==================== design 1
===== config.mk =====
export PLATFORM = sky130hd
export DESIGN_NAME = mem_byte_ctrl
export DESIGN_NICKNAME = d
export VERILOG_FILES = /design/src/rtl/mem_byte_ctrl.sv
export SDC_FILE = /design/constraint.sdc
export NUM_CORES = 1
export LEC_CHECK = 0
export CAP_MARGIN = 20
export CORE_AREA = 5 5 97 99
export DETAILED_ROUTE_END_ITERATION = 8
export DIE_AREA = 0 0 102 104
export DONT_BUFFER_PORTS = 1
export GPL_ROUTABILITY_DRIVEN = 0
export PLACE_DENSITY = 0.77
export SLEW_MARGIN = 20
export SYNTH_ARGS = -nofsm -noshare
export SYNTH_HDL_FRONTEND = slang
export SYNTH_SLANG_ARGS = --single-unit

===== constraint.sdc =====
create_clock -name clk -period 1.8 [get_ports clk]
set_input_delay 0.27 -clock clk [delete_from_list [all_inputs] [get_ports clk]]
set_output_delay 0.27 -clock clk [all_outputs]
set_load 0.02 [all_outputs]

===== src/rtl/mem_byte_ctrl.sv =====
// mem_byte_ctrl: MEM-stage data memory sequencer.
// Word/byte loads and stores; byte stores are a single atomic read-modify-write.
// Memory is single-port with a registered read (data one cycle after address).
// Optional feature macro: MEMCTRL_LB_SIGNEXT_EN (byte loads sign-extend when defined).
module mem_byte_ctrl #(
  parameter int ADDR_BITS = 10
) (
  input  logic                 clk,
  input  logic                 rst,
  input  logic                 req,
  input  logic                 req_we,
  input  logic                 req_byte,
  input  logic [31:0]          req_addr,
  input  logic [31:0]          req_wdata,
  output logic                 busy,
  output logic                 done,
  output logic                 err,
  output logic [31:0]          rdata,
  output logic                 mem_we,
  output logic [ADDR_BITS-1:0] mem_addr,
  output logic [31:0]          mem_din,
  input  logic [31:0]          mem_dout
);

  typedef enum logic [2:0] {S_IDLE, S_READ, S_WAIT, S_WRITE, S_DONE} state_t;

  state_t               state_q, state_d;
  logic [ADDR_BITS+1:0] addr_q, addr_d;
  logic [31:0]          wdata_q, wdata_d;
  logic                 we_q, we_d;
  logic                 byte_q, byte_d;
  logic                 err_q, err_d;
  logic [31:0]          data_q, data_d;
  logic [31:0]          rdata_q, rdata_d;

  // Address bits above the memory window wrap away.
  logic unused_addr_hi;
  assign unused_addr_hi = ^req_addr[31:ADDR_BITS+2];

  // Lane shift for the latched byte address.
  logic [4:0]  lane_sh;
  logic [7:0]  lane_b;
  logic [31:0] lane_ext;
  assign lane_sh = {addr_q[1:0], 3'b000};
  assign lane_b  = 8'(mem_dout >> lane_sh);
`ifdef MEMCTRL_LB_SIGNEXT_EN
  assign lane_ext = {{24{lane_b[7]}}, lane_b};
`else
  assign lane_ext = {24'b0, lane_b};
`endif

  // State and datapath registers; reset aborts any operation at the edge.
  always_ff @(posedge clk) begin
    if (rst) begin
      state_q <= S_IDLE;
      addr_q  <= '0;
      wdata_q <= '0;
      we_q    <= 1'b0;
      byte_q  <= 1'b0;
      err_q   <= 1'b0;
      data_q  <= '0;
      rdata_q <= '0;
    end else begin
      state_q <= state_d;
      addr_q  <= addr_d;
      wdata_q <= wdata_d;
      we_q    <= we_d;
      byte_q  <= byte_d;
      err_q   <= err_d;
      data_q  <= data_d;
      rdata_q <= rdata_d;
    end
  end

  // Next-state and register updates; load result is formed in WAIT so it is
  // already valid while done is high.
  always_comb begin
    state_d = state_q;
    addr_d  = addr_q;
    wdata_d = wdata_q;
    we_d    = we_q;
    byte_d  = byte_q;
    err_d   = err_q;
    data_d  = data_q;
    rdata_d = rdata_q;
    case (state_q)
      S_IDLE: begin
        if (req) begin
          addr_d  = req_addr[ADDR_BITS+1:0];
          wdata_d = req_wdata;
          we_d    = req_we;
          byte_d  = req_byte;
          err_d   = 1'b0;
          if (!req_byte && (req_addr[1:0] != 2'b00)) begin
            err_d   = 1'b1;
            state_d = S_DONE;
          end else if (req_we && !req_byte) begin
            state_d = S_WRITE;
          end else begin
            state_d = S_READ;
          end
        end
      end
      S_READ:  state_d = S_WAIT;
      S_WAIT: begin
        if (we_q) begin
          data_d  = (mem_dout & ~(32'h0000_00FF << lane_sh)) |
                    ({24'b0, wdata_q[7:0]} << lane_sh);
          state_d = S_WRITE;
        end else begin
          data_d  = mem_dout;
          rdata_d = byte_q ? lane_ext : mem_dout;
          state_d = S_DONE;
        end
      end
      S_WRITE: state_d = S_DONE;
      S_DONE:  state_d = S_IDLE;
      default: state_d = S_IDLE;
    endcase
  end

  assign busy     = (state_q != S_IDLE);
  assign done     = (state_q == S_DONE);
  assign err      = done & err_q;
  assign rdata    = rdata_q;
  assign mem_we   = (state_q == S_WRITE);
  assign mem_addr = addr_q[ADDR_BITS+1:2];
  assign mem_din  = byte_q ? data_q : wdata_q;

endmodule

==================== design 2
==> src/rtl/bcd_mod_counter.sv <==
// Two-digit BCD modulo counter (MIN_VALUE..MIN_VALUE+MODULUS-1) with clear, validated load
// and single-cycle carry/borrow/load_err pulses for same-clock cascading of time fields.
module bcd_mod_counter #(
  parameter int MODULUS   = 60,
  parameter int MIN_VALUE = 0
) (
  input  logic       clk,
  input  logic       reset,
  input  logic       en,
  input  logic       up_dn,
  input  logic       clear,
  input  logic       load,
  input  logic [3:0] load_tens,
  input  logic [3:0] load_ones,
  output logic [3:0] tens,
  output logic [3:0] ones,
  output logic       carry,
  output logic       borrow,
  output logic       load_err
);

  localparam int MAX_VALUE = MIN_VALUE + MODULUS - 1;

  localparam logic [3:0] MIN_TENS = 4'(MIN_VALUE / 10);
  localparam logic [3:0] MIN_ONES = 4'(MIN_VALUE % 10);
  localparam logic [3:0] MAX_TENS = 4'(MAX_VALUE / 10);
  localparam logic [3:0] MAX_ONES = 4'(MAX_VALUE % 10);

  typedef enum logic [2:0] {
    OP_HOLD    = 3'd0,
    OP_CLEAR   = 3'd1,
    OP_LOAD    = 3'd2,
    OP_REJECT  = 3'd3,
    OP_INC     = 3'd4,
    OP_DEC     = 3'd5,
    OP_RECOVER = 3'd6
  } op_e;

  function automatic logic is_digit(input logic [3:0] d);
    return (d <= 4'd9);
  endfunction

  // Digit-wise comparisons avoid a binary conversion of the BCD value.
  function automatic logic bcd_ge(input logic [3:0] t, input logic [3:0] o,
                                  input logic [3:0] bt, input logic [3:0] bo);
    return (t > bt) || ((t == bt) && (o >= bo));
  endfunction

  function automatic logic bcd_le(input logic [3:0] t, input logic [3:0] o,
                                  input logic [3:0] bt, input logic [3:0] bo);
    return (t < bt) || ((t == bt) && (o <= bo));
  endfunction

  function automatic logic bcd_in_range(input logic [3:0] t, input logic [3:0] o);
    return is_digit(t) && is_digit(o) &&
           bcd_ge(t, o, MIN_TENS, MIN_ONES) &&
           bcd_le(t, o, MAX_TENS, MAX_ONES);
  endfunction

  logic [3:0] tens_r;
  logic [3:0] ones_r;
  logic       carry_r;
  logic       borrow_r;
  logic       load_err_r;

  logic [3:0] tens_nxt_s;
  logic [3:0] ones_nxt_s;
  logic       carry_nxt_s;
  logic       borrow_nxt_s;
  logic       load_err_nxt_s;

  logic       state_ok_s;
  logic       load_ok_s;
  logic       at_max_s;
  logic       at_min_s;
  op_e        op_s;

  assign state_ok_s = bcd_in_range(tens_r, ones_r);
  assign load_ok_s  = bcd_in_range(load_tens, load_ones);
  assign at_max_s   = (tens_r == MAX_TENS) && (ones_r == MAX_ONES);
  assign at_min_s   = (tens_r == MIN_TENS) && (ones_r == MIN_ONES);

  // Request decode: clear beats load beats en; a corrupted value recovers on en.
  always_comb begin
    op_s = OP_HOLD;
    if (clear) begin
      op_s = OP_CLEAR;
    end else if (load) begin
      op_s = load_ok_s ? OP_LOAD : OP_REJECT;
    end else if (en) begin
      if (!state_ok_s) begin
        op_s = OP_RECOVER;
      end else begin
        op_s = up_dn ? OP_INC : OP_DEC;
      end
    end else begin
      op_s = OP_HOLD;
    end
  end

  // Next value and pulse generation for the decoded operation.
  always_comb begin
    tens_nxt_s     = tens_r;
    ones_nxt_s     = ones_r;
    carry_nxt_s    = 1'b0;
    borrow_nxt_s   = 1'b0;
    load_err_nxt_s = 1'b0;
    case (op_s)
      OP_HOLD: begin
        tens_nxt_s = tens_r;
        ones_nxt_s = ones_r;
      end
      OP_CLEAR, OP_RECOVER: begin
        tens_nxt_s = MIN_TENS;
        ones_nxt_s = MIN_ONES;
      end
      OP_LOAD: begin
        tens_nxt_s = load_tens;
        ones_nxt_s = load_ones;
      end
      OP_REJECT: begin
        load_err_nxt_s = 1'b1;
      end
      OP_INC: begin
        if (at_max_s) begin
          tens_nxt_s  = MIN_TENS;
          ones_nxt_s  = MIN_ONES;
          carry_nxt_s = 1'b1;
        end else if (ones_r == 4'd9) begin
          tens_nxt_s = tens_r + 4'd1;
          ones_nxt_s = 4'd0;
        end else begin
          ones_nxt_s = ones_r + 4'd1;
        end
      end
      OP_DEC: begin
        if (at_min_s) begin
          tens_nxt_s   = MAX_TENS;
          ones_nxt_s   = MAX_ONES;
          borrow_nxt_s = 1'b1;
        end else if (ones_r == 4'd0) begin
          tens_nxt_s = tens_r - 4'd1;
          ones_nxt_s = 4'd9;
        end else begin
          ones_nxt_s = ones_r - 4'd1;
        end
      end
      default: begin
        tens_nxt_s = MIN_TENS;
        ones_nxt_s = MIN_ONES;
      end
    endcase
  end

  // Value and pulse registers; pulses share the edge with the value they describe.
  always_ff @(posedge clk or posedge reset) begin
    if (reset) begin
      tens_r     <= MIN_TENS;
      ones_r     <= MIN_ONES;
      carry_r    <= 1'b0;
      borrow_r   <= 1'b0;
      load_err_r <= 1'b0;
    end else begin
      tens_r     <= tens_nxt_s;
      ones_r     <= ones_nxt_s;
      carry_r    <= carry_nxt_s;
      borrow_r   <= borrow_nxt_s;
      load_err_r <= load_err_nxt_s;
    end
  end

  assign tens     = tens_r;
  assign ones     = ones_r;
  assign carry    = carry_r;
  assign borrow   = borrow_r;
  assign load_err = load_err_r;

endmodule

==> config.mk <==
export PLATFORM = sky130hd
export DESIGN_NAME = bcd_mod_counter
export DESIGN_NICKNAME = d
export VERILOG_FILES = /design/src/rtl/bcd_mod_counter.sv
export SDC_FILE = /design/constraint.sdc
export NUM_CORES = 1
export LEC_CHECK = 0
export ABC_AREA = 1
export CAP_MARGIN = 20
export CORE_MARGIN = 3
export CORE_UTILIZATION = 50
export CTS_CLUSTER_DIAMETER = 30
export DETAILED_ROUTE_END_ITERATION = 8
export GPL_TIMING_DRIVEN = 0
export HOLD_SLACK_MARGIN = 0.12
export PLACE_DENSITY_LB_ADDON = 0.08
export SYNTH_ARGS = -nofsm -noshare
export SYNTH_HDL_FRONTEND = slang
export SYNTH_SLANG_ARGS = --single-unit
==> constraint.sdc <==
create_clock -name clk -period 2.9 [get_ports clk]
set_input_delay 0.29 -clock clk [delete_from_list [all_inputs] [get_ports clk]]
set_output_delay 0.29 -clock clk [all_outputs]
set_load 0.005 [all_outputs]
==================== design 3
[config.mk]
export PLATFORM = sky130hd
export DESIGN_NAME = rosc_sample_collector_flat
export DESIGN_NICKNAME = d
export VERILOG_FILES = /design/src/rtl/rosc_sample_collector_pkg.sv /design/src/rtl/rosc_sample_collector_if.sv /design/src/rtl/rosc_sample_collector_accum.sv /design/src/rtl/rosc_sample_collector.sv /design/src/flat_wrapper.sv
export SDC_FILE = /design/constraint.sdc
export NUM_CORES = 1
export LEC_CHECK = 0
export ABC_AREA = 0
export CORE_ASPECT_RATIO = 1.1
export CORE_MARGIN = 4
export CORE_UTILIZATION = 58
export CTS_BUF_LIST = sky130_fd_sc_hd__clkbuf_8 sky130_fd_sc_hd__clkbuf_16
export DETAILED_ROUTE_END_ITERATION = 7
export DONT_BUFFER_PORTS = 1
export GPL_TIMING_DRIVEN = 0
export PLACE_DENSITY_LB_ADDON = 0.2
export SLEW_MARGIN = 25
export SYNTH_ARGS = -nofsm -noshare
export SYNTH_HDL_FRONTEND = slang
export SYNTH_HIERARCHICAL = 1
export SYNTH_SLANG_ARGS = --single-unit
[constraint.sdc]
create_clock -name Clk -period 2.1 [get_ports Clk]
set_input_delay 0.315 -clock Clk [delete_from_list [all_inputs] [get_ports Clk]]
set_output_delay 0.315 -clock Clk [all_outputs]
set_load 0.02 [all_outputs]
[src/rtl/rosc_sample_collector_pkg.sv]
// Shared ROSC definitions: mode and ErrorCode encodings plus the collector state enum.
package rosc_pkg;

  localparam logic [1:0] MODE_STOP = 2'b00;
  localparam logic [1:0] MODE_FAST = 2'b01;
  localparam logic [1:0] MODE_SLOW = 2'b10;

  localparam logic [2:0] EC_RESET     = 3'd0;
  localparam logic [2:0] EC_DATAREADY = 3'd1;
  localparam logic [2:0] EC_FAST      = 3'd2;
  localparam logic [2:0] EC_SLOW      = 3'd3;

  typedef enum logic [2:0] {
    ST_IDLE,
    ST_ARM,
    ST_WAIT_RDY,
    ST_ACK,
    ST_WAIT_LOW,
    ST_FINISH
  } collector_state_t;

  function automatic logic mode_valid(input logic [1:0] m);
    return (m == MODE_FAST) || (m == MODE_SLOW);
  endfunction

endpackage

[src/rtl/rosc_sample_collector_if.sv]
// Collector <-> ROSC handshake bundle; master is the collector, slave is the ROSC.
interface rosc_sample_collector_if;
  logic [1:0]  Mode;
  logic        Enable;
  logic [3:0]  NumClkCycles;
  logic        CPUReadComplete;
  logic [15:0] ROSCReading;
  logic [2:0]  ErrorCode;
  logic        ROSCValReady;

  modport master (
    output Mode, Enable, NumClkCycles, CPUReadComplete,
    input  ROSCReading, ErrorCode, ROSCValReady
  );

  modport slave (
    input  Mode, Enable, NumClkCycles, CPUReadComplete,
    output ROSCReading, ErrorCode, ROSCValReady
  );
endinterface

[src/rtl/rosc_sample_collector_accum.sv]
// Sum/min/max/count accumulator with clear and capture strobes.
// Min/max tracking exists only with ROSC_MINMAX_EN; otherwise o_cmp is the last reading.
module rosc_sample_accum #(
  parameter int MAX_SAMPLES = 16,
  parameter int SUM_W       = 16 + $clog2(MAX_SAMPLES)
) (
  input  logic                            clk,
  input  logic                            rst,
  input  logic                            i_clr,
  input  logic                            i_cap,
  input  logic [15:0]                     i_data,
  output logic [SUM_W-1:0]                o_sum,
  output logic [15:0]                     o_min,
  output logic [15:0]                     o_max,
  output logic [$clog2(MAX_SAMPLES):0]    o_count,
  output logic [15:0]                     o_cmp
);
  localparam int CNT_W = $clog2(MAX_SAMPLES) + 1;

  logic [SUM_W-1:0] r_sum;
  logic [CNT_W-1:0] r_count;

  always_ff @(posedge clk or posedge rst) begin
    if (rst) begin
      r_sum   <= '0;
      r_count <= '0;
    end else if (i_clr) begin
      r_sum   <= '0;
      r_count <= '0;
    end else if (i_cap) begin
      r_sum   <= r_sum + {{(SUM_W-16){1'b0}}, i_data};
      r_count <= r_count + 1'b1;
    end
  end

  assign o_sum   = r_sum;
  assign o_count = r_count;

`ifdef ROSC_MINMAX_EN
  logic [15:0] r_min;
  logic [15:0] r_max;

  always_ff @(posedge clk or posedge rst) begin
    if (rst) begin
      r_min <= 16'hFFFF;
      r_max <= '0;
    end else if (i_clr) begin
      r_min <= 16'hFFFF;
      r_max <= '0;
    end else if (i_cap) begin
      if (i_data < r_min) r_min <= i_data;
      if (i_data > r_max) r_max <= i_data;
    end
  end

  assign o_min = r_min;
  assign o_max = r_max;
  assign o_cmp = r_min;
`else
  logic [15:0] r_last;

  always_ff @(posedge clk or posedge rst) begin
    if (rst)        r_last <= '0;
    else if (i_clr) r_last <= '0;
    else if (i_cap) r_last <= i_data;
  end

  assign o_min = '0;
  assign o_max = '0;
  assign o_cmp = r_last;
`endif

endmodule

[src/rtl/rosc_sample_collector.sv]
// Drives the ROSC through a sampling run and accumulates its readings.
// Optional min/max tracking: define ROSC_MINMAX_EN (see rosc_sample_accum).
module rosc_sample_collector
  import rosc_pkg::*;
#(
  parameter int MAX_SAMPLES    = 16,
  parameter int TIMEOUT_CYCLES = 64,
  parameter int SUM_W          = 16 + $clog2(MAX_SAMPLES)
) (
  input  logic                          Clk,
  input  logic                          Reset,
  input  logic                          Start,
  input  logic                          Abort,
  input  logic [1:0]                    HostMode,
  input  logic [3:0]                    HostNumClkCycles,
  input  logic [$clog2(MAX_SAMPLES)-1:0] HostNumSamples,
  input  logic [15:0]                   Threshold,
  rosc_sample_collector_if.master       rosc,
  output logic                          Busy,
  output logic                          Done,
  output logic [SUM_W-1:0]              SampleSum,
  output logic [15:0]                   SampleMin,
  output logic [15:0]                   SampleMax,
  output logic [$clog2(MAX_SAMPLES):0]  SampleCount,
  output logic                          Degraded,
  output logic                          TimeoutErr,
  output logic                          ModeErr
);
  localparam int NS_W  = $clog2(MAX_SAMPLES);
  localparam int CNT_W = NS_W + 1;
  localparam int TO_W  = $clog2(TIMEOUT_CYCLES);

  collector_state_t r_state;
  logic [1:0]       r_mode_lat;
  logic [3:0]       r_ncc;
  logic [NS_W-1:0]  r_ns_lat;
  logic [15:0]      r_thr;
  logic [1:0]       r_mode_out;
  logic             r_enable;
  logic             r_ack;
  logic             r_busy;
  logic             r_done;
  logic             r_degraded;
  logic             r_to_err;
  logic             r_mode_err;
  logic [TO_W-1:0]  r_to_cnt;

  logic             w_clr;
  logic             w_cap;
  logic             w_to_hit;
  logic [CNT_W-1:0] w_target;
  logic [CNT_W-1:0] w_count;
  logic [15:0]      w_cmp;

  assign w_clr    = (r_state == ST_IDLE) && Start && !Abort;
  assign w_cap    = (r_state == ST_WAIT_RDY) && !Abort && rosc.ROSCValReady &&
                    (rosc.ErrorCode == EC_DATAREADY);
  assign w_to_hit = (r_to_cnt == TO_W'(TIMEOUT_CYCLES - 1));
  assign w_target = (r_ns_lat == '0) ? CNT_W'(MAX_SAMPLES) : {1'b0, r_ns_lat};

  rosc_sample_accum #(
    .MAX_SAMPLES (MAX_SAMPLES),
    .SUM_W       (SUM_W)
  ) u_accum (
    .clk     (Clk),
    .rst     (Reset),
    .i_clr   (w_clr),
    .i_cap   (w_cap),
    .i_data  (rosc.ROSCReading),
    .o_sum   (SampleSum),
    .o_min   (SampleMin),
    .o_max   (SampleMax),
    .o_count (w_count),
    .o_cmp   (w_cmp)
  );

  // ROSC-facing outputs are registered alongside the state so they change on the transition edge.
  always_ff @(posedge Clk or posedge Reset) begin
    if (Reset) begin
      r_state    <= ST_IDLE;
      r_mode_lat <= MODE_STOP;
      r_ncc      <= '0;
      r_ns_lat   <= '0;
      r_thr      <= '0;
      r_mode_out <= MODE_STOP;
      r_enable   <= 1'b0;
      r_ack      <= 1'b0;
      r_busy     <= 1'b0;
      r_done     <= 1'b0;
      r_degraded <= 1'b0;
      r_to_err   <= 1'b0;
      r_mode_err <= 1'b0;
      r_to_cnt   <= '0;
    end else begin
      r_ack  <= 1'b0;
      r_done <= 1'b0;
      if (Abort) begin
        r_state    <= ST_IDLE;
        r_mode_out <= MODE_STOP;
        r_enable   <= 1'b0;
        r_busy     <= 1'b0;
      end else begin
        case (r_state)
          ST_IDLE: begin
            if (Start) begin
              r_mode_lat <= HostMode;
              r_ncc      <= HostNumClkCycles;
              r_ns_lat   <= HostNumSamples;
              r_thr      <= Threshold;
              r_to_err   <= 1'b0;
              r_degraded <= 1'b0;
              if (mode_valid(HostMode)) begin
                r_mode_err <= 1'b0;
                r_state    <= ST_ARM;
                r_mode_out <= HostMode;
                r_enable   <= 1'b1;
                r_busy     <= 1'b1;
              end else begin
                r_mode_err <= 1'b1;
              end
            end
          end
          ST_ARM: begin
            r_state  <= ST_WAIT_RDY;
            r_to_cnt <= '0;
          end
          ST_WAIT_RDY: begin
            if (w_cap) begin
              r_state <= ST_ACK;
              r_ack   <= 1'b1;
            end else if (w_to_hit) begin
              r_to_err   <= 1'b1;
              r_state    <= ST_IDLE;
              r_mode_out <= MODE_STOP;
              r_enable   <= 1'b0;
              r_busy     <= 1'b0;
            end else begin
              r_to_cnt <= r_to_cnt + 1'b1;
            end
          end
          ST_ACK: begin
            // Fast mode stops after one sample: the ROSC only repeats its stored value.
            if ((w_count == w_target) || (r_mode_lat == MODE_FAST)) begin
              r_state    <= ST_FINISH;
              r_done     <= 1'b1;
              r_degraded <= (w_cmp < r_thr);
              r_mode_out <= MODE_STOP;
              r_enable   <= 1'b0;
              r_busy     <= 1'b0;
            end else begin
              r_state  <= ST_WAIT_LOW;
              r_to_cnt <= '0;
            end
          end
          ST_WAIT_LOW: begin
            if (!rosc.ROSCValReady) begin
              r_state  <= ST_WAIT_RDY;
              r_to_cnt <= '0;
            end else if (w_to_hit) begin
              r_to_err   <= 1'b1;
              r_state    <= ST_IDLE;
              r_mode_out <= MODE_STOP;
              r_enable   <= 1'b0;
              r_busy     <= 1'b0;
            end else begin
              r_to_cnt <= r_to_cnt + 1'b1;
            end
          end
          ST_FINISH: r_state <= ST_IDLE;
          default:   r_state <= ST_IDLE;
        endcase
      end
    end
  end

  assign rosc.Mode            = r_mode_out;
  assign rosc.Enable          = r_enable;
  assign rosc.NumClkCycles    = r_ncc;
  assign rosc.CPUReadComplete = r_ack;
  assign Busy                 = r_busy;
  assign Done                 = r_done;
  assign SampleCount          = w_count;
  assign Degraded             = r_degraded;
  assign TimeoutErr           = r_to_err;
  assign ModeErr              = r_mode_err;

endmodule
[src/flat_wrapper.sv]
// flat-port wrapper written by rule: the top's interface ports become plain ports
module rosc_sample_collector_flat import rosc_pkg::*;
#(
  parameter int MAX_SAMPLES    = 16,
  parameter int TIMEOUT_CYCLES = 64,
  parameter int SUM_W          = 16 + $clog2(MAX_SAMPLES)
)
  (Clk, Reset, Start, Abort, HostMode, HostNumClkCycles, HostNumSamples, Threshold, Busy, Done, SampleSum, SampleMin, SampleMax, SampleCount, Degraded, TimeoutErr, ModeErr, rosc_Mode, rosc_Enable, rosc_NumClkCycles, rosc_CPUReadComplete, rosc_ROSCReading, rosc_ErrorCode, rosc_ROSCValReady);
  rosc_sample_collector_if rosc_i ();
  input  logic Clk;
  input  logic Reset;
  input  logic Start;
  input  logic Abort;
  input  logic [1:0] HostMode;
  input  logic [3:0] HostNumClkCycles;
  input  logic [$clog2(MAX_SAMPLES)-1:0] HostNumSamples;
  input  logic [15:0] Threshold;
  output logic Busy;
  output logic Done;
  output logic [SUM_W-1:0] SampleSum;
  output logic [15:0] SampleMin;
  output logic [15:0] SampleMax;
  output logic [$clog2(MAX_SAMPLES):0] SampleCount;
  output logic Degraded;
  output logic TimeoutErr;
  output logic ModeErr;
  output wire logic [$bits(rosc_i.Mode)-1:0] rosc_Mode;
  output wire logic [$bits(rosc_i.Enable)-1:0] rosc_Enable;
  output wire logic [$bits(rosc_i.NumClkCycles)-1:0] rosc_NumClkCycles;
  output wire logic [$bits(rosc_i.CPUReadComplete)-1:0] rosc_CPUReadComplete;
  input wire logic [$bits(rosc_i.ROSCReading)-1:0] rosc_ROSCReading;
  input wire logic [$bits(rosc_i.ErrorCode)-1:0] rosc_ErrorCode;
  input wire logic [$bits(rosc_i.ROSCValReady)-1:0] rosc_ROSCValReady;
  assign rosc_Mode = rosc_i.Mode;
  assign rosc_Enable = rosc_i.Enable;
  assign rosc_NumClkCycles = rosc_i.NumClkCycles;
  assign rosc_CPUReadComplete = rosc_i.CPUReadComplete;
  assign rosc_i.ROSCReading = rosc_ROSCReading;
  assign rosc_i.ErrorCode = rosc_ErrorCode;
  assign rosc_i.ROSCValReady = rosc_ROSCValReady;
  rosc_sample_collector #(.MAX_SAMPLES(MAX_SAMPLES), .TIMEOUT_CYCLES(TIMEOUT_CYCLES), .SUM_W(SUM_W)) u_core (.Clk(Clk), .Reset(Reset), .Start(Start), .Abort(Abort), .HostMode(HostMode), .HostNumClkCycles(HostNumClkCycles), .HostNumSamples(HostNumSamples), .Threshold(Threshold), .rosc(rosc_i), .Busy(Busy), .Done(Done), .SampleSum(SampleSum), .SampleMin(SampleMin), .SampleMax(SampleMax), .SampleCount(SampleCount), .Degraded(Degraded), .TimeoutErr(TimeoutErr), .ModeErr(ModeErr));
endmodule
==================== design 4
`src/rtl/memtest_defs.sv`:
```
// Shared definitions for the Wishbone memory tester: FSM states,
// pattern mode codes and Galois LFSR tap masks per data width.
package memtest_defs;

    typedef enum logic [1:0] {
        ST_IDLE,
        ST_WRITE,
        ST_READ,
        ST_DONE
    } state_t;

    localparam logic [1:0] MODE_ADDR = 2'd0;
    localparam logic [1:0] MODE_INV  = 2'd1;
    localparam logic [1:0] MODE_LFSR = 2'd2;

    // Maximal-length Galois masks (right-shifting form), bit n-1 = x^n term.
    function automatic logic [63:0] lfsr_taps(input int dw);
        logic [63:0] t;
        case (dw)
            16:      t = 64'h0000_0000_0000_B400;
            24:      t = 64'h0000_0000_00E1_0000;
            32:      t = 64'h0000_0000_8020_0003;
            40:      t = 64'h0000_00A0_0014_0000;
            48:      t = 64'h0000_C000_0018_0000;
            56:      t = 64'h00C0_0006_0000_0000;
            64:      t = 64'hD800_0000_0000_0000;
            default: t = 64'h0000_0000_0000_0001;
        endcase
        return t;
    endfunction

endpackage

```
`src/rtl/memtest_pattern.sv`:
```
// Expected-data generator: address, inverted address, or Galois LFSR.
// The LFSR mode exists only when WB_MEMTEST_LFSR_EN is defined.
module memtest_pattern
    import memtest_defs::*;
#(
    parameter int AW = 19,
    parameter int DW = 32
) (
    input  logic          i_clk,
    input  logic          i_reset_n,
    input  logic [1:0]    i_mode,
    input  logic [AW-1:0] i_addr,
    input  logic          i_advance,
    input  logic          i_reseed,
    output logic [DW-1:0] o_expected
);

    logic [DW-1:0] w_base;

    if (DW > AW) begin : g_ext
        assign w_base = {{(DW-AW){1'b0}}, i_addr};
    end else if (DW == AW) begin : g_same
        assign w_base = i_addr;
    end else begin : g_trunc
        assign w_base = i_addr[DW-1:0];
    end

`ifdef WB_MEMTEST_LFSR_EN
    localparam logic [63:0] TAPS64 = lfsr_taps(DW);
    localparam logic [DW-1:0] TAPS = TAPS64[DW-1:0];
    localparam logic [DW-1:0] SEED = {{(DW-1){1'b0}}, 1'b1};

    logic [DW-1:0] r_lfsr;

    // Reseed wins over advance so the last write ack restarts the sequence.
    always_ff @(posedge i_clk or negedge i_reset_n) begin
        if (!i_reset_n) begin
            r_lfsr <= SEED;
        end else if (i_reseed) begin
            r_lfsr <= SEED;
        end else if (i_advance) begin
            r_lfsr <= (r_lfsr >> 1) ^ (r_lfsr[0] ? TAPS : '0);
        end
    end

    always_comb begin
        o_expected = w_base;
        case (i_mode)
            MODE_INV:  o_expected = ~w_base;
            MODE_LFSR: o_expected = r_lfsr;
            default:   o_expected = w_base;
        endcase
    end
`else
    logic w_unused;
    assign w_unused = &{1'b0, i_clk, i_reset_n, i_advance, i_reseed};

    always_comb begin
        o_expected = w_base;
        case (i_mode)
            MODE_INV: o_expected = ~w_base;
            default:  o_expected = w_base;
        endcase
    end
`endif

endmodule

```
`src/rtl/wb_memtest.sv`:
```
// Wishbone memory tester: writes a pattern to every word, reads it back.
// Define WB_MEMTEST_LFSR_EN to build the LFSR pattern mode.
module wb_memtest
    import memtest_defs::*;
#(
    parameter int AW      = 19,
    parameter int DW      = 32,
    parameter int TIMEOUT = 1023
) (
    input  logic            i_clk,
    input  logic            i_reset_n,
    input  logic            i_start,
    input  logic [1:0]      i_mode,
    output logic            o_wb_cyc,
    output logic            o_wb_stb,
    output logic            o_wb_we,
    output logic [AW-1:0]   o_wb_addr,
    output logic [DW-1:0]   o_wb_data,
    output logic [DW/8-1:0] o_wb_sel,
    input  logic            i_wb_ack,
    input  logic            i_wb_stall,
    input  logic            i_wb_err,
    input  logic [DW-1:0]   i_wb_data,
    output logic            o_busy,
    output logic            o_done,
    output logic            o_pass,
    output logic [15:0]     o_err_count,
    output logic [AW-1:0]   o_first_err_addr,
    output logic [DW-1:0]   o_first_err_data
);

    localparam int TW = $clog2(TIMEOUT + 1);

    state_t        r_state;
    logic          r_cyc;
    logic          r_stb;
    logic          r_we;
    logic [AW-1:0] r_addr;
    logic [DW-1:0] r_data;
    logic [1:0]    r_mode;
    logic [TW-1:0] r_tmo;
    logic          r_pass;
    logic          r_seen;
    logic [15:0]   r_err_count;
    logic [AW-1:0] r_first_addr;
    logic [DW-1:0] r_first_data;

    logic          w_start;
    logic          w_ack;
    logic          w_last;
    logic          w_mis;
    logic          w_reseed;
    logic [DW-1:0] w_pat;

    assign o_busy           = (r_state == ST_WRITE) || (r_state == ST_READ);
    assign o_done           = (r_state == ST_DONE);
    assign o_pass           = r_pass;
    assign o_err_count      = r_err_count;
    assign o_first_err_addr = r_first_addr;
    assign o_first_err_data = r_first_data;
    assign o_wb_cyc         = r_cyc;
    assign o_wb_stb         = r_stb;
    assign o_wb_we          = r_we;
    assign o_wb_addr        = r_addr;
    assign o_wb_data        = r_data;
    assign o_wb_sel         = '1;

    assign w_start  = i_start && !o_busy;
    assign w_ack    = r_cyc && i_wb_ack && !i_wb_err;
    assign w_last   = &r_addr;
    assign w_mis    = (i_wb_data != w_pat);
    assign w_reseed = w_start || (w_ack && w_last && (r_state == ST_WRITE));

    memtest_pattern #(.AW(AW), .DW(DW)) u_pattern (
        .i_clk      (i_clk),
        .i_reset_n  (i_reset_n),
        .i_mode     (r_mode),
        .i_addr     (r_addr),
        .i_advance  (w_ack),
        .i_reseed   (w_reseed),
        .o_expected (w_pat)
    );

    always_ff @(posedge i_clk or negedge i_reset_n) begin
        if (!i_reset_n) begin
            r_state      <= ST_IDLE;
            r_cyc        <= 1'b0;
            r_stb        <= 1'b0;
            r_we         <= 1'b0;
            r_addr       <= '0;
            r_data       <= '0;
            r_mode       <= MODE_ADDR;
            r_tmo        <= '0;
            r_pass       <= 1'b0;
            r_seen       <= 1'b0;
            r_err_count  <= '0;
            r_first_addr <= '0;
            r_first_data <= '0;
        end else begin
            unique case (r_state)
                ST_IDLE, ST_DONE: begin
                    if (w_start) begin
                        r_state      <= ST_WRITE;
                        r_addr       <= '0;
                        r_pass       <= 1'b0;
                        r_seen       <= 1'b0;
                        r_err_count  <= '0;
                        r_first_addr <= '0;
                        r_first_data <= '0;
                        if (i_mode == MODE_INV || i_mode == MODE_LFSR)
                            r_mode <= i_mode;
                        else
                            r_mode <= MODE_ADDR;
                    end
                end
                ST_WRITE, ST_READ: begin
                    if (!r_cyc) begin
                        r_cyc  <= 1'b1;
                        r_stb  <= 1'b1;
                        r_we   <= (r_state == ST_WRITE);
                        r_data <= (r_state == ST_WRITE) ? w_pat : '0;
                        r_tmo  <= '0;
                    end else begin
                        if (r_stb && !i_wb_stall)
                            r_stb <= 1'b0;
                        if (i_wb_err) begin
                            r_cyc   <= 1'b0;
                            r_stb   <= 1'b0;
                            r_we    <= 1'b0;
                            r_state <= ST_DONE;
                            r_pass  <= 1'b0;
                            if (r_err_count != 16'hFFFF)
                                r_err_count <= r_err_count + 16'd1;
                        end else if (i_wb_ack) begin
                            r_cyc  <= 1'b0;
                            r_stb  <= 1'b0;
                            r_we   <= 1'b0;
                            r_addr <= r_addr + AW'(1);
                            if (r_state == ST_WRITE) begin
                                if (w_last)
                                    r_state <= ST_READ;
                            end else begin
                                if (w_mis) begin
                                    if (r_err_count != 16'hFFFF)
                                        r_err_count <= r_err_count + 16'd1;
                                    if (!r_seen) begin
                                        r_seen       <= 1'b1;
                                        r_first_addr <= r_addr;
                                        r_first_data <= i_wb_data;
                                    end
                                end
                                if (w_last) begin
                                    r_state <= ST_DONE;
                                    r_pass  <= (r_err_count == 16'd0) && !w_mis;
                                end
                            end
                        end else if (r_tmo == TW'(TIMEOUT)) begin
                            // Stuck slave: give up on this request.
                            r_cyc   <= 1'b0;
                            r_stb   <= 1'b0;
                            r_we    <= 1'b0;
                            r_state <= ST_DONE;
                            r_pass  <= 1'b0;
                        end else begin
                            r_tmo <= r_tmo + TW'(1);
                        end
                    end
                end
            endcase
        end
    end

endmodule

```
`config.mk`:
```
export PLATFORM = sky130hd
export DESIGN_NAME = wb_memtest
export DESIGN_NICKNAME = d
export VERILOG_FILES = /design/src/rtl/memtest_defs.sv /design/src/rtl/memtest_pattern.sv /design/src/rtl/wb_memtest.sv
export SDC_FILE = /design/constraint.sdc
export NUM_CORES = 1
export LEC_CHECK = 0
export ABC_AREA = 1
export CAP_MARGIN = 20
export CORE_MARGIN = 8
export CORE_UTILIZATION = 40
export CTS_BUF_LIST = sky130_fd_sc_hd__clkbuf_16
export DETAILED_ROUTE_END_ITERATION = 6
export GPL_TIMING_DRIVEN = 0
export PLACE_DENSITY = 0.66
export SYNTH_ARGS = -nofsm -noshare
export SYNTH_HDL_FRONTEND = slang
export SYNTH_SLANG_ARGS = --single-unit
```
`constraint.sdc`:
```
create_clock -name i_clk -period 2.7 [get_ports i_clk]
set_clock_uncertainty 0.05 [all_clocks]
set_input_delay 0.54 -clock i_clk [delete_from_list [all_inputs] [get_ports i_clk]]
set_output_delay 0.54 -clock i_clk [all_outputs]
set_load 0.03 [all_outputs]
```
Figure 1. The clock network (design 3).
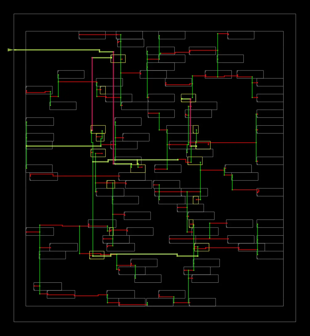
sink count of the clock tree: 84
final clock skew: 0.0205 ns
Flop Count: 84

==> metrics.log, design 3 <==
[flow] final metrics
INFO  metric status = complete, but fails checks
INFO  metric violations = negative setup slack
INFO  metric layout.cell_area.non_filler = approximately 0.0062 mm2
INFO  metric synth.cellmix.xorXnorShare = 0.0341
INFO  metric final_period_minus_worst_setup_slack = between 2 and 2.5 ns
INFO  metric post-dp-hpwl = roughly 9.7 mm
INFO  metric cts_tree = done
INFO  metric antenna_found_initial = 0
INFO  metric setup_total_negative_slack = -1.42 ns
INFO  metric postLayoutSetupSlackWorst = -0.280 ns
INFO  metric clock_net_power = 0.00102 W
INFO  metric cts_setup_buffers = 12
INFO  metric routedLengthMet1 = 5.28 mm
INFO  metric synthMostInstantiatedCell = dfrtp_1
INFO  metric hold_viol = 0
INFO  metric power.density = a little over 600 mW/mm2
INFO  metric numPlacedInstances = about 700
INFO  metric dieArea = 0.0104 mm2
INFO  metric synthToLayoutAreaGrowth = 21.6%
INFO  metric place_area = about 0.0055 mm2
INFO  metric fin_util = 0.734
INFO  metric clock_tree.htree_level_count = 3
INFO  metric edf_count = 0
INFO  metric timing.slew.headroom = 0.446
INFO  metric largest_net_degree_at_the_start_of_global_routing = 29
INFO  metric nets = ~700
INFO  metric first_global_vias = 4,298
INFO  metric grt_first_pass_wirelength = between 20 and 25 mm
INFO  metric report.final.setup_viol = 11
design 3: area by class of cell:
cell class	count	area [um2]	area share
multi-input combinational	420	3120	0.500
buffer	52	389	0.0624
tap	111	139	0.0223
inverter	32	121	0.0195
clock buffer	9	124	0.0199
clock inverter	7	37.5	0.00602
timing repair buffer	21	189	0.0303
sequential	84	2120	0.340
design 3: path summary, 6_finish.rpt:
| check | start | end | slack (ns) | cells after the start |
|---|---|---|---|---|
| hold / removal | Abort | u_core/Done | 0.02 | 1 |
| setup reg to reg | u_core/u_accum/o_sum[0] | u_core/u_accum/o_sum[12] | -0.28 | 8 |
| min in group asynchronous | Reset | u_core/u_accum/o_sum[6] | 0.40 | 2 |
| setup / recovery | u_core/u_accum/o_sum[0] | u_core/u_accum/o_sum[12] | -0.28 | 8 |
| max in group asynchronous | Reset | u_core/r_thr[6] | 1.19 | 3 |
| hold reg to reg | u_core/r_mode_lat[0] | u_core/r_mode_lat[0] | 0.50 | 2 |
design 3: worst max-delay path, delay by kind of cell, from the launching register on:
kind                     cells  cell delay [ns]
AND-OR/OR-AND                6             1.23
adder cells (fa/ha/maj)      2             0.56
flip-flops                   1             0.49
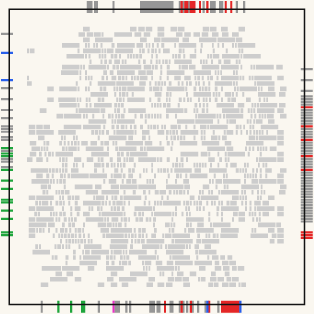
Figure 2: design 4, pin placement.
Drawn at 2 px/um. Pins as bars across the die edge, other pins in grey.
Key: blue = `o_wb_sel` [pins 4, direction output, edge 2 left, 2 bottom]; red = `o_wb_data` [pins 32, direction output, edge 14 bottom, 10 top, 8 right]; magenta = `i_start` [pins 1, direction input, edge bottom]; green = `o_err_count` [pins 16, direction output, edge 12 left, 4 bottom]
All pins by edge: 53 right, 45 top, 42 bottom, 28 left.

Figure 3. The clock network (design 4).
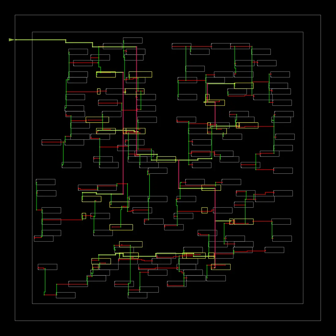
sink count of the clock tree: 125
total of clock buffers placed in the layout: 17
clock buffers created by TritonCTS: 17
power dissipated in the clock network: 0.00237 W

==> metrics.log, design 4 <==
[flow] final metrics
INFO  metric syn-mean-instance-area = just over 7 um2
INFO  metric fp-utilization = 0.403
INFO  metric synth_cell_type_count = roughly 40
INFO  metric antenna_found_initial = 1
INFO  metric drive_above_1_share = 0.0741
INFO  metric critPathKind = reg -> out
INFO  metric power_frac_seq = 0.265
INFO  metric final_period_minus_worst_setup_slack = about 2.6 ns
INFO  metric gr-usage-all-layers = 0.200
INFO  metric grt-ovfl-total = 0
INFO  metric ys_sh_aoi = 0.0707
INFO  metric synthMostInstantiatedCell = nand2_1
INFO  metric layout.non_clock_inverters = approximately 110
INFO  metric post_synthesis_simple_gate_area_fraction = 0.350
INFO  metric post-dp-hpwl = 16.4 mm
INFO  metric layout.clock.cell_area_share = 0.0640
INFO  metric largest_net_degree_at_the_start_of_global_routing = roughly 73
INFO  metric most_common_logic_cells_in_the_final_layout = 358 x nand2_1, 161 x clkdlybuf4s50_1, 125 x dfrtp_1, 102 x inv_1, 101 x nor2_1
INFO  metric worst_hold_slack = approximately 0.017 ns
INFO  metric status = complete, no violations
INFO  metric place.gp.congestion = ~0.85
INFO  metric dieArea = between 0.02 and 0.025 mm2
INFO  metric comb_share = 0.321
INFO  metric hold_viol = 0
INFO  metric report.final.setup_viol = 0
INFO  metric total_power = 0.0100 W
INFO  metric post_synthesis_cell_count_from_yosys = between 900 and 1k
## design 4: layer usage
metal | global-route usage | vias to the layer above | wire, um
li1 | - | 3372 | -
met1 | 0.258 | 3038 | 9790
met2 | 0.316 | 197 | 9830
met3 | 0.0551 | 34 | 1300
met4 | 0.0704 | 0 | 499
met5 | 0 | - | 0
## design 4: timing repair
action,in CTS,in global routing
pin swaps,0,0
gates resized,2,4
setup endpoints to repair,1,18
hold buffers,0,0
setup buffers,1,0
## design 4: path summary, 6_finish.rpt
kind | start | end | slack [ns]
setup reg to reg | r_state[0] | o_first_err_data[8] | 0.21
setup / recovery | r_state[0] | o_busy | 0.12
max in group asynchronous | i_reset_n | o_first_err_data[20] | 1.84
hold / removal | i_reset_n | o_err_count[9] | 0.02
hold reg to reg | o_first_err_data[6] | o_first_err_data[6] | 0.43
min in group i_clk | o_first_err_data[6] | o_first_err_data[6] | 0.43
## design 4: worst max-delay path, cell delays in order (launching register included)
cell           delay [ns]
dfrtp_1              0.39
inv_1                0.06
ha_1                 0.32
clkbuf_4             0.26
clkinvlp_4           0.16
dlygate4sd2_1        0.38
Figure 4. The clock network (design 2).
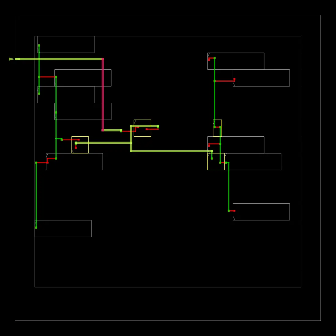
sink count of the clock tree: 11
Latency at later pin: 0.27 ns
power dissipated in the clock network: 0.000101 W
final clock skew: 0.00136 ns

Figure 5. Wiring heat map (design 2).
Drawn at 6 px/um. The die is cut into 10 by 10 equal tiles; dark purple is low, yellow is high, scaled to the fullest tile. Values are wire area over tile area, all layers added.
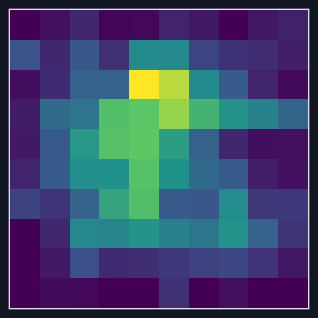
The emptiest ninth of the die: lower left. The mean over all tiles is 0.15. The densest ninth of the die: centre. 17% of the tiles are over half the peak.

==> metrics.log, design 2 <==
[flow] final metrics
INFO  metric status = complete, no violations
INFO  metric first_global_vias = around 930
INFO  metric yosys-top-cells-area = dfrtp_1 29%, nand2_1 17%, nand3_1 9.4%
INFO  metric clock_tree.htree_level_count = 1
INFO  metric synth_adder_area_share = 0.0394
INFO  metric die_h = roughly 50 um
INFO  metric crit_path_capture_type = flip-flop
INFO  metric via_count = 1,003
INFO  metric r2r_end = tens[3]
INFO  metric critPathKind = reg -> reg
INFO  metric yosysTopAreaCellShare = 0.289
INFO  metric clkTransAtPathRegs = 0.06 ns
INFO  metric irDropWorstVdd = ~280 uV
INFO  metric numCtsBuffers = 3
INFO  metric die_w = approximately 50 um
INFO  metric core_region_area = about 0.0018 mm2
INFO  metric crit_arrival = around 2.2 ns
INFO  metric place.gp.congestion = 0.872
INFO  metric tightest_slew = about 0.43 ns
INFO  metric cellLeakagePower = between 0.6 and 0.7 nW
INFO  metric routed-wl-met2 = roughly 1.1 mm
INFO  metric ff2ff_path_depth = 12
design 2: worst max-delay path, cell delays in order, from the launching register on:
cell     delay, ns
dfrtp_1       0.50
inv_1         0.10
ha_1          0.24
inv_1         0.06
nand3_1       0.12
nand3_4       0.16
nor2_2        0.06
nor2_4        0.16
nand4_1       0.20
nand2_1       0.13
nor2_2        0.06
nand2_1       0.07
nand2_1       0.05
design 2: power breakdown:
| group | switching [W] | internal [W] |
|---|---|---|
| Sequential | 0.0000271 | 0.000167 |
| Combinational | 0.000103 | 0.0000855 |
| Clock | 0.0000480 | 0.0000533 |
design 2: metrics by stage:
| stage | worst slack, ns | power [W] |
|---|---|---|
| CTS | 0.908 | 0.000487 |
| detailed placement | 0.827 | 0.000383 |
| global route | 0.702 | 0.000522 |
| global placement | 0.889 | 0.000379 |
| finish | 0.892 | 0.000483 |
| floorplan | 1.16 | 0.000308 |
design 2: state kept, by name, indices dropped and copies added, names as in the netlist:
name	count
load_err	1
ones	4
borrow	1
carry	1
tens	4
design 2: cell type report:
type                            count  share of cell area
Multi-Input combinational cell    111               0.479
Clock buffer                        4              0.0210
Sequential cell                    11               0.220
Tap cell                           25              0.0250
Timing Repair Buffer               24               0.192
Inverter                           21              0.0630
Figure 6. The clock network (design 1).
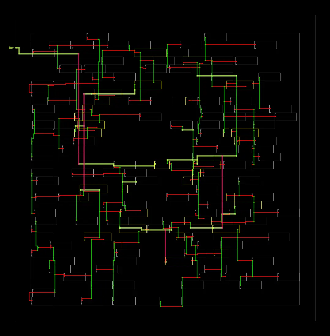
clock buffers created by TritonCTS: 17
sink count of the clock tree: 114

==> metrics.log, design 1 <==
[flow] final metrics
INFO  metric first_global_vias = a little over 4k
INFO  metric setup.worst_path.start_class = flip-flop
INFO  metric layout.clock.cell_area_share = 0.0958
INFO  metric n_fill_cell = approximately 660
INFO  metric hold_viol = ~110
INFO  metric tightest_slew = between 0.5 and 0.6 ns
INFO  metric pre_cts_slack = 0.283 ns
INFO  metric die_w = between 100 and 150 um
INFO  metric post-dp-hpwl = ~9.5 mm
INFO  metric dr.max_layer_used = met4
INFO  metric layout.buffer.nonclock.area_share = 0.0467
INFO  metric clk_path_buf_depth = 2
INFO  metric clock.latency.late_pin = about 0.5 ns
INFO  metric r2r_start = state_q[1]
INFO  metric worst_hold_slack = -0.168 ns
INFO  metric drt_first_pass_iters = 7
INFO  metric status = complete, but fails checks
INFO  metric synth_flops = approximately 110
INFO  metric violations = negative hold slack
design 1: per-stage QoR:
stage	TNS, ns	cell area (um2)	hold slack, ns	cells
6_report	0	5790	-0.168	696
3_5_place_dp	0	5130	0.349	658
2_1_floorplan	0	5130	0.406	594
3_3_place_gp	0	5130	0.346	658
4_1_cts	-0.671	5760	-0.200	695
5_1_grt	0	5790	-0.192	696
design 1: timing repair:
action                     4_1_cts  5_1_grt
setup endpoints to repair       21       36
resized                          7        7
buffers inserted                 0        1
pin swaps                        0        2
hold endpoints to repair       114      112
design 1: placed cells by master (no fill, tap or decap), types with 5 or more instances in the layout:
master         count
dfxtp_1          110
clkbuf_16         16
nand3_1           25
nand2_1          120
mux2_2            32
buf_4             13
a21oi_1           85
dlygate4sd3_1      5
buf_12             5
clkinvlp_4         6
nor2_1            40
a211oi_1          40
a211o_1            8
a21oi_2            5
mux2i_1           40
design 1: where the power goes:
part	internal, W	switching, W	leakage [nW]
Clock	0.00189	0.00118	0.258
Sequential	0.00270	0.000189	0.931
Combinational	0.000352	0.000522	0.982
Total	0.00494	0.00189	2.17

==> layout pictures side by side <==
Metal 3.
image #1
Drawn at 4 px/um. Cells faint in the background.
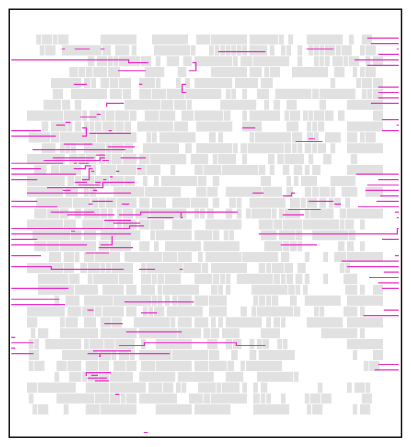
image #2
Drawn at 3 px/um. Cells faint in the background.
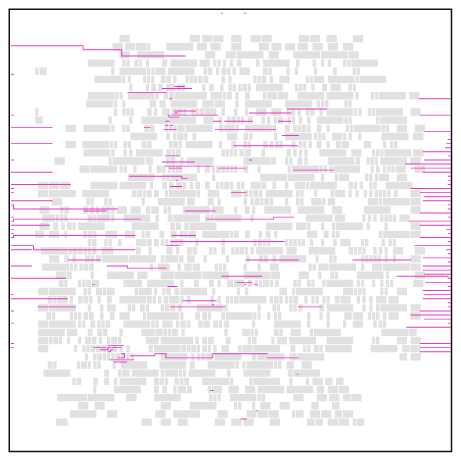
image #3
Drawn at 10 px/um. Cells faint in the background.
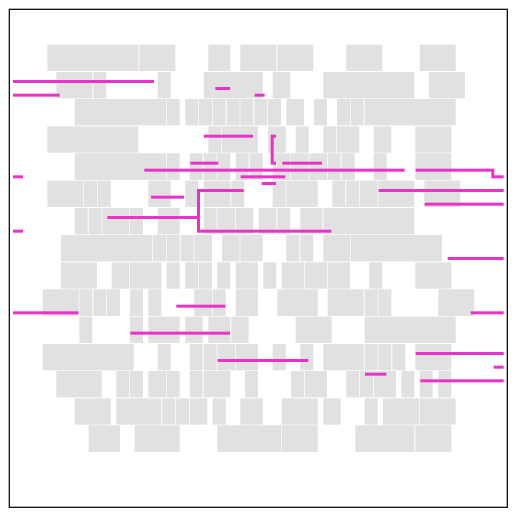
image #4
Drawn at 4 px/um. Cells faint in the background.
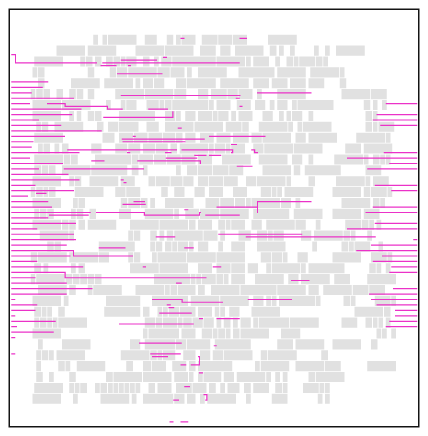
| picture | from |
|---|---|
| image #2 | design 4 |
| image #4 | design 1 |
| image #1 | design 3 |
| image #3 | design 2 |
Of these, largest die: image #2
Of these, smallest die: image #3


==================== design 5
Figure 7. Pin placement (design 5).
Drawn at 4 px/um. Pins as bars across the die edge, other pins in grey.
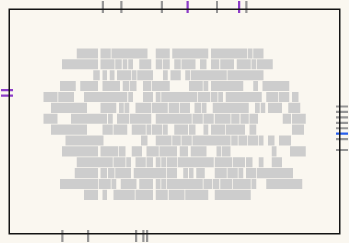

### config.mk
export PLATFORM = sky130hd
export DESIGN_NAME = change_dispenser
export DESIGN_NICKNAME = d
export VERILOG_FILES = /design/src/rtl/change_dispenser.sv
export SDC_FILE = /design/constraint.sdc
export NUM_CORES = 1
export LEC_CHECK = 0
export CAP_MARGIN = 20
export CORE_ASPECT_RATIO = 0.6
export CORE_MARGIN = 8
export CORE_UTILIZATION = 53
export CTS_BUF_LIST = sky130_fd_sc_hd__clkbuf_16
export DETAILED_ROUTE_END_ITERATION = 6
export PLACE_DENSITY = 0.85
export RECOVER_POWER = 100
export REMOVE_ABC_BUFFERS = 1
export SETUP_SLACK_MARGIN = 0.5
export SLEW_MARGIN = 40
export SYNTH_ARGS = -nofsm -noshare
export SYNTH_HDL_FRONTEND = slang
export SYNTH_SLANG_ARGS = --single-unit
### constraint.sdc
create_clock -name clk -period 2.6 [get_ports clk]
set_input_delay 0.52 -clock clk [delete_from_list [all_inputs] [get_ports clk]]
set_output_delay 0.52 -clock clk [all_outputs]
set_load 0.02 [all_outputs]
### src/rtl/change_dispenser.sv
`default_nettype none
// ============================================================================
//  Module      : change_dispenser
//  Description : Settles a coffee sale: compares paid against price, releases
//                a cup when funds suffice and pays the remainder back as
//                greedy coins through an ack handshake with a jam timeout.
//  Revision    : 1.0 - initial release
// ============================================================================
module change_dispenser #(
   parameter logic [3:0] COIN_HI     = 4'd5,
   parameter logic [3:0] COIN_MID    = 4'd2,
   parameter logic [3:0] COIN_LO     = 4'd1,
   parameter int         ACK_TIMEOUT = 15
) (
   input  logic       clk,
   input  logic       rst_n,
   input  logic       vend_req,
   input  logic [3:0] paid,
   input  logic [3:0] price,
   input  logic       coin_ack,
   output logic       busy,
   output logic       cup_dispense,
   output logic       coin_valid,
   output logic [3:0] coin_value,
   output logic       LED_green,
   output logic       LED_yellow,
   output logic       jam
);

   localparam int WAIT_W = $clog2(ACK_TIMEOUT + 1);

   typedef enum logic [2:0] {
      IDLE   = 3'd0,
      CALC   = 3'd1,
      CUP    = 3'd2,
      CHANGE = 3'd3,
      DONE   = 3'd4,
      FAULT  = 3'd5
   } state_t;

   state_t              state, state_nx;
   logic [3:0]          paid_r, paid_nx;
   logic [3:0]          price_r, price_nx;
   logic [3:0]          remain, remain_nx;
   logic [WAIT_W-1:0]   wait_cnt, wait_nx;
   logic                sale, sale_nx;
   logic [3:0]          coin_sel;
   logic                offering;

   // Greedy pick: largest coin that still fits in the remaining change.
   always_comb begin
      coin_sel = COIN_LO;
      if (remain >= COIN_HI)
         coin_sel = COIN_HI;
      else if (remain >= COIN_MID)
         coin_sel = COIN_MID;
   end

   // A coin is on offer only while change is still owed.
   assign offering = (state == CHANGE) && (remain != 4'd0);

   // Outputs decode purely from registered state, so reset clears them at once.
   always_comb begin
      busy         = (state != IDLE);
      cup_dispense = (state == CUP);
      coin_valid   = offering;
      coin_value   = offering ? coin_sel : 4'd0;
      LED_green    = (state == DONE) && sale;
      LED_yellow   = (state == DONE) && !sale;
      jam          = (state == FAULT);
   end

   // Next-state and datapath updates; everything holds unless a state acts.
   always_comb begin
      state_nx  = state;
      paid_nx   = paid_r;
      price_nx  = price_r;
      remain_nx = remain;
      wait_nx   = wait_cnt;
      sale_nx   = sale;
      case (state)
         IDLE: begin
            if (vend_req) begin
               paid_nx  = paid;
               price_nx = price;
               state_nx = CALC;
            end
         end
         CALC: begin
            wait_nx = '0;
            if (paid_r >= price_r) begin
               remain_nx = paid_r - price_r;
               sale_nx   = 1'b1;
               state_nx  = CUP;
            end else begin
               remain_nx = paid_r;
               sale_nx   = 1'b0;
               state_nx  = CHANGE;
            end
         end
         CUP: begin
            state_nx = CHANGE;
         end
         CHANGE: begin
            if (remain == 4'd0) begin
               state_nx = DONE;
            end else if (coin_ack) begin
               remain_nx = remain - coin_sel;
               wait_nx   = '0;
            end else if (wait_cnt == WAIT_W'(ACK_TIMEOUT - 1)) begin
               // This unacknowledged cycle brings the wait up to the limit.
               state_nx = FAULT;
            end else begin
               wait_nx = wait_cnt + WAIT_W'(1);
            end
         end
         DONE: begin
            state_nx = IDLE;
         end
         FAULT: begin
            state_nx = FAULT;
         end
         default: begin
            state_nx = IDLE;
         end
      endcase
   end

   // State and datapath registers with asynchronous active-low clear.
   always_ff @(posedge clk or negedge rst_n) begin
      if (!rst_n) begin
         state    <= IDLE;
         paid_r   <= 4'd0;
         price_r  <= 4'd0;
         remain   <= 4'd0;
         wait_cnt <= '0;
         sale     <= 1'b0;
      end else begin
         state    <= state_nx;
         paid_r   <= paid_nx;
         price_r  <= price_nx;
         remain   <= remain_nx;
         wait_cnt <= wait_nx;
         sale     <= sale_nx;
      end
   end

endmodule
`default_nettype wire

==================== design 6
### src/rtl/hc_sr04_scheduler.sv
// Round-robin scheduler sharing one HC-SR04 measurement engine across n_sensors rangers.
// Each slot: trig pulse, echo timing in centimetres, result published to a per-sensor bank.
module hc_sr04_scheduler #(
  parameter int unsigned clk_frequency   = 50000000,
  parameter int unsigned n_sensors       = 4,
  parameter int unsigned distance_width  = 8,
  parameter int unsigned slot_time_ms    = 60,
  parameter int unsigned trig_time_us    = 10,
  parameter int unsigned rise_timeout_ms = 1
) (
  input  logic                                                 clk,
  input  logic                                                 rst,
  input  logic                                                 enable,
  output logic [n_sensors-1:0]                                 trig,
  input  logic [n_sensors-1:0]                                 echo,
  output logic [n_sensors*distance_width-1:0]                  distance,
  output logic [n_sensors-1:0]                                 valid,
  output logic [n_sensors-1:0]                                 timeout,
  output logic                                                 busy,
  output logic [((n_sensors > 1) ? $clog2(n_sensors) : 1)-1:0] cur_sensor
);

  localparam int unsigned NS          = n_sensors;
  localparam int unsigned DW          = distance_width;
  localparam int unsigned SLOT_CYCLES = 32'(64'(slot_time_ms) * 64'(clk_frequency) / 64'd1000);
  localparam int unsigned TRIG_CYCLES = 32'(64'(trig_time_us) * 64'(clk_frequency) / 64'd1000000);
  localparam int unsigned RISE_CYCLES = 32'(64'(rise_timeout_ms) * 64'(clk_frequency) / 64'd1000);
  localparam int unsigned CM_CYCLES   = 32'(64'(clk_frequency) * 64'd2 / 64'd343 / 64'd100);
  localparam int unsigned CSW         = (n_sensors > 1) ? $clog2(n_sensors) : 1;
  localparam int unsigned SCW         = $clog2(SLOT_CYCLES + 1);
  localparam int unsigned WCW         = $clog2(RISE_CYCLES + 1);
  localparam int unsigned PSW         = $clog2(CM_CYCLES + 1);

  localparam logic [SCW-1:0] TRIG_LAST = SCW'(TRIG_CYCLES - 1);
  localparam logic [SCW-1:0] SLOT_LAST = SCW'(SLOT_CYCLES - 1);
  localparam logic [WCW-1:0] WAIT_LAST = WCW'(RISE_CYCLES - 1);
  localparam logic [PSW-1:0] PRE_LAST  = PSW'(CM_CYCLES - 1);
  localparam logic [CSW-1:0] CUR_LAST  = CSW'(n_sensors - 1);

  localparam logic [2:0] IDLE      = 3'd0;
  localparam logic [2:0] TRIG      = 3'd1;
  localparam logic [2:0] WAIT_RISE = 3'd2;
  localparam logic [2:0] MEASURE   = 3'd3;
  localparam logic [2:0] GAP       = 3'd4;

  logic [2:0]     state, state_next;
  logic [NS-1:0]  sync1, sync2, echo_q;
  logic [SCW-1:0] slot_cnt;
  logic [WCW-1:0] wait_cnt;
  logic [PSW-1:0] pre_cnt;
  logic [DW-1:0]  cm_cnt;
  logic [CSW-1:0] cur_next;
  logic           rise_c, fall_c, slot_last_c;
  logic           done_c, fail_c, advance_c;

  // Edges of the selected sensor's synchronised echo only
  assign rise_c      = sync2[cur_sensor] & ~echo_q[cur_sensor];
  assign fall_c      = ~sync2[cur_sensor] & echo_q[cur_sensor];
  assign slot_last_c = (slot_cnt == SLOT_LAST);

  always_ff @(posedge clk or posedge rst) begin
    if (rst) state <= IDLE;
    else     state <= state_next;
  end

  // Next state and slot events; a result landing on the last slot cycle advances at once
  // so the following trig keeps its exact slot spacing.
  always_comb begin
    state_next = state;
    done_c     = 1'b0;
    fail_c     = 1'b0;
    advance_c  = 1'b0;
    cur_next   = cur_sensor;
    case (state)
      IDLE:      if (enable) state_next = TRIG;
      TRIG:      if (slot_cnt == TRIG_LAST) state_next = WAIT_RISE;
      WAIT_RISE: begin
        if (rise_c)                     state_next = MEASURE;
        else if (wait_cnt == WAIT_LAST) fail_c = 1'b1;
      end
      MEASURE: begin
        if (fall_c)           done_c = 1'b1;
        else if (slot_last_c) fail_c = 1'b1;
      end
      GAP:     advance_c = slot_last_c;
      default: state_next = IDLE;
    endcase
    if (done_c || fail_c) begin
      if (slot_last_c) advance_c = 1'b1;
      else             state_next = GAP;
    end
    if (advance_c) begin
      state_next = enable ? TRIG : IDLE;
      cur_next   = (cur_sensor == CUR_LAST) ? '0 : cur_sensor + CSW'(1);
    end
  end

  // Synchronisers, counters and registered outputs
  always_ff @(posedge clk or posedge rst) begin
    if (rst) begin
      sync1      <= '0;
      sync2      <= '0;
      echo_q     <= '0;
      slot_cnt   <= '0;
      wait_cnt   <= '0;
      pre_cnt    <= '0;
      cm_cnt     <= '0;
      trig       <= '0;
      distance   <= '0;
      valid      <= '0;
      timeout    <= '0;
      busy       <= 1'b0;
      cur_sensor <= '0;
    end else begin
      sync1      <= echo;
      sync2      <= sync1;
      echo_q     <= sync2;
      trig       <= (state_next == TRIG) ? (NS'(1) << cur_next) : '0;
      busy       <= (state_next != IDLE);
      cur_sensor <= cur_next;
      valid      <= '0;

      if (state_next == TRIG && state != TRIG) slot_cnt <= '0;
      else if (state != IDLE)                  slot_cnt <= slot_cnt + SCW'(1);

      if (state == WAIT_RISE) wait_cnt <= wait_cnt + WCW'(1);
      else                    wait_cnt <= '0;

      if (state != MEASURE) begin
        pre_cnt <= '0;
        cm_cnt  <= '0;
      end else if (pre_cnt == PRE_LAST) begin
        pre_cnt <= '0;
        if (cm_cnt != '1) cm_cnt <= cm_cnt + DW'(1);
      end else begin
        pre_cnt <= pre_cnt + PSW'(1);
      end

      if (done_c) begin
        distance[int'(cur_sensor)*DW +: DW] <= cm_cnt;
        valid[cur_sensor]                   <= 1'b1;
        timeout[cur_sensor]                 <= 1'b0;
      end else if (fail_c) begin
        distance[int'(cur_sensor)*DW +: DW] <= '1;
        valid[cur_sensor]                   <= 1'b1;
        timeout[cur_sensor]                 <= 1'b1;
      end
    end
  end

endmodule

### config.mk
export PLATFORM = sky130hd
export DESIGN_NAME = hc_sr04_scheduler
export DESIGN_NICKNAME = d
export VERILOG_FILES = /design/src/rtl/hc_sr04_scheduler.sv
export SDC_FILE = /design/constraint.sdc
export NUM_CORES = 1
export LEC_CHECK = 0
export CORE_MARGIN = 2
export CORE_UTILIZATION = 34
export DETAILED_ROUTE_END_ITERATION = 10
export PLACE_DENSITY = 0.51
export SYNTH_ARGS = -nofsm -noshare
export SYNTH_HDL_FRONTEND = slang
export SYNTH_SLANG_ARGS = --single-unit
### constraint.sdc
create_clock -name clk -period 6.6 [get_ports clk]
set_input_delay 1.32 -clock clk [delete_from_list [all_inputs] [get_ports clk]]
set_output_delay 1.32 -clock clk [all_outputs]
set_load 0.05 [all_outputs]
==================== design 7
## config.mk

```make
export PLATFORM = sky130hd
export DESIGN_NAME = seq_detector_param
export DESIGN_NICKNAME = d
export VERILOG_FILES = /design/src/rtl/seq_detector_pkg.sv /design/src/rtl/seq_detector_param_sat_counter.sv /design/src/rtl/seq_detector_param.sv
export SDC_FILE = /design/constraint.sdc
export NUM_CORES = 1
export LEC_CHECK = 0
export ABC_AREA = 1
export CORE_AREA = 5 5 52 54
export DETAILED_ROUTE_END_ITERATION = 8
export DIE_AREA = 0 0 57 59
export GPL_TIMING_DRIVEN = 0
export PLACE_DENSITY = 0.64
export REMOVE_ABC_BUFFERS = 1
export SYNTH_ARGS = -nofsm -noshare
export SYNTH_HDL_FRONTEND = slang
export SYNTH_SLANG_ARGS = --single-unit
```

## constraint.sdc

```tcl
create_clock -name clk -period 1.3 [get_ports clk]
set_input_delay 0.195 -clock clk [delete_from_list [all_inputs] [get_ports clk]]
set_output_delay 0.195 -clock clk [all_outputs]
set_load 0.005 [all_outputs]
```

## src/rtl/seq_detector_pkg.sv

```systemverilog
// seq_detector_pkg: shared defaults and fill-width helper for seq_detector_param
package seq_detector_pkg;

    localparam int         DEF_PAT_LEN = 4;
    localparam logic [3:0] DEF_PATTERN = 4'b1101;
    localparam int         DEF_CNT_W   = 8;

    function automatic int fill_w(input int pat_len);
        return $clog2(pat_len + 1);
    endfunction

endpackage

```

## src/rtl/seq_detector_param_sat_counter.sv

```systemverilog
// sat_counter: saturating up-counter, sticks at all-ones
module sat_counter #(
    parameter int CNT_W = 8
) (
    input  logic             clk,
    input  logic             rst,
    input  logic             inc,
    output logic [CNT_W-1:0] count
);

    logic [CNT_W-1:0] count_q, count_d;

    always_comb begin
        count_d = (inc && !(&count_q)) ? count_q + 1'b1 : count_q;
    end

    always_ff @(posedge clk) begin
        if (rst) count_q <= '0;
        else     count_q <= count_d;
    end

    assign count = count_q;

endmodule

```

## src/rtl/seq_detector_param.sv

```systemverilog
// seq_detector_param: serial pattern detector, Mealy/Moore, runtime overlap; SEQ_DETECTOR_PROG_PATTERN_EN adds a loadable pattern
module seq_detector_param
    import seq_detector_pkg::*;
#(
    parameter int                 PAT_LEN = DEF_PAT_LEN,
    parameter logic [PAT_LEN-1:0] PATTERN = DEF_PATTERN,
    parameter bit                 MOORE   = 1'b0,
    parameter int                 CNT_W   = DEF_CNT_W
) (
    input  logic               clk,
    input  logic               rst,
`ifdef SEQ_DETECTOR_PROG_PATTERN_EN
    input  logic               pat_load,
    input  logic [PAT_LEN-1:0] pat_in,
`endif
    input  logic               x,
    input  logic               en,
    input  logic               overlap,
    output logic               z,
    output logic [CNT_W-1:0]   match_count
);

    localparam int            FW     = fill_w(PAT_LEN);
    localparam logic [FW-1:0] FULL   = FW'(PAT_LEN);
    localparam logic [FW-1:0] THRESH = FW'(PAT_LEN - 1);

    logic [PAT_LEN-1:0] hist_q, hist_d;
    logic [FW-1:0]      fill_q, fill_d;
    logic               z_q, z_d;
    logic [PAT_LEN-1:0] cand;
    logic [PAT_LEN-1:0] pat;
    logic               load;
    logic               hit;

`ifdef SEQ_DETECTOR_PROG_PATTERN_EN
    logic [PAT_LEN-1:0] pat_reg_q, pat_reg_d;

    always_comb begin
        pat_reg_d = pat_load ? pat_in : pat_reg_q;
    end

    always_ff @(posedge clk) begin
        if (rst) pat_reg_q <= PATTERN;
        else     pat_reg_q <= pat_reg_d;
    end

    assign pat  = pat_reg_q;
    assign load = pat_load;
`else
    assign pat  = PATTERN;
    assign load = 1'b0;
`endif

    assign cand = {hist_q[PAT_LEN-2:0], x};
    // fill guards against the zero-filled history after reset/clear matching
    assign hit  = en && !rst && !load && (fill_q >= THRESH) && (cand == pat);

    always_comb begin
        hist_d = hist_q;
        fill_d = fill_q;
        z_d    = hit;
        if (load || (hit && !overlap)) begin
            hist_d = '0;
            fill_d = '0;
        end else if (en) begin
            hist_d = cand;
            fill_d = (hit || fill_q == FULL) ? FULL : fill_q + 1'b1;
        end
    end

    always_ff @(posedge clk) begin
        if (rst) begin
            hist_q <= '0;
            fill_q <= '0;
            z_q    <= 1'b0;
        end else begin
            hist_q <= hist_d;
            fill_q <= fill_d;
            z_q    <= z_d;
        end
    end

    sat_counter #(.CNT_W(CNT_W)) u_cnt (
        .clk   (clk),
        .rst   (rst),
        .inc   (hit),
        .count (match_count)
    );

    assign z = MOORE ? z_q : hit;

endmodule
```

==================== design 8
$ cat src/rtl/uart_led_pwm_ctrl.sv
// Byte-command LED controller: step toggle, atomic multi-byte duty load,
// per-channel PWM with selectable output polarity.
module uart_led_pwm_ctrl #(
    parameter int NUM_CH      = 3,
    parameter int PWM_BITS    = 8,
    parameter int TIMEOUT_CYC = 1200000,
    parameter int ACTIVE_LOW  = 1
) (
    input  logic              clk,
    input  logic              rst_n,
    input  logic [7:0]        rx_data,
    input  logic              rx_valid,
    output logic [NUM_CH-1:0] led_out,
    output logic              busy,
    output logic              cmd_err
);

    localparam int IW = (NUM_CH > 1) ? $clog2(NUM_CH) : 1;
    localparam int SW = $clog2(NUM_CH + 1);
    localparam int TW = $clog2(TIMEOUT_CYC);
    localparam int SH = (PWM_BITS < 8) ? (8 - PWM_BITS) : 0;

    localparam logic [7:0] OP_SET  = 8'h53;
    localparam logic [7:0] OP_NEXT = 8'h4E;
    localparam logic [7:0] OP_OFF  = 8'h4F;

    localparam logic [PWM_BITS-1:0] DUTY_MAX = {PWM_BITS{1'b1}};
    localparam logic [NUM_CH-1:0]   LED_OFF  =
        (ACTIVE_LOW != 0) ? {NUM_CH{1'b1}} : {NUM_CH{1'b0}};

    typedef enum logic {
        S_IDLE    = 1'b0,
        S_COLLECT = 1'b1
    } state_t;

    state_t r_state;
    state_t w_next;

    logic [PWM_BITS-1:0] r_duty  [NUM_CH];
    logic [PWM_BITS-1:0] r_stage [NUM_CH];
    logic [IW-1:0]       r_idx;
    logic [TW-1:0]       r_timer;
    logic [SW-1:0]       r_step;
    logic [PWM_BITS-1:0] r_pwm_cnt;
    logic [NUM_CH-1:0]   r_led;
    logic                r_cmd_err;

    logic                w_idle;
    logic                w_collect;
    logic                w_op_set;
    logic                w_op_next;
    logic                w_op_off;
    logic                w_op_bad;
    logic                w_pay;
    logic                w_last;
    logic                w_tmo;
    logic [SW-1:0]       w_step_inc;
    logic [PWM_BITS-1:0] w_byte_duty;
    logic [NUM_CH-1:0]   w_on;

    assign w_idle    = (r_state == S_IDLE);
    assign w_collect = (r_state == S_COLLECT);

    assign w_op_set  = w_idle && rx_valid && (rx_data == OP_SET);
    assign w_op_next = w_idle && rx_valid && (rx_data == OP_NEXT);
    assign w_op_off  = w_idle && rx_valid && (rx_data == OP_OFF);
    assign w_op_bad  = w_idle && rx_valid &&
                       !(w_op_set || w_op_next || w_op_off);

    // Every byte seen in COLLECT is payload, opcodes included.
    assign w_pay  = w_collect && rx_valid;
    assign w_last = w_pay && (r_idx == IW'(NUM_CH - 1));
    assign w_tmo  = w_collect && !rx_valid &&
                    (r_timer == TW'(TIMEOUT_CYC - 1));

    assign w_step_inc = (r_step == SW'(NUM_CH)) ? '0 : r_step + 1'b1;

    // Narrow duties keep the byte's MSBs; wide duties zero-extend it.
    assign w_byte_duty = PWM_BITS'(rx_data >> SH);

    // FSM state register
    always_ff @(posedge clk or negedge rst_n) begin
        if (!rst_n) begin
            r_state <= S_IDLE;
        end else begin
            r_state <= w_next;
        end
    end

    // FSM next state
    always_comb begin
        w_next = r_state;
        case (r_state)
            S_IDLE: begin
                if (w_op_set) begin
                    w_next = S_COLLECT;
                end
            end
            S_COLLECT: begin
                if (w_last || w_tmo) begin
                    w_next = S_IDLE;
                end
            end
            default: w_next = S_IDLE;
        endcase
    end

    // FSM outputs
    always_comb begin
        busy = (r_state == S_COLLECT);
    end

    always_ff @(posedge clk or negedge rst_n) begin
        if (!rst_n) begin
            r_idx   <= '0;
            r_timer <= '0;
            for (int i = 0; i < NUM_CH; i++) begin
                r_stage[i] <= '0;
            end
        end else if (w_op_set) begin
            r_idx   <= '0;
            r_timer <= '0;
        end else if (w_pay) begin
            r_stage[r_idx] <= w_byte_duty;
            r_idx          <= r_idx + 1'b1;
            r_timer        <= '0;
        end else if (w_collect) begin
            r_timer <= r_timer + 1'b1;
        end
    end

    // Duty registers: the set command commits all channels at once.
    always_ff @(posedge clk or negedge rst_n) begin
        if (!rst_n) begin
            r_step <= '0;
            for (int i = 0; i < NUM_CH; i++) begin
                r_duty[i] <= '0;
            end
        end else if (w_op_set || w_op_off) begin
            r_step <= '0;
            if (w_op_off) begin
                for (int i = 0; i < NUM_CH; i++) begin
                    r_duty[i] <= '0;
                end
            end
        end else if (w_op_next) begin
            r_step <= w_step_inc;
            for (int i = 0; i < NUM_CH; i++) begin
                r_duty[i] <= (SW'(i) < w_step_inc) ? DUTY_MAX : '0;
            end
        end else if (w_last) begin
            for (int i = 0; i < NUM_CH; i++) begin
                if (i == NUM_CH - 1) begin
                    r_duty[i] <= w_byte_duty;
                end else begin
                    r_duty[i] <= r_stage[i];
                end
            end
        end
    end

    always_ff @(posedge clk or negedge rst_n) begin
        if (!rst_n) begin
            r_pwm_cnt <= '0;
        end else begin
            r_pwm_cnt <= r_pwm_cnt + 1'b1;
        end
    end

    always_comb begin
        w_on = '0;
        for (int i = 0; i < NUM_CH; i++) begin
            w_on[i] = (r_pwm_cnt < r_duty[i]);
        end
    end

    always_ff @(posedge clk or negedge rst_n) begin
        if (!rst_n) begin
            r_led     <= LED_OFF;
            r_cmd_err <= 1'b0;
        end else begin
            r_led     <= (ACTIVE_LOW != 0) ? ~w_on : w_on;
            r_cmd_err <= w_op_bad || w_tmo;
        end
    end

    assign led_out = r_led;
    assign cmd_err = r_cmd_err;

endmodule

$ cat config.mk
export PLATFORM = sky130hd
export DESIGN_NAME = uart_led_pwm_ctrl
export DESIGN_NICKNAME = d
export VERILOG_FILES = /design/src/rtl/uart_led_pwm_ctrl.sv
export SDC_FILE = /design/constraint.sdc
export NUM_CORES = 1
export LEC_CHECK = 0
export CORE_MARGIN = 3
export CORE_UTILIZATION = 65
export DETAILED_ROUTE_END_ITERATION = 12
export GPL_TIMING_DRIVEN = 0
export PLACE_DENSITY = 0.93
export SLEW_MARGIN = 20
export SYNTH_ARGS = -nofsm -noshare
export SYNTH_HDL_FRONTEND = slang
export SYNTH_SLANG_ARGS = --single-unit
export TNS_END_PERCENT = 20
$ cat constraint.sdc
create_clock -name clk -period 4.85 [get_ports clk]
set_input_delay 0.485 -clock clk [delete_from_list [all_inputs] [get_ports clk]]
set_output_delay 0.485 -clock clk [all_outputs]
set_load 0.005 [all_outputs]

==> notes/layouts.md <==
Pictures saved along the way, in no particular order.

Metal 3.
panel A
Drawn at 6 px/um. Cells faint in the background.
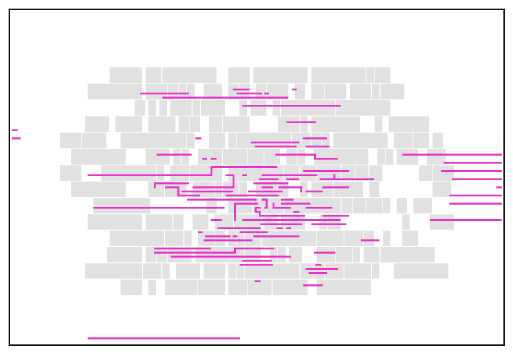
panel B
Drawn at 4 px/um. Cells faint in the background.
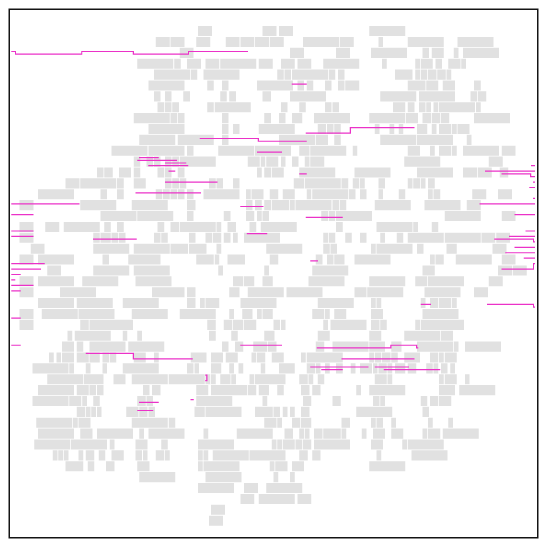
panel C
Drawn at 6 px/um. Cells faint in the background.
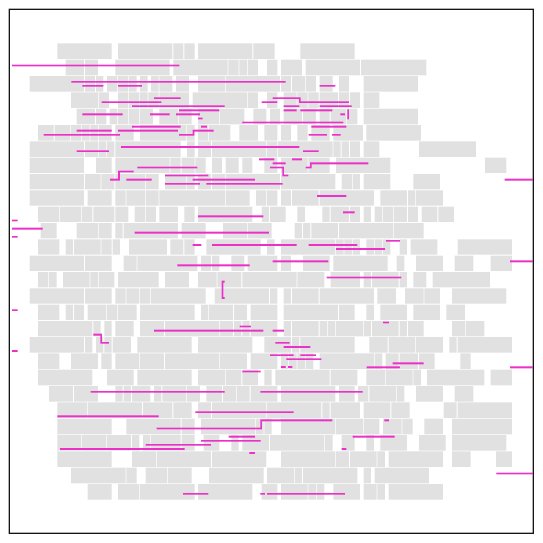
panel D
Drawn at 8 px/um. Cells faint in the background.
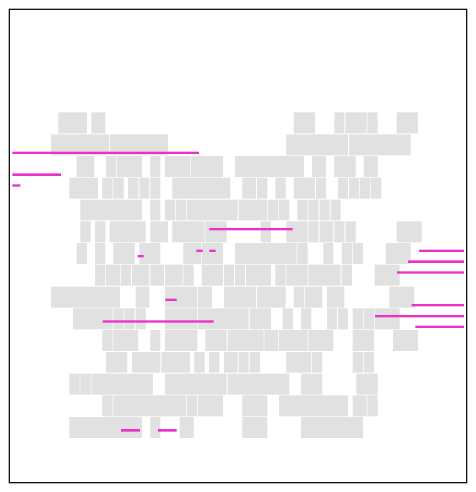
- panel C = design 8
- panel D = design 7
- panel A = design 5
- panel B = design 6

Key to panel B:
48 nets have wire on it. The longest straight run is 18.4 um. The layer holds 3.9% of the routed length. The layer carries 514 um of wire.

Figure 8. Pin placement (design 6).
Drawn at 3 px/um. Pins as bars across the die edge, other pins in grey.
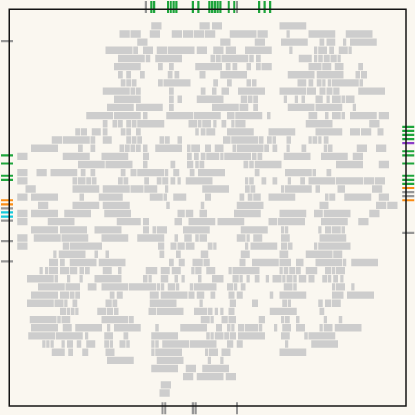
Key: green = `distance` [pins 32, direction output, edge 18 top, 10 right, 4 left]; orange = `timeout` [pins 4, direction output, edge 2 right, 2 left]; cyan = `cur_sensor` [pins 2, direction output, edge left]; purple = `rst` [pins 1, direction input, edge right]
All pins by edge: 20 top, 16 right, 13 left, 5 bottom.

==> metrics.log, design 6 <==
[flow] final metrics
INFO  metric numCtsBuffers = 17
INFO  metric p_int = approximately 0.0014 W
INFO  metric timing.critical_path.slowest_stage_cell = clkdlybuf4s50_1
INFO  metric synth.cellmix.xorXnorShare = 0.0679
INFO  metric post-dp-hpwl = just over 9 mm
INFO  metric status = complete, no violations
INFO  metric crit_cells = 1
INFO  metric yosys-top-cells-area = dfrtp_1 54%, a21oi_1 8.9%, nor2_1 5.3%
INFO  metric irDropWorstVdd = between 150 and 200 uV
INFO  metric max_flop_register = distance
INFO  metric die_h = about 130 um
INFO  metric worst_setup_path_start = cur_sensor[0]
INFO  metric final_period_minus_worst_setup_slack = ~3.2 ns
INFO  metric nets = ~630
INFO  metric floorplan.rows = about 46
INFO  metric setup.worst_path.start_class = flip-flop
INFO  metric cts.sink_count = around 120
INFO  metric power.density = 264 mW/mm2
INFO  metric total_power = between 0.0015 and 0.002 W
INFO  metric cts_tree = done
INFO  metric min-delay-start = sync1[3]
INFO  metric first_global_vias = between 4k and 5k
INFO  metric cts_setup_buffers = 0
INFO  metric ys_warn_count = 0
INFO  metric fin_util = 0.429
==> design 6: worst reg2reg max path, stage by stage (launching register included) <==
cell and delay (ns):
dfrtp_1 0.47, or3b_1 0.67, nor3_1 0.42, nand3_1 0.16
o21ai_2 0.14, buf_4 0.42, and2_1 0.43, a21oi_1 0.13
==> design 6: power by group through the flow <==
stage / sequential (W) / clock [W] / combinational (W)
after floorplan: 0.000803 / 0 / 0.0000744
after global placement: 0.000812 / 0 / 0.0000922
after detailed placement: 0.000812 / 0 / 0.0000950
after CTS: 0.000799 / 0.000937 / 0.0000958
after global routing: 0.000804 / 0.000970 / 0.000107
final: 0.000800 / 0.000912 / 0.0000935
==> design 6: area by class of cell <==
class / count / area [um2]
Fill cell: 1569 / 9110
Sequential cell: 120 / 3000
Multi-Input combinational cell: 400 / 2350
Timing Repair Buffer: 55 / 546
Clock buffer: 18 / 439
Tap cell: 216 / 270
Clock inverter: 14 / 150
Inverter: 18 / 70.1
==> design 6: routing by layer <==
| layer | global-route usage | vias up |
|---|---|---|
| met4 | 0.0586 | 0 |
| met1 | 0.220 | 2106 |
| met3 | 0.0392 | 11 |
| met5 | 0 | - |
| met2 | 0.245 | 87 |
| li1 | - | 2063 |
Figure 9. The clock network (design 5).
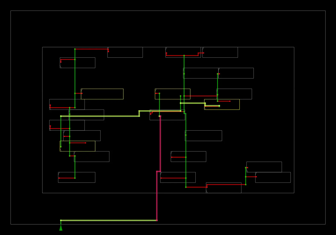
total of clock buffers placed in the layout: 3
sink count of the clock tree: 20
Latency at later pin: 0.26 ns
clock buffers created by TritonCTS: 3

About Figure 7:
Key: purple = `paid` [pins 4, direction input, edge 2 top, 2 left]; blue = `jam` [pins 1, direction output, edge right]

==> metrics.log, design 5 <==
[flow] final metrics
INFO  metric via_count = ~1.4k
INFO  metric timing.final.max_slew_violations = 0
INFO  metric ys_sh_aoi = 0.170
INFO  metric status = complete, no violations
INFO  metric fp-utilization = 0.557
INFO  metric layout.cell_area.non_filler = 0.00183 mm2
INFO  metric tightest_slew = roughly 1.2 ns
INFO  metric critical_path_peak_fanout = 4
INFO  metric share_clk_of_total_power = 0.139
INFO  metric crit_arrival = roughly 2.5 ns
INFO  metric wl_per_cell = ~22 um
INFO  metric synth-async-reset-ratio = 1.00
INFO  metric drt_first_pass_iters = 5
INFO  metric setup_total_negative_slack = 0 ns
INFO  metric clkTransAtPathRegs = 0.06 ns
INFO  metric drtAntennaViolNets = 0
INFO  metric clk_path_buf_depth = 2
INFO  metric pwr-share-comb = 0.661
INFO  metric die_h = 55.7 um
INFO  metric power.density = 1680 mW/mm2
INFO  metric yosys-dominant-comb-family = simple AND/OR/NAND/NOR gates
INFO  metric post_synthesis_simple_gate_area_fraction = 0.211
INFO  metric post-route-period-util = 0.912
INFO  metric pre_cts_slack = between 0.2 and 0.25 ns
INFO  metric synth.cellmix.xorXnorShare = 0.0188
INFO  metric fin_util = 0.732
INFO  metric core_region_area = ~0.0025 mm2
-- design 5: final timing paths --
kind                                 start    endpoint  slack, ns  cells past startpoint
worst min-delay path            price_r[2]  price_r[2]       0.56                      2
min in group asynchronous            rst_n  price_r[1]       1.01                      2
worst max register to register  price_r[0]   remain[1]       0.23                      7
worst min register to register  price_r[2]  price_r[2]       0.56                      2
worst max-delay path            price_r[0]   remain[1]       0.23                      7
max in group asynchronous            rst_n   remain[2]       0.82                      2
-- design 5: per-layer routing --
metal / track usage / part of all wire / up-vias
li1: - / - / 579
met1: 0.245 / 0.38 / 627
met2: 0.283 / 0.45 / 129
met3: 0.0790 / 0.12 / 29
met4: 0.114 / 0.052 / 0
met5: 0 / 0 / -
-- design 5: worst max-delay path: stages, from the launching register on --
cell      delay, ns
dfrtp_1        0.40
ha_1           0.25
fa_2           0.38
a21boi_2       0.18
o21ai_0        0.31
buf_6          0.17
mux2_2         0.34
o211ai_1       0.22
-- design 5: power by group through the flow --
stage               registers, W  logic (W)  clock network (W)
finish                  0.000618    0.00204           0.000429
global route            0.000635    0.00217           0.000450
CTS                     0.000594    0.00180           0.000434
detailed placement      0.000605    0.00157                  0
global placement        0.000592    0.00150                  0
floorplan               0.000580    0.00112                  0
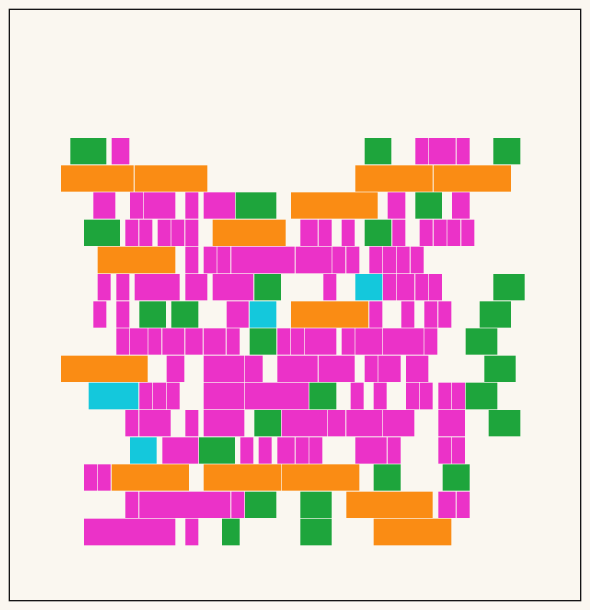
Figure 10: design 7, placement by cell class.
Drawn at 10 px/um.
Key: cyan = clock drivers and dummy loads [cells 4, share of their area 3.0%]; orange = registers [cells 14, share of their area 25%]; magenta = remaining logic cells [cells 113, share of their area 54%]; green = remaining buffers and delay cells [cells 26, share of their area 18%]

==> metrics.log, design 7 <==
[flow] final metrics
INFO  metric whs_endpoint = u_cnt.count[4]
INFO  metric max_stage_delay = ~0.36 ns
INFO  metric route.detailed.drc = 0
INFO  metric min_delay_path_class = in -> reg
INFO  metric violations = negative setup slack
INFO  metric layout.non_clock_inverters = 17
INFO  metric status = complete, but fails checks
INFO  metric timing.slew.headroom = 0.753
INFO  metric numPlacedInstances = between 150 and 200
INFO  metric postLayoutSetupSlackWorst = -0.219 ns
INFO  metric path_delay_family = flip-flops
INFO  metric grt.met2_usage = 0.254
INFO  metric multi_input_comb_cells = 96
INFO  metric met3_wirelength = 101 um
INFO  metric r2r_start = fill_q[1]
INFO  metric power.density = approximately 710 mW/mm2
INFO  metric signal_buffers = 26
INFO  metric top_area_cell_class = logic gates
INFO  metric crit_path_capture_type = output pin
INFO  metric report.final.setup_viol = 15
INFO  metric timing.final.max_slew_violations = 0
INFO  metric ctsResizeCount = 39
INFO  metric worst_setup_path_start = fill_q[1]
INFO  metric floorplan.rows = 17
INFO  metric comb_share = 0.476
INFO  metric drt_first_pass_iters = 4
INFO  metric place.gp.congestion = slightly below 0.8
INFO  metric post-dp-hpwl = between 1 and 1.5 mm
INFO  metric critical_path_peak_fanout = 2
-- design 7: state kept, by name, summed over array words and instances (netlist names) --
name	cells
u_cnt.count	8
fill_q	3
hist_q	3
-- design 7: report_power, final --
group	leakage [nW]	total, W	internal [W]	switching (W)
Combinational	0.432	0.000113	0.0000495	0.0000636
Clock	0.0210	0.000318	0.000171	0.000147
Sequential	0.120	0.000447	0.000436	0.0000114
Total	0.573	0.000879	0.000656	0.000222
-- design 7: kinds of logic after synthesis --
group           synth area share
compound gates            0.0998
xor+xnor                  0.0106
fa+ha+maj                 0.0605
buf+inv                   0.0772
flops                      0.339
simple gates               0.413
-- design 7: worst register-to-register path: cells and delay by family, from the launching register on --
family,cells,cell delay [ns]
fa+ha+maj,2,0.31
simple gates,6,0.41
flops,1,0.36
compound gates,1,0.11
buf+inv,2,0.25
-- design 7: cell usage after synthesis --
cell / number
nand2_1: 41
inv_1: 15
nor2_1: 15
dfxtp_1: 14
a21oi_1: 12
nand3_1: 6
nand2_2: 5
ha_1: 4
o21ai_0: 3
inv_2: 2
nand3_2: 2
nand3b_1: 2
nor2_4: 2
nand4_1: 1
nor2_2: 1
o21bai_1: 1
xor2_1: 1
Figure 11. Pin placement (design 8).
Drawn at 4 px/um. Pins as bars across the die edge, other pins in grey.
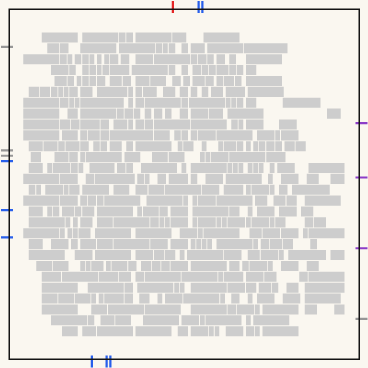
Key: purple = `led_out` [pins 3, direction output, edge right]; red = `cmd_err` [pins 1, direction output, edge top]; blue = `rx_data` [pins 8, direction input, edge 3 bottom, 3 left, 2 top]
All pins by edge: 6 left, 4 right, 3 top, 3 bottom.

==> metrics.log, design 8 <==
[flow] final metrics
INFO  metric tightest_slew = around 0.73 ns
INFO  metric final_period_minus_worst_setup_slack = 2.10 ns
INFO  metric total_power = around 0.0018 W
INFO  metric worstPathCellList = clkdlybuf4s50_1 > and4b_2 > o21ai_0 > a21oi_2 > o31ai_2
INFO  metric timing.slew.headroom = 0.516
INFO  metric sw_frac_of_total = 0.285
INFO  metric timing.final.max_slew_violations = 0
INFO  metric net-switching-power = 0.000517 W
INFO  metric violations = negative hold slack
INFO  metric power_frac_seq = 0.463
INFO  metric clk_root_buffer_cell = clkbuf_8
INFO  metric clock_tree.htree_level_count = 3
INFO  metric pin_count = 16
INFO  metric worst_hold_slack = -0.00168 ns
INFO  metric status = complete, but fails checks
INFO  metric synth_adder_area_share = 0.0819
INFO  metric power.density = between 300 and 400 mW/mm2
INFO  metric clock_net_power = about 0.00061 W
INFO  metric fp-utilization = 0.697
INFO  metric synth-area-yosys = 0.00428 mm2
INFO  metric setup_total_negative_slack = 0 ns
INFO  metric cts.sink_count = a little under 80
INFO  metric n_fill_cell = approximately 350
INFO  metric first_global_vias = about 3.3k
INFO  metric pwr-share-comb = 0.202
INFO  metric synth-async-reset-ratio = 1.00
INFO  metric ys_warn_count = 0
INFO  metric hold_viol = 2
INFO  metric post-route-period-util = 0.432
INFO  metric antenna_cells_inserted = 0
design 8: worst max-delay path, delay by kind of cell:
family          cells  cell delay [ns]
simple gates        1             0.43
buf+inv             1             0.54
compound gates      3             0.87
design 8: registers in the layout (all words and copies together) (netlist names):
register and flops:
r_pwm_cnt 8, r_stage 16, cmd_err 1, r_duty 24, led_out 3, r_step 2
r_timer 21, busy 1, r_idx 2
design 8: per-stage QoR:
stage	hold WS, ns	cells	util
2_1_floorplan	0.189	401	-
3_3_place_gp	0.470	489	0.734
3_5_place_dp	0.392	490	0.738
4_1_cts	0.00607	506	0.778
5_1_grt	0.0135	506	0.778
6_report	-0.00168	506	0.778
design 8: area by class of cell:
type                       instances  area (um2)  area share
buffer                            17         119      0.0249
clock buffer                      11         141      0.0296
clock inverter                     5         106      0.0223
inverter                          27         101      0.0212
multi-input combinational        279        2100       0.440
sequential                        78        1960       0.410
tap                               75        93.8      0.0197
timing repair buffer              14         155      0.0325
design 8: per-layer routing:
| layer | track usage | vias up |
|---|---|---|
| met1 | 0.375 | 1654 |
| met2 | 0.433 | 171 |
| met5 | 0 | - |
| met4 | 0.109 | 0 |
| li1 | - | 1501 |
| met3 | 0.0672 | 33 |

==================== design 9
Figure 12. Pin placement (design 9).
Drawn at 6 px/um. Pins as bars across the die edge, other pins in grey.
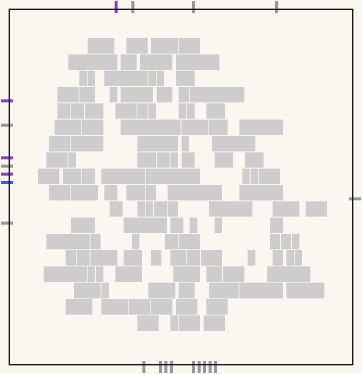

**config.mk**
```make
export PLATFORM = sky130hd
export DESIGN_NAME = coin_payout_flat
export DESIGN_NICKNAME = d
export VERILOG_FILES = /design/src/rtl/vending_pkg.sv /design/src/rtl/coin_payout_if.sv /design/src/rtl/payout_timer.sv /design/src/rtl/coin_payout.sv /design/src/flat_wrapper.sv
export SDC_FILE = /design/constraint.sdc
export NUM_CORES = 1
export LEC_CHECK = 0
export CORE_AREA = 4 4 53 55
export CTS_BUF_LIST = sky130_fd_sc_hd__clkbuf_16
export DETAILED_ROUTE_END_ITERATION = 10
export DIE_AREA = 0 0 57 59
export GPL_TIMING_DRIVEN = 0
export SLEW_MARGIN = 5
export SYNTH_ARGS = -nofsm -noshare
export SYNTH_HDL_FRONTEND = slang
export SYNTH_SLANG_ARGS = --single-unit
```
**constraint.sdc**
```tcl
create_clock -name clk -period 2.2 [get_ports clk]
set_clock_uncertainty 0.1 [all_clocks]
set_input_delay 0.44 -clock clk [delete_from_list [all_inputs] [get_ports clk]]
set_output_delay 0.44 -clock clk [all_outputs]
set_load 0.005 [all_outputs]
```
**src/rtl/vending_pkg.sv**
```systemverilog
// Shared definitions for the vending payout path: state encoding, inventory width
// and the default hopper timeout.
package vending_pkg;

    localparam int INV_W                  = 4;
    localparam int DEFAULT_TIMEOUT_CYCLES = 16;

    typedef enum logic [1:0] {
        IDLE     = 2'd0,
        DISPENSE = 2'd1,
        PAY      = 2'd2,
        FAULT    = 2'd3
    } state_t;

    // Add one extra bit of headroom so any overflow clamps at the all-ones inventory.
    function automatic logic [INV_W-1:0] sat_add(input logic [INV_W-1:0] a,
                                                 input logic [INV_W-1:0] b);
        logic [INV_W:0] sum;
        sum = {1'b0, a} + {1'b0, b};
        return sum[INV_W] ? {INV_W{1'b1}} : sum[INV_W-1:0];
    endfunction

endpackage

```
**src/rtl/coin_payout_if.sv**
```systemverilog
// Signal bundle between the vending controller / operator panel and the payout block.
interface coin_payout_if;
    import vending_pkg::*;

    logic             drop_req;
    logic             change_req;
    logic             coin_sensed;
    logic             refill_valid;
    logic [INV_W-1:0] refill_count;
    logic             fault_clr;

    logic             product_gate;
    logic             hopper_en;
    logic             done;
    logic             busy;
    logic             fault;
    logic             exact_change_only;
    logic [INV_W-1:0] coin_count;

    modport master (
        output drop_req, change_req, coin_sensed, refill_valid, refill_count, fault_clr,
        input  product_gate, hopper_en, done, busy, fault, exact_change_only, coin_count
    );

    modport slave (
        input  drop_req, change_req, coin_sensed, refill_valid, refill_count, fault_clr,
        output product_gate, hopper_en, done, busy, fault, exact_change_only, coin_count
    );

endinterface

```
**src/rtl/payout_timer.sv**
```systemverilog
// Hopper run timer: counts PAY cycles and flags the last allowed cycle before a fault.
module payout_timer #(
    parameter int TIMEOUT_CYCLES = vending_pkg::DEFAULT_TIMEOUT_CYCLES
) (
    input  logic clk,
    input  logic reset,
    input  logic clear,
    input  logic enable,
    output logic tc
);

    localparam int          W    = (TIMEOUT_CYCLES > 1) ? $clog2(TIMEOUT_CYCLES) : 1;
    localparam logic [W-1:0] LAST = W'(TIMEOUT_CYCLES - 1);

    logic [W-1:0] count;

    // Holds at the terminal value so the counter can never wrap back to zero.
    always_ff @(posedge clk) begin
        if (!reset) begin
            count <= '0;
        end else if (clear) begin
            count <= '0;
        end else if (enable && (count != LAST)) begin
            count <= count + W'(1);
        end
    end

    assign tc = enable && (count == LAST);

endmodule

```
**src/rtl/coin_payout.sv**
```systemverilog
// Product release and single Rs50 change payout controller with hopper timeout,
// fault recovery and saturating operator refill.
module coin_payout
    import vending_pkg::*;
#(
    parameter int TIMEOUT_CYCLES = DEFAULT_TIMEOUT_CYCLES,
    parameter int INV_INIT       = 8
) (
    input logic          clk,
    input logic          reset,
    coin_payout_if.slave bus
);

    state_t           state, state_nxt;
    logic             chg_pending, chg_nxt;
    logic             done_r, done_nxt;
    logic [INV_W-1:0] coin_count_r, count_nxt;
    logic             timer_clear, timer_en, timer_tc;

    payout_timer #(.TIMEOUT_CYCLES(TIMEOUT_CYCLES)) u_timer (
        .clk    (clk),
        .reset  (reset),
        .clear  (timer_clear),
        .enable (timer_en),
        .tc     (timer_tc)
    );

    always_ff @(posedge clk) begin
        if (!reset) begin
            state        <= IDLE;
            chg_pending  <= 1'b0;
            done_r       <= 1'b0;
            coin_count_r <= INV_W'(INV_INIT);
        end else begin
            state        <= state_nxt;
            chg_pending  <= chg_nxt;
            done_r       <= done_nxt;
            coin_count_r <= count_nxt;
        end
    end

    // Refill lands in the same edge as an IDLE drop, so DISPENSE already sees the new count.
    always_comb begin
        state_nxt   = state;
        chg_nxt     = chg_pending;
        done_nxt    = 1'b0;
        count_nxt   = coin_count_r;
        timer_clear = 1'b1;
        timer_en    = 1'b0;

        if (((state == IDLE) || (state == FAULT)) && bus.refill_valid) begin
            count_nxt = sat_add(coin_count_r, bus.refill_count);
        end

        case (state)
            IDLE: begin
                if (bus.drop_req) begin
                    state_nxt = DISPENSE;
                    chg_nxt   = bus.change_req;
                end
            end
            DISPENSE: begin
                if (!chg_pending) begin
                    state_nxt = IDLE;
                    done_nxt  = 1'b1;
                end else if (coin_count_r != '0) begin
                    state_nxt = PAY;
                end else begin
                    state_nxt = FAULT;
                end
            end
            PAY: begin
                timer_clear = 1'b0;
                timer_en    = 1'b1;
                // A coin seen on the terminal cycle still counts as a successful payout.
                if (bus.coin_sensed) begin
                    state_nxt = IDLE;
                    done_nxt  = 1'b1;
                    chg_nxt   = 1'b0;
                    if (coin_count_r != '0) begin
                        count_nxt = coin_count_r - INV_W'(1);
                    end
                end else if (timer_tc) begin
                    state_nxt = FAULT;
                end
            end
            FAULT: begin
                if (bus.fault_clr) begin
                    state_nxt = IDLE;
                    chg_nxt   = 1'b0;
                end
            end
            default: state_nxt = IDLE;
        endcase
    end

    assign bus.product_gate      = (state == DISPENSE);
    assign bus.hopper_en         = (state == PAY);
    assign bus.fault             = (state == FAULT);
    assign bus.busy              = (state != IDLE);
    assign bus.done              = done_r;
    assign bus.coin_count        = coin_count_r;
    assign bus.exact_change_only = (coin_count_r == '0);

endmodule
```
**src/flat_wrapper.sv**
```systemverilog
// flat-port wrapper written by rule: the top's interface ports become plain ports
module coin_payout_flat import vending_pkg::*;
#(
    parameter int TIMEOUT_CYCLES = DEFAULT_TIMEOUT_CYCLES,
    parameter int INV_INIT       = 8
)
  (clk, reset, bus_drop_req, bus_change_req, bus_coin_sensed, bus_refill_valid, bus_refill_count, bus_fault_clr, bus_product_gate, bus_hopper_en, bus_done, bus_busy, bus_fault, bus_exact_change_only, bus_coin_count);
  coin_payout_if bus_i ();
  input logic clk;
  input logic reset;
  input wire logic [$bits(bus_i.drop_req)-1:0] bus_drop_req;
  input wire logic [$bits(bus_i.change_req)-1:0] bus_change_req;
  input wire logic [$bits(bus_i.coin_sensed)-1:0] bus_coin_sensed;
  input wire logic [$bits(bus_i.refill_valid)-1:0] bus_refill_valid;
  input wire logic [$bits(bus_i.refill_count)-1:0] bus_refill_count;
  input wire logic [$bits(bus_i.fault_clr)-1:0] bus_fault_clr;
  output wire logic [$bits(bus_i.product_gate)-1:0] bus_product_gate;
  output wire logic [$bits(bus_i.hopper_en)-1:0] bus_hopper_en;
  output wire logic [$bits(bus_i.done)-1:0] bus_done;
  output wire logic [$bits(bus_i.busy)-1:0] bus_busy;
  output wire logic [$bits(bus_i.fault)-1:0] bus_fault;
  output wire logic [$bits(bus_i.exact_change_only)-1:0] bus_exact_change_only;
  output wire logic [$bits(bus_i.coin_count)-1:0] bus_coin_count;
  assign bus_i.drop_req = bus_drop_req;
  assign bus_i.change_req = bus_change_req;
  assign bus_i.coin_sensed = bus_coin_sensed;
  assign bus_i.refill_valid = bus_refill_valid;
  assign bus_i.refill_count = bus_refill_count;
  assign bus_i.fault_clr = bus_fault_clr;
  assign bus_product_gate = bus_i.product_gate;
  assign bus_hopper_en = bus_i.hopper_en;
  assign bus_done = bus_i.done;
  assign bus_busy = bus_i.busy;
  assign bus_fault = bus_i.fault;
  assign bus_exact_change_only = bus_i.exact_change_only;
  assign bus_coin_count = bus_i.coin_count;
  coin_payout #(.TIMEOUT_CYCLES(TIMEOUT_CYCLES), .INV_INIT(INV_INIT)) u_core (.clk(clk), .reset(reset), .bus(bus_i));
endmodule
```
==================== design 10
<file path="src/rtl/lt_pkg.sv">
// Shared types and codes for the DP source link-training block.
// State codes are Gray along the main training path.
package lt_pkg;

  typedef enum logic [3:0] {
    ST_IDLE      = 4'b0000,
    ST_WR_CFG    = 4'b0001,
    ST_WR_TPS1   = 4'b0011,
    ST_WAIT      = 4'b0010,
    ST_RD_STATUS = 4'b0110,
    ST_EVAL      = 4'b0111,
    ST_ERR_WAIT  = 4'b0101,
    ST_WR_DRIVE  = 4'b0100,
    ST_DONE      = 4'b1100,
    ST_FAIL      = 4'b1101
  } lt_state_e;

  localparam logic [1:0] AUX_WR_CFG    = 2'b00;
  localparam logic [1:0] AUX_WR_TPS1   = 2'b01;
  localparam logic [1:0] AUX_WR_DRIVE  = 2'b10;
  localparam logic [1:0] AUX_RD_STATUS = 2'b11;

  localparam logic [7:0] BW_RBR  = 8'h06;
  localparam logic [7:0] BW_HBR  = 8'h0A;
  localparam logic [7:0] BW_HBR2 = 8'h14;
  localparam logic [7:0] BW_HBR3 = 8'h1E;

  localparam logic [1:0] LC_1 = 2'b00;
  localparam logic [1:0] LC_2 = 2'b01;
  localparam logic [1:0] LC_4 = 2'b11;

  // The reserved code 2'b10 falls back to a single lane.
  function automatic logic [3:0] lane_mask(input logic [1:0] lc);
    case (lc)
      LC_2:    return 4'b0011;
      LC_4:    return 4'b1111;
      default: return 4'b0001;
    endcase
  endfunction

endpackage

</file>
<file path="src/rtl/lt_wait_timer.sv">
// Down-counter: load sets the count, en decrements toward zero, expired is high at zero.
// A load of N-1 gives an expiry on the Nth enabled cycle.
module lt_wait_timer #(
  parameter int W = 8
) (
  input  logic         clk,
  input  logic         rst_n,
  input  logic         load_i,
  input  logic [W-1:0] load_val_i,
  input  logic         en_i,
  output logic         expired_o
);

  logic [W-1:0] cnt_q, cnt_d;

  always_comb begin
    cnt_d = cnt_q;
    if (load_i) begin
      cnt_d = load_val_i;
    end else if (en_i && cnt_q != '0) begin
      cnt_d = cnt_q - 1'b1;
    end
  end

  always_ff @(posedge clk or negedge rst_n) begin
    if (!rst_n) cnt_q <= '0;
    else        cnt_q <= cnt_d;
  end

  assign expired_o = (cnt_q == '0);

endmodule

</file>
<file path="src/rtl/cr_lt_fsm.sv">
// Clock-recovery link-training FSM: drives AUX writes/reads, evaluates CR_DONE, applies cr_err_chk decisions.
// AUX requests are held until ack; an errored ack drops the request one cycle before reissue.
module cr_lt_fsm
  import lt_pkg::*;
#(
  parameter int CR_WAIT   = 100,
  parameter int AUX_RETRY = 3,
  parameter int ERR_TMO   = 8
) (
  input  logic       clk,
  input  logic       rst_n,
  input  logic       config_param_vld,
  input  logic [7:0] link_bw_cr,
  input  logic [1:0] link_lc_cr,
  output logic       aux_req,
  output logic [1:0] aux_op,
  input  logic       aux_ack,
  input  logic       aux_err,
  input  logic [3:0] aux_cr_done,
  input  logic [7:0] aux_adj_vtg,
  input  logic [7:0] aux_adj_pre,
  output logic [7:0] phy_bw,
  output logic [1:0] phy_lc,
  output logic [7:0] phy_vtg,
  output logic [7:0] phy_pre,
  output logic       phy_tps1,
  output logic       cr_chk_start,
  output logic [7:0] adj_vtg,
  output logic [7:0] adj_pre,
  output logic       cr_completed,
  output logic       fsm_cr_failed,
  input  logic [7:0] new_bw_cr,
  input  logic [1:0] new_lc_cr,
  input  logic       err_cr_failed,
  input  logic       drive_setting_flag,
  input  logic       bw_flag,
  input  logic       lc_flag
);

  localparam int TMAX = (CR_WAIT > ERR_TMO) ? CR_WAIT : ERR_TMO;
  localparam int TW   = $clog2(TMAX + 1);
  localparam int RW   = $clog2(AUX_RETRY + 2);

  lt_state_e     state_q;
  logic          aux_req_q;
  logic [1:0]    aux_op_q;
  logic [7:0]    phy_bw_q, phy_vtg_q, phy_pre_q, adj_vtg_q, adj_pre_q;
  logic [1:0]    phy_lc_q;
  logic          phy_tps1_q, cr_chk_start_q, cr_completed_q, fsm_cr_failed_q;
  logic [3:0]    cr_done_q;
  logic [RW-1:0] retry_q;

  logic          tmr_load, tmr_en, tmr_expired;
  logic [TW-1:0] tmr_val;
  logic          lanes_ok, retry_last, good_ack;

  assign lanes_ok   = (cr_done_q & lane_mask(phy_lc_q)) == lane_mask(phy_lc_q);
  assign retry_last = (retry_q == RW'(AUX_RETRY));
  assign good_ack   = aux_req_q && aux_ack && !aux_err;
  assign tmr_en     = (state_q == ST_WAIT) || (state_q == ST_ERR_WAIT);

  // The timer is loaded on the transition into WAIT or ERR_WAIT.
  always_comb begin
    tmr_load = 1'b0;
    tmr_val  = TW'(CR_WAIT - 1);
    if ((state_q == ST_WR_TPS1 || state_q == ST_WR_DRIVE) && good_ack) begin
      tmr_load = 1'b1;
    end else if (state_q == ST_EVAL && !lanes_ok) begin
      tmr_load = 1'b1;
      tmr_val  = TW'(ERR_TMO - 1);
    end
  end

  lt_wait_timer #(.W(TW)) u_timer (
    .clk        (clk),
    .rst_n      (rst_n),
    .load_i     (tmr_load),
    .load_val_i (tmr_val),
    .en_i       (tmr_en),
    .expired_o  (tmr_expired)
  );

  always_ff @(posedge clk or negedge rst_n) begin
    if (!rst_n) begin
      state_q          <= ST_IDLE;
      aux_req_q        <= 1'b0;
      aux_op_q         <= AUX_WR_CFG;
      phy_bw_q         <= '0;
      phy_lc_q         <= '0;
      phy_vtg_q        <= '0;
      phy_pre_q        <= '0;
      phy_tps1_q       <= 1'b0;
      adj_vtg_q        <= '0;
      adj_pre_q        <= '0;
      cr_done_q        <= '0;
      retry_q          <= '0;
      cr_chk_start_q   <= 1'b0;
      cr_completed_q   <= 1'b0;
      fsm_cr_failed_q  <= 1'b0;
    end else begin
      cr_chk_start_q  <= 1'b0;
      cr_completed_q  <= 1'b0;
      fsm_cr_failed_q <= 1'b0;
      case (state_q)
        ST_IDLE: begin
          if (config_param_vld) begin
            phy_bw_q  <= link_bw_cr;
            phy_lc_q  <= link_lc_cr;
            phy_vtg_q <= '0;
            phy_pre_q <= '0;
            retry_q   <= '0;
            aux_req_q <= 1'b1;
            aux_op_q  <= AUX_WR_CFG;
            state_q   <= ST_WR_CFG;
          end
        end
        ST_WR_CFG, ST_WR_TPS1, ST_RD_STATUS, ST_WR_DRIVE: begin
          if (!aux_req_q) begin
            aux_req_q <= 1'b1;
          end else if (aux_ack && aux_err) begin
            aux_req_q <= 1'b0;
            if (retry_last) begin
              retry_q         <= '0;
              phy_tps1_q      <= 1'b0;
              fsm_cr_failed_q <= 1'b1;
              state_q         <= ST_FAIL;
            end else begin
              retry_q <= retry_q + 1'b1;
            end
          end else if (aux_ack) begin
            retry_q <= '0;
            case (state_q)
              ST_WR_CFG: begin
                aux_op_q   <= AUX_WR_TPS1;
                phy_tps1_q <= 1'b1;
                state_q    <= ST_WR_TPS1;
              end
              ST_RD_STATUS: begin
                adj_vtg_q <= aux_adj_vtg;
                adj_pre_q <= aux_adj_pre;
                cr_done_q <= aux_cr_done;
                aux_req_q <= 1'b0;
                state_q   <= ST_EVAL;
              end
              default: begin
                aux_req_q <= 1'b0;
                state_q   <= ST_WAIT;
              end
            endcase
          end
        end
        ST_WAIT: begin
          if (tmr_expired) begin
            aux_req_q <= 1'b1;
            aux_op_q  <= AUX_RD_STATUS;
            state_q   <= ST_RD_STATUS;
          end
        end
        ST_EVAL: begin
          if (lanes_ok) begin
            cr_completed_q <= 1'b1;
            state_q        <= ST_DONE;
          end else begin
            cr_chk_start_q <= 1'b1;
            state_q        <= ST_ERR_WAIT;
          end
        end
        ST_ERR_WAIT: begin
          if (err_cr_failed || (!bw_flag && !drive_setting_flag && tmr_expired)) begin
            phy_tps1_q      <= 1'b0;
            fsm_cr_failed_q <= 1'b1;
            state_q         <= ST_FAIL;
          end else if (bw_flag) begin
            phy_bw_q <= new_bw_cr;
            if (lc_flag) phy_lc_q <= new_lc_cr;
            phy_vtg_q <= '0;
            phy_pre_q <= '0;
            aux_req_q <= 1'b1;
            aux_op_q  <= AUX_WR_CFG;
            state_q   <= ST_WR_CFG;
          end else if (drive_setting_flag) begin
            phy_vtg_q <= adj_vtg_q;
            phy_pre_q <= adj_pre_q;
            aux_req_q <= 1'b1;
            aux_op_q  <= AUX_WR_DRIVE;
            state_q   <= ST_WR_DRIVE;
          end
        end
        ST_DONE, ST_FAIL: state_q <= ST_IDLE;
        default:          state_q <= ST_IDLE;
      endcase
    end
  end

  assign aux_req       = aux_req_q;
  assign aux_op        = aux_op_q;
  assign phy_bw        = phy_bw_q;
  assign phy_lc        = phy_lc_q;
  assign phy_vtg       = phy_vtg_q;
  assign phy_pre       = phy_pre_q;
  assign phy_tps1      = phy_tps1_q;
  assign cr_chk_start  = cr_chk_start_q;
  assign adj_vtg       = adj_vtg_q;
  assign adj_pre       = adj_pre_q;
  assign cr_completed  = cr_completed_q;
  assign fsm_cr_failed = fsm_cr_failed_q;

endmodule

</file>
<file path="config.mk">
export PLATFORM = sky130hd
export DESIGN_NAME = cr_lt_fsm
export DESIGN_NICKNAME = d
export VERILOG_FILES = /design/src/rtl/lt_pkg.sv /design/src/rtl/lt_wait_timer.sv /design/src/rtl/cr_lt_fsm.sv
export SDC_FILE = /design/constraint.sdc
export NUM_CORES = 1
export LEC_CHECK = 0
export CORE_UTILIZATION = 47
export CTS_BUF_LIST = sky130_fd_sc_hd__clkbuf_8 sky130_fd_sc_hd__clkbuf_16
export CTS_CLUSTER_SIZE = 14
export DETAILED_ROUTE_END_ITERATION = 16
export PLACE_DENSITY = 0.82
export SETUP_SLACK_MARGIN = 0.15
export SYNTH_ARGS = -nofsm -noshare
export SYNTH_HDL_FRONTEND = slang
export SYNTH_SLANG_ARGS = --single-unit
</file>
<file path="constraint.sdc">
create_clock -name clk -period 2.4 [get_ports clk]
set_input_delay 0.24 -clock clk [delete_from_list [all_inputs] [get_ports clk]]
set_output_delay 0.24 -clock clk [all_outputs]
set_load 0.02 [all_outputs]
</file>
==================== design 11
<file path="src/rtl/score_bcd.sv">
// Game score keeper: 4-digit packed BCD score with best-score tracking and an
// IDLE/PLAY/OVER state machine, feeding the seven-segment scan driver.
module score_bcd #(
  parameter bit WRAP = 1'b0
) (
  input  logic        cclk,
  input  logic        clr,
  input  logic        start,
  input  logic        over,
  input  logic        inc,
  input  logic        show_best,
  output logic [15:0] x,
  output logic [15:0] score,
  output logic [15:0] best,
  output logic        playing,
  output logic        new_best,
  output logic        sat
);

  typedef enum logic [1:0] {IDLE, PLAY, OVER} state_t;

  state_t      state, state_nx;
  logic        inc_q;
  logic [15:0] score_inc, score_nx, best_nx;
  logic        new_best_nx, sat_nx;
  logic        carry, event_ok, over_ok, at_max, beats;

  // Ripple BCD increment; carry stops at the first digit that is not 9.
  always_comb begin
    carry     = 1'b1;
    score_inc = score;
    for (int unsigned d = 0; d < 4; d++) begin
      if (carry) begin
        if (score[4*d +: 4] == 4'd9) begin
          score_inc[4*d +: 4] = 4'd0;
        end else begin
          score_inc[4*d +: 4] = score[4*d +: 4] + 4'd1;
          carry = 1'b0;
        end
      end
    end
    at_max = (score == 16'h9999);
    if (at_max && !WRAP) score_inc = score;
  end

  always_comb begin
    state_nx    = state;
    score_nx    = score;
    best_nx     = best;
    new_best_nx = new_best;
    sat_nx      = sat;
    event_ok    = inc && !inc_q && (state == PLAY) && !start;
    over_ok     = over && (state == PLAY) && !start;
    beats       = 1'b0;

    if (start) begin
      state_nx    = PLAY;
      score_nx    = '0;
      new_best_nx = 1'b0;
      sat_nx      = 1'b0;
    end else begin
      if (event_ok) begin
        score_nx = score_inc;
        if (at_max && !WRAP) sat_nx = 1'b1;
      end
      // The best compare sees the score including a same-cycle increment.
      beats = over_ok && (score_nx > best);
      if (beats) begin
        best_nx     = score_nx;
        new_best_nx = 1'b1;
      end
      if (over_ok) state_nx = OVER;
    end
  end

  always_ff @(posedge cclk or posedge clr) begin
    if (clr) begin
      state    <= IDLE;
      inc_q    <= 1'b1;
      score    <= '0;
      best     <= '0;
      new_best <= 1'b0;
      sat      <= 1'b0;
    end else begin
      state    <= state_nx;
      inc_q    <= inc;
      score    <= score_nx;
      best     <= best_nx;
      new_best <= new_best_nx;
      sat      <= sat_nx;
    end
  end

  assign playing = (state == PLAY);
  assign x       = show_best ? best : score;

endmodule

</file>
<file path="config.mk">
export PLATFORM = sky130hd
export DESIGN_NAME = score_bcd
export DESIGN_NICKNAME = d
export VERILOG_FILES = /design/src/rtl/score_bcd.sv
export SDC_FILE = /design/constraint.sdc
export NUM_CORES = 1
export LEC_CHECK = 0
export ABC_AREA = 1
export CORE_MARGIN = 4
export CORE_UTILIZATION = 45
export DETAILED_ROUTE_END_ITERATION = 10
export DONT_BUFFER_PORTS = 1
export PLACE_DENSITY = 0.56
export SLEW_MARGIN = 20
export SYNTH_ARGS = -nofsm -noshare
export SYNTH_HDL_FRONTEND = slang
export SYNTH_SLANG_ARGS = --single-unit
</file>
<file path="constraint.sdc">
create_clock -name cclk -period 3 [get_ports cclk]
set_clock_uncertainty 0.15 [all_clocks]
set_input_delay 0.75 -clock cclk [delete_from_list [all_inputs] [get_ports cclk]]
set_output_delay 0.75 -clock cclk [all_outputs]
set_load 0.02 [all_outputs]
</file>

==> layout pictures side by side <==
Metal 3.
Plate I
Drawn at 6 px/um. Cells faint in the background.
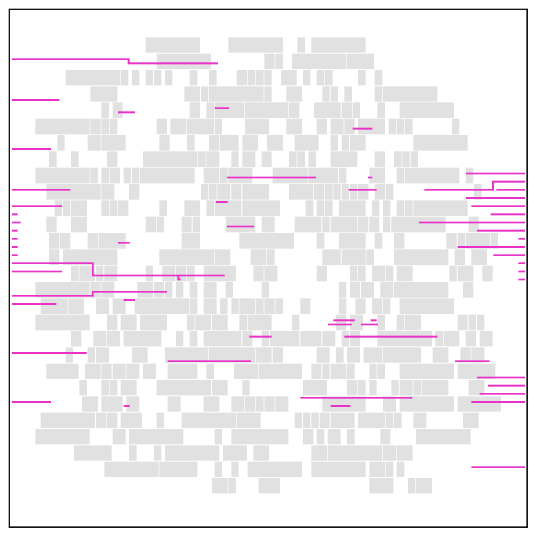
Plate II
Drawn at 6 px/um. Cells faint in the background.
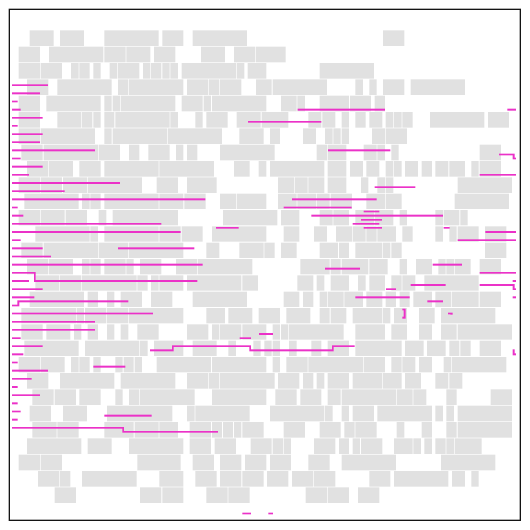
Plate III
Drawn at 8 px/um. Cells faint in the background.
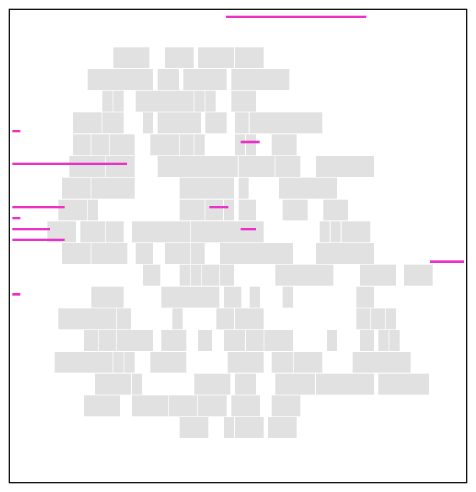
For design 9, see Plate III.
For design 11, see Plate I.
For design 10, see Plate II.
Of these, smallest die: Plate III

Key to Plate II:
The wires run mostly horizontal. 73 nets have wire on it.

Figure 13. Pin placement (design 11).
Drawn at 4 px/um. Pins as bars across the die edge, other pins in grey.
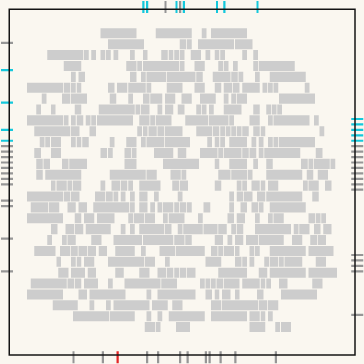
Key: cyan = `best` [pins 16, direction output, edge 7 top, 5 right, 4 left]; red = `new_best` [pins 1, direction output, edge bottom]
All pins by edge: 19 right, 17 left, 12 bottom, 9 top.

==> metrics.log, design 11 <==
[flow] final metrics
INFO  metric die_w = about 86 um
INFO  metric status = complete, no violations
INFO  metric yosys-dominant-comb-family = simple AND/OR/NAND/NOR gates
INFO  metric edf_count = 0
INFO  metric crit_arrival = 2.90 ns
INFO  metric drtAntennaViolNets = 0
INFO  metric critPathKind = reg -> reg
INFO  metric largest_net_degree_at_the_start_of_global_routing = 38
INFO  metric top_power_group = registers
INFO  metric critical_path_buffers_and_inverters = 3
INFO  metric post_synthesis_simple_gate_area_fraction = 0.365
INFO  metric first_global_vias = approximately 2.5k
INFO  metric post-dp-hpwl = about 5.8 mm
INFO  metric layout.clock.cell_area_share = 0.0240
INFO  metric crit_cells = 19
INFO  metric synth-async-reset-ratio = 1.00
INFO  metric maxClockFrequency = about 350 MHz
INFO  metric path_delay_family = simple AND/OR/NAND/NOR gates
==> design 11: cells in the final DEF (no fill, tap or decap), types with 3 or more instances in the layout <==
cell	n
nand2_1	91
buf_4	40
inv_1	39
dfrtp_1	36
nand3_1	27
nand2_2	22
ha_1	17
nor2_1	16
o21ai_0	15
a21oi_1	14
nand4_1	8
inv_2	7
nand3_4	7
nor2_4	6
nand2_4	5
ha_4	5
clkbuf_8	5
nand3_2	4
nor2_2	4
nor3_1	4
a21oi_2	3
o21ai_1	3
clkinv_2	3
nor2_8	3
==> design 11: layer usage <==
| metal | vias to the layer above | share of wire | global-route usage | routed length, um |
|---|---|---|---|---|
| li1 | 1255 | - | - | - |
| met1 | 1187 | 0.41 | 0.250 | 3140 |
| met2 | 67 | 0.51 | 0.369 | 3960 |
| met3 | 18 | 0.053 | 0.0548 | 411 |
| met4 | 0 | 0.028 | 0.0820 | 219 |
| met5 | - | 0 | 0 | 0 |
==> design 11: state kept, by name, indices dropped and copies added (netlist names) <==
name and count:
best 16, inc_q 1, new_best 1, sat 1, score 16, state 2
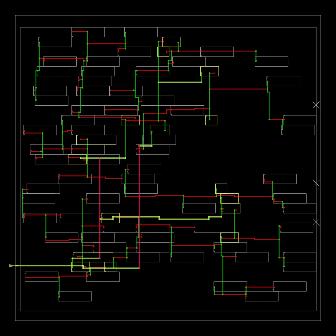
Figure 14: design 10, the clock network.
Flop Count: 67
final clock skew: 0.0158 ns
total of clock buffers placed in the layout: 10

==> metrics.log, design 10 <==
[flow] final metrics
INFO  metric crit_arrival = between 2 and 2.5 ns
INFO  metric n_fill_cell = between 500 and 600
INFO  metric rsz0062_at_grt = no
INFO  metric combinational_gate_power = 0.00259 W
INFO  metric nets = between 400 and 500
INFO  metric post-route-period-util = 0.872
INFO  metric path_delay_family = simple AND/OR/NAND/NOR gates
INFO  metric clk_root_buffer_cell = clkbuf_8
INFO  metric share_clk_of_total_power = 0.201
INFO  metric tightest_slew = around 0.75 ns
INFO  metric post_cts_hold_buffer_count = 1
INFO  metric hold_viol = 0
INFO  metric synth_flops = around 67
INFO  metric fp-utilization = 0.498
INFO  metric setup_total_negative_slack = 0 ns
INFO  metric yosys-top-cells-area = dfrtp_1 52%, mux2_2 8.4%, nand2_1 7.3%
INFO  metric power_sequential = between 0.0015 and 0.002 W
INFO  metric violations = design-rule violations
INFO  metric worstPathRequired = roughly 2.6 ns
INFO  metric status = complete, but fails checks
INFO  metric via_count = 2,807
INFO  metric numCtsBuffers = 9
INFO  metric grt-ovfl-total = 0
INFO  metric p_int = approximately 0.0034 W
INFO  metric setup.worst_path.start_class = flip-flop
INFO  metric route.detailed.drc = 3
-- design 10: final timing paths --
path	startpoint	to	slack, ns	cells after the start
max	u_timer.cnt_q[0]	aux_op[1]	0.31	7
min	phy_vtg[2]	phy_vtg[2]	0.49	2
max reg2reg	u_timer.cnt_q[0]	aux_op[1]	0.31	7
min reg2reg	phy_vtg[2]	phy_vtg[2]	0.49	2
max in group asynchronous	rst_n	retry_q[0]	1.26	3
min in group asynchronous	rst_n	adj_vtg[3]	0.50	2
-- design 10: final cells by class --
type                    count  share of cell area
flip-flops and latches     67               0.365
multi-input cells         232               0.320
clock buffers              10              0.0299
well taps                  77              0.0209
clock inverters             6              0.0207
inverters                   5             0.00408
repair buffers            113               0.239
-- design 10: kinds of logic (layout without fill, tap and decap cells) --
logic type / after synthesis / in the layout / synth area share
AND/OR/NAND/NOR: 129 / 129 / 0.194
flip-flops: 67 / 67 / 0.519
AND-OR/OR-AND: 62 / 62 / 0.122
buffers and inverters: 22 / 134 / 0.0286
adder cells (fa/ha/maj): 2 / 2 / 0.00774
XOR/XNOR: 4 / 4 / 0.0108
multiplexers: 35 / 35 / 0.118
Figure 15. Wiring heat map (design 9).
Drawn at 4 px/um. The die is cut into 11 by 12 equal tiles; dark purple is low, yellow is high, scaled to the fullest tile. Values are wire area over tile area, all layers added.
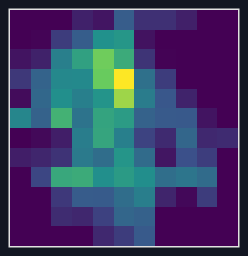
12% of the tiles are over half the peak. The emptiest ninth of the die: upper right. The fullest tile reaches 0.42. The mean over all tiles is 0.092. The densest ninth of the die: centre. 32% of the tiles are nearly empty.

Figure 16. The clock network (design 9).
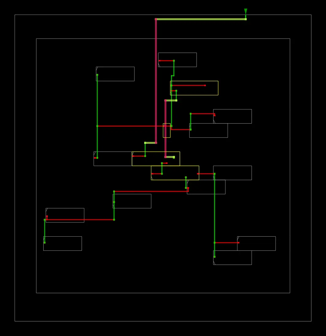
sink count of the clock tree: 12
clock buffers created by TritonCTS: 3

Notes on Figure 12 above:
Key: purple = `bus_refill_count` [pins 4, direction input, edge 3 left, 1 top]; blue = `bus_refill_valid` [pins 1, direction input, edge left]
All pins by edge: 9 bottom, 7 left, 4 top, 1 right.

==> metrics.log, design 9 <==
[flow] final metrics
INFO  metric status = complete, no violations
INFO  metric log.warning_count = 32
INFO  metric synth_cell_type_count = 40
INFO  metric via_count = 780
INFO  metric n_fill_cell = 230
INFO  metric cts_tree = done
INFO  metric timing.critical_path.slowest_stage_cell = clkdlybuf4s50_1
INFO  metric met3_wirelength = 59 um
INFO  metric irDropWorstVdd = around 440 uV
INFO  metric final_cell_count_no_fill = ~150
INFO  metric r2r_end = u_core.bus.coin_count[2]
INFO  metric clk_path_buf_depth = 2
INFO  metric ctsResizeCount = 6
INFO  metric cellLeakagePower = just over 0.5 nW
INFO  metric yosysTopAreaCellShare = 0.269
INFO  metric power_frac_seq = 0.315
INFO  metric dr.first_iter.drc_count = 14
INFO  metric drtAntennaViolNets = 0
INFO  metric post_synthesis_simple_gate_area_fraction = 0.290
INFO  metric fin_util = 0.521
INFO  metric syn-mean-instance-area = between 8 and 9 um2
INFO  metric worst_hold_slack = approximately 0.35 ns
INFO  metric first_global_vias = about 780
INFO  metric nets = around 150
INFO  metric wl_per_cell = about 13 um
==> design 9: how the worst max path moves through the flow <==
stage / depth (start not counted) / from / to
4_1_cts: 4 / u_core.bus.coin_count[1] / bus_exact_change_only
3_5_place_dp: 8 / bus_refill_count[0] / u_core.bus.coin_count[2]
3_3_place_gp: 8 / bus_refill_count[0] / u_core.bus.coin_count[2]
2_1_floorplan: 7 / bus_refill_count[0] / u_core.bus.coin_count[2]
5_1_grt: 8 / bus_refill_count[0] / u_core.bus.coin_count[2]
6_report: 8 / bus_refill_count[0] / u_core.bus.coin_count[2]
==> design 9: worst register-to-register path: stages (launching register included) <==
cell and delay, ns:
dfxtp_1 0.40, ha_2 0.22, inv_1 0.05, fa_2 0.35, nand2b_1 0.16, o2bb2ai_2 0.16, a2111oi_4 0.30, nand4b_1 0.15
==> design 9: cell type report <==
cell class              instances  area, um2  area share
plain buffers                   1       11.3     0.00905
clock inverters                 1       3.75     0.00302
clock buffers                   3       75.1      0.0604
inverters                       9       33.8      0.0272
well taps                      30       37.5      0.0302
repair buffers                 19        193       0.155
multi-input cells              78        649       0.522
flip-flops and latches         12        240       0.193


==> layout pictures side by side <==
Placement by cell class.
shot_01.png
Drawn at 6 px/um.
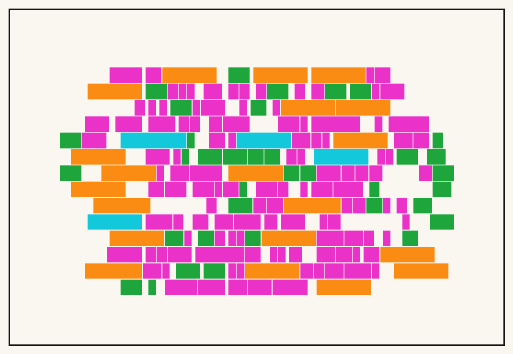
shot_02.png
Drawn at 10 px/um.
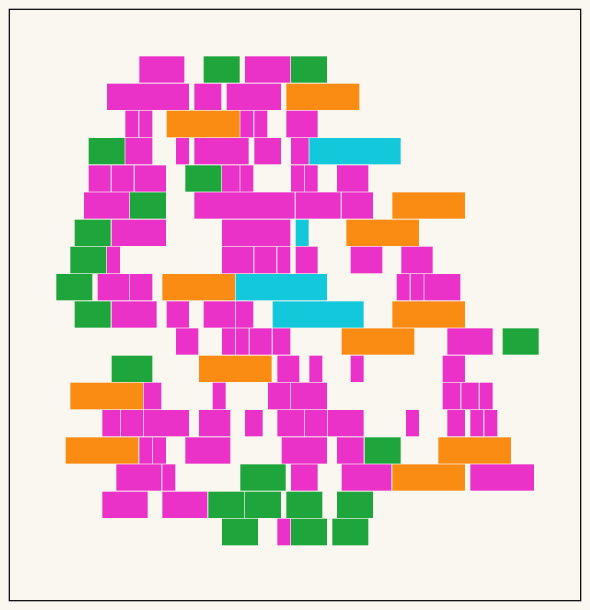
shot_03.png
Drawn at 12 px/um.
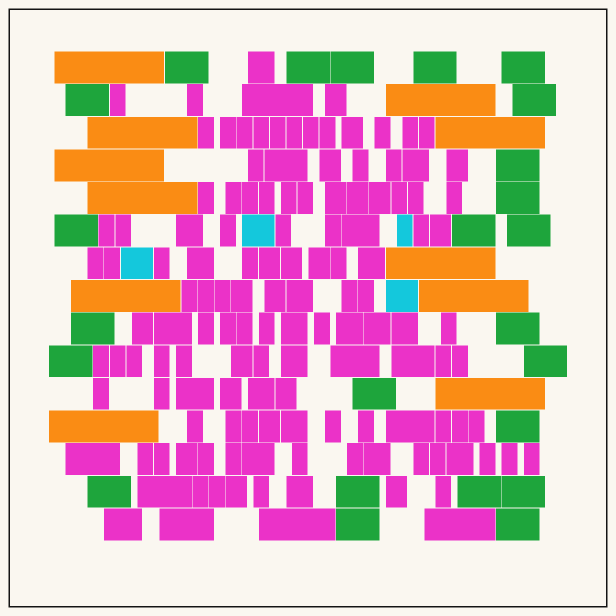
shot_04.png
Drawn at 6 px/um.
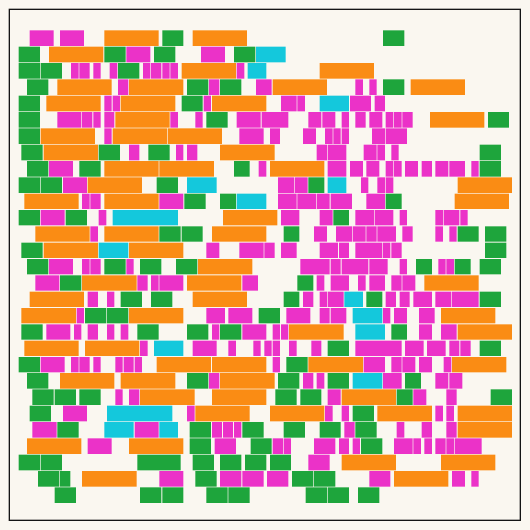
shot_05.png
Drawn at 4 px/um.
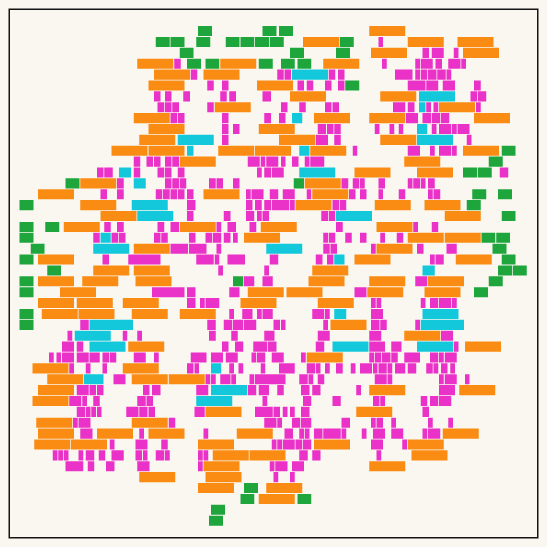
- design 9 = shot_02.png
- design 2 = shot_03.png
- design 5 = shot_01.png
- design 10 = shot_04.png
- design 6 = shot_05.png
- smallest die: shot_03.png
- lowest utilization: shot_05.png


==> notes/layouts.md <==
Pictures saved along the way, in no particular order.

Metal 4.
picture 1
Drawn at 4 px/um. Supply wires on this layer in grey. Cells faint in the background.
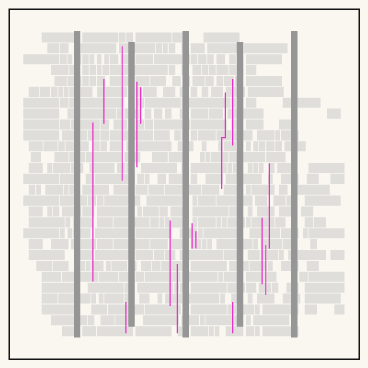
picture 2
Drawn at 4 px/um. Supply wires on this layer in grey. Cells faint in the background.
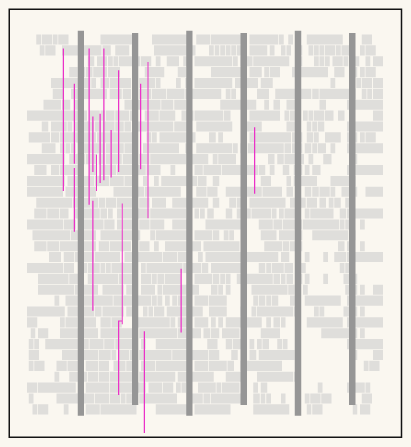
picture 3
Drawn at 4 px/um. Supply wires on this layer in grey. Cells faint in the background.
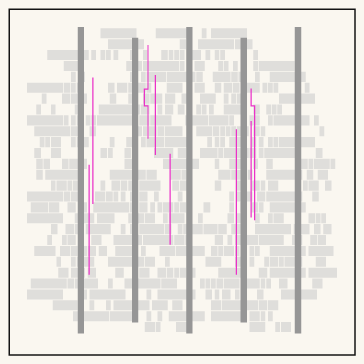
picture 4
Drawn at 4 px/um. Supply wires on this layer in grey. Cells faint in the background.
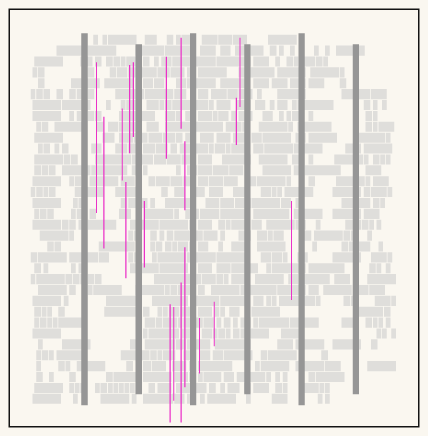
picture 5
Drawn at 4 px/um. Supply wires on this layer in grey. Cells faint in the background.
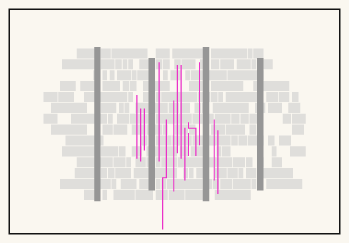
picture 6
Drawn at 2 px/um. Supply wires on this layer in grey. Cells faint in the background.
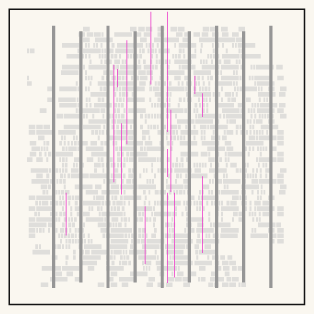
Of these, largest die: picture 6
Of these, smallest die: picture 5
- design 3 = picture 2
- design 1 = picture 4
- design 11 = picture 3
- design 5 = picture 5
- design 8 = picture 1
- design 4 = picture 6

Key to picture 6:
11 nets have wire on it. The layer carries 500 um of wire. The longest straight run is 59.8 um.

Power is estimated from default activity; no workload was simulated.
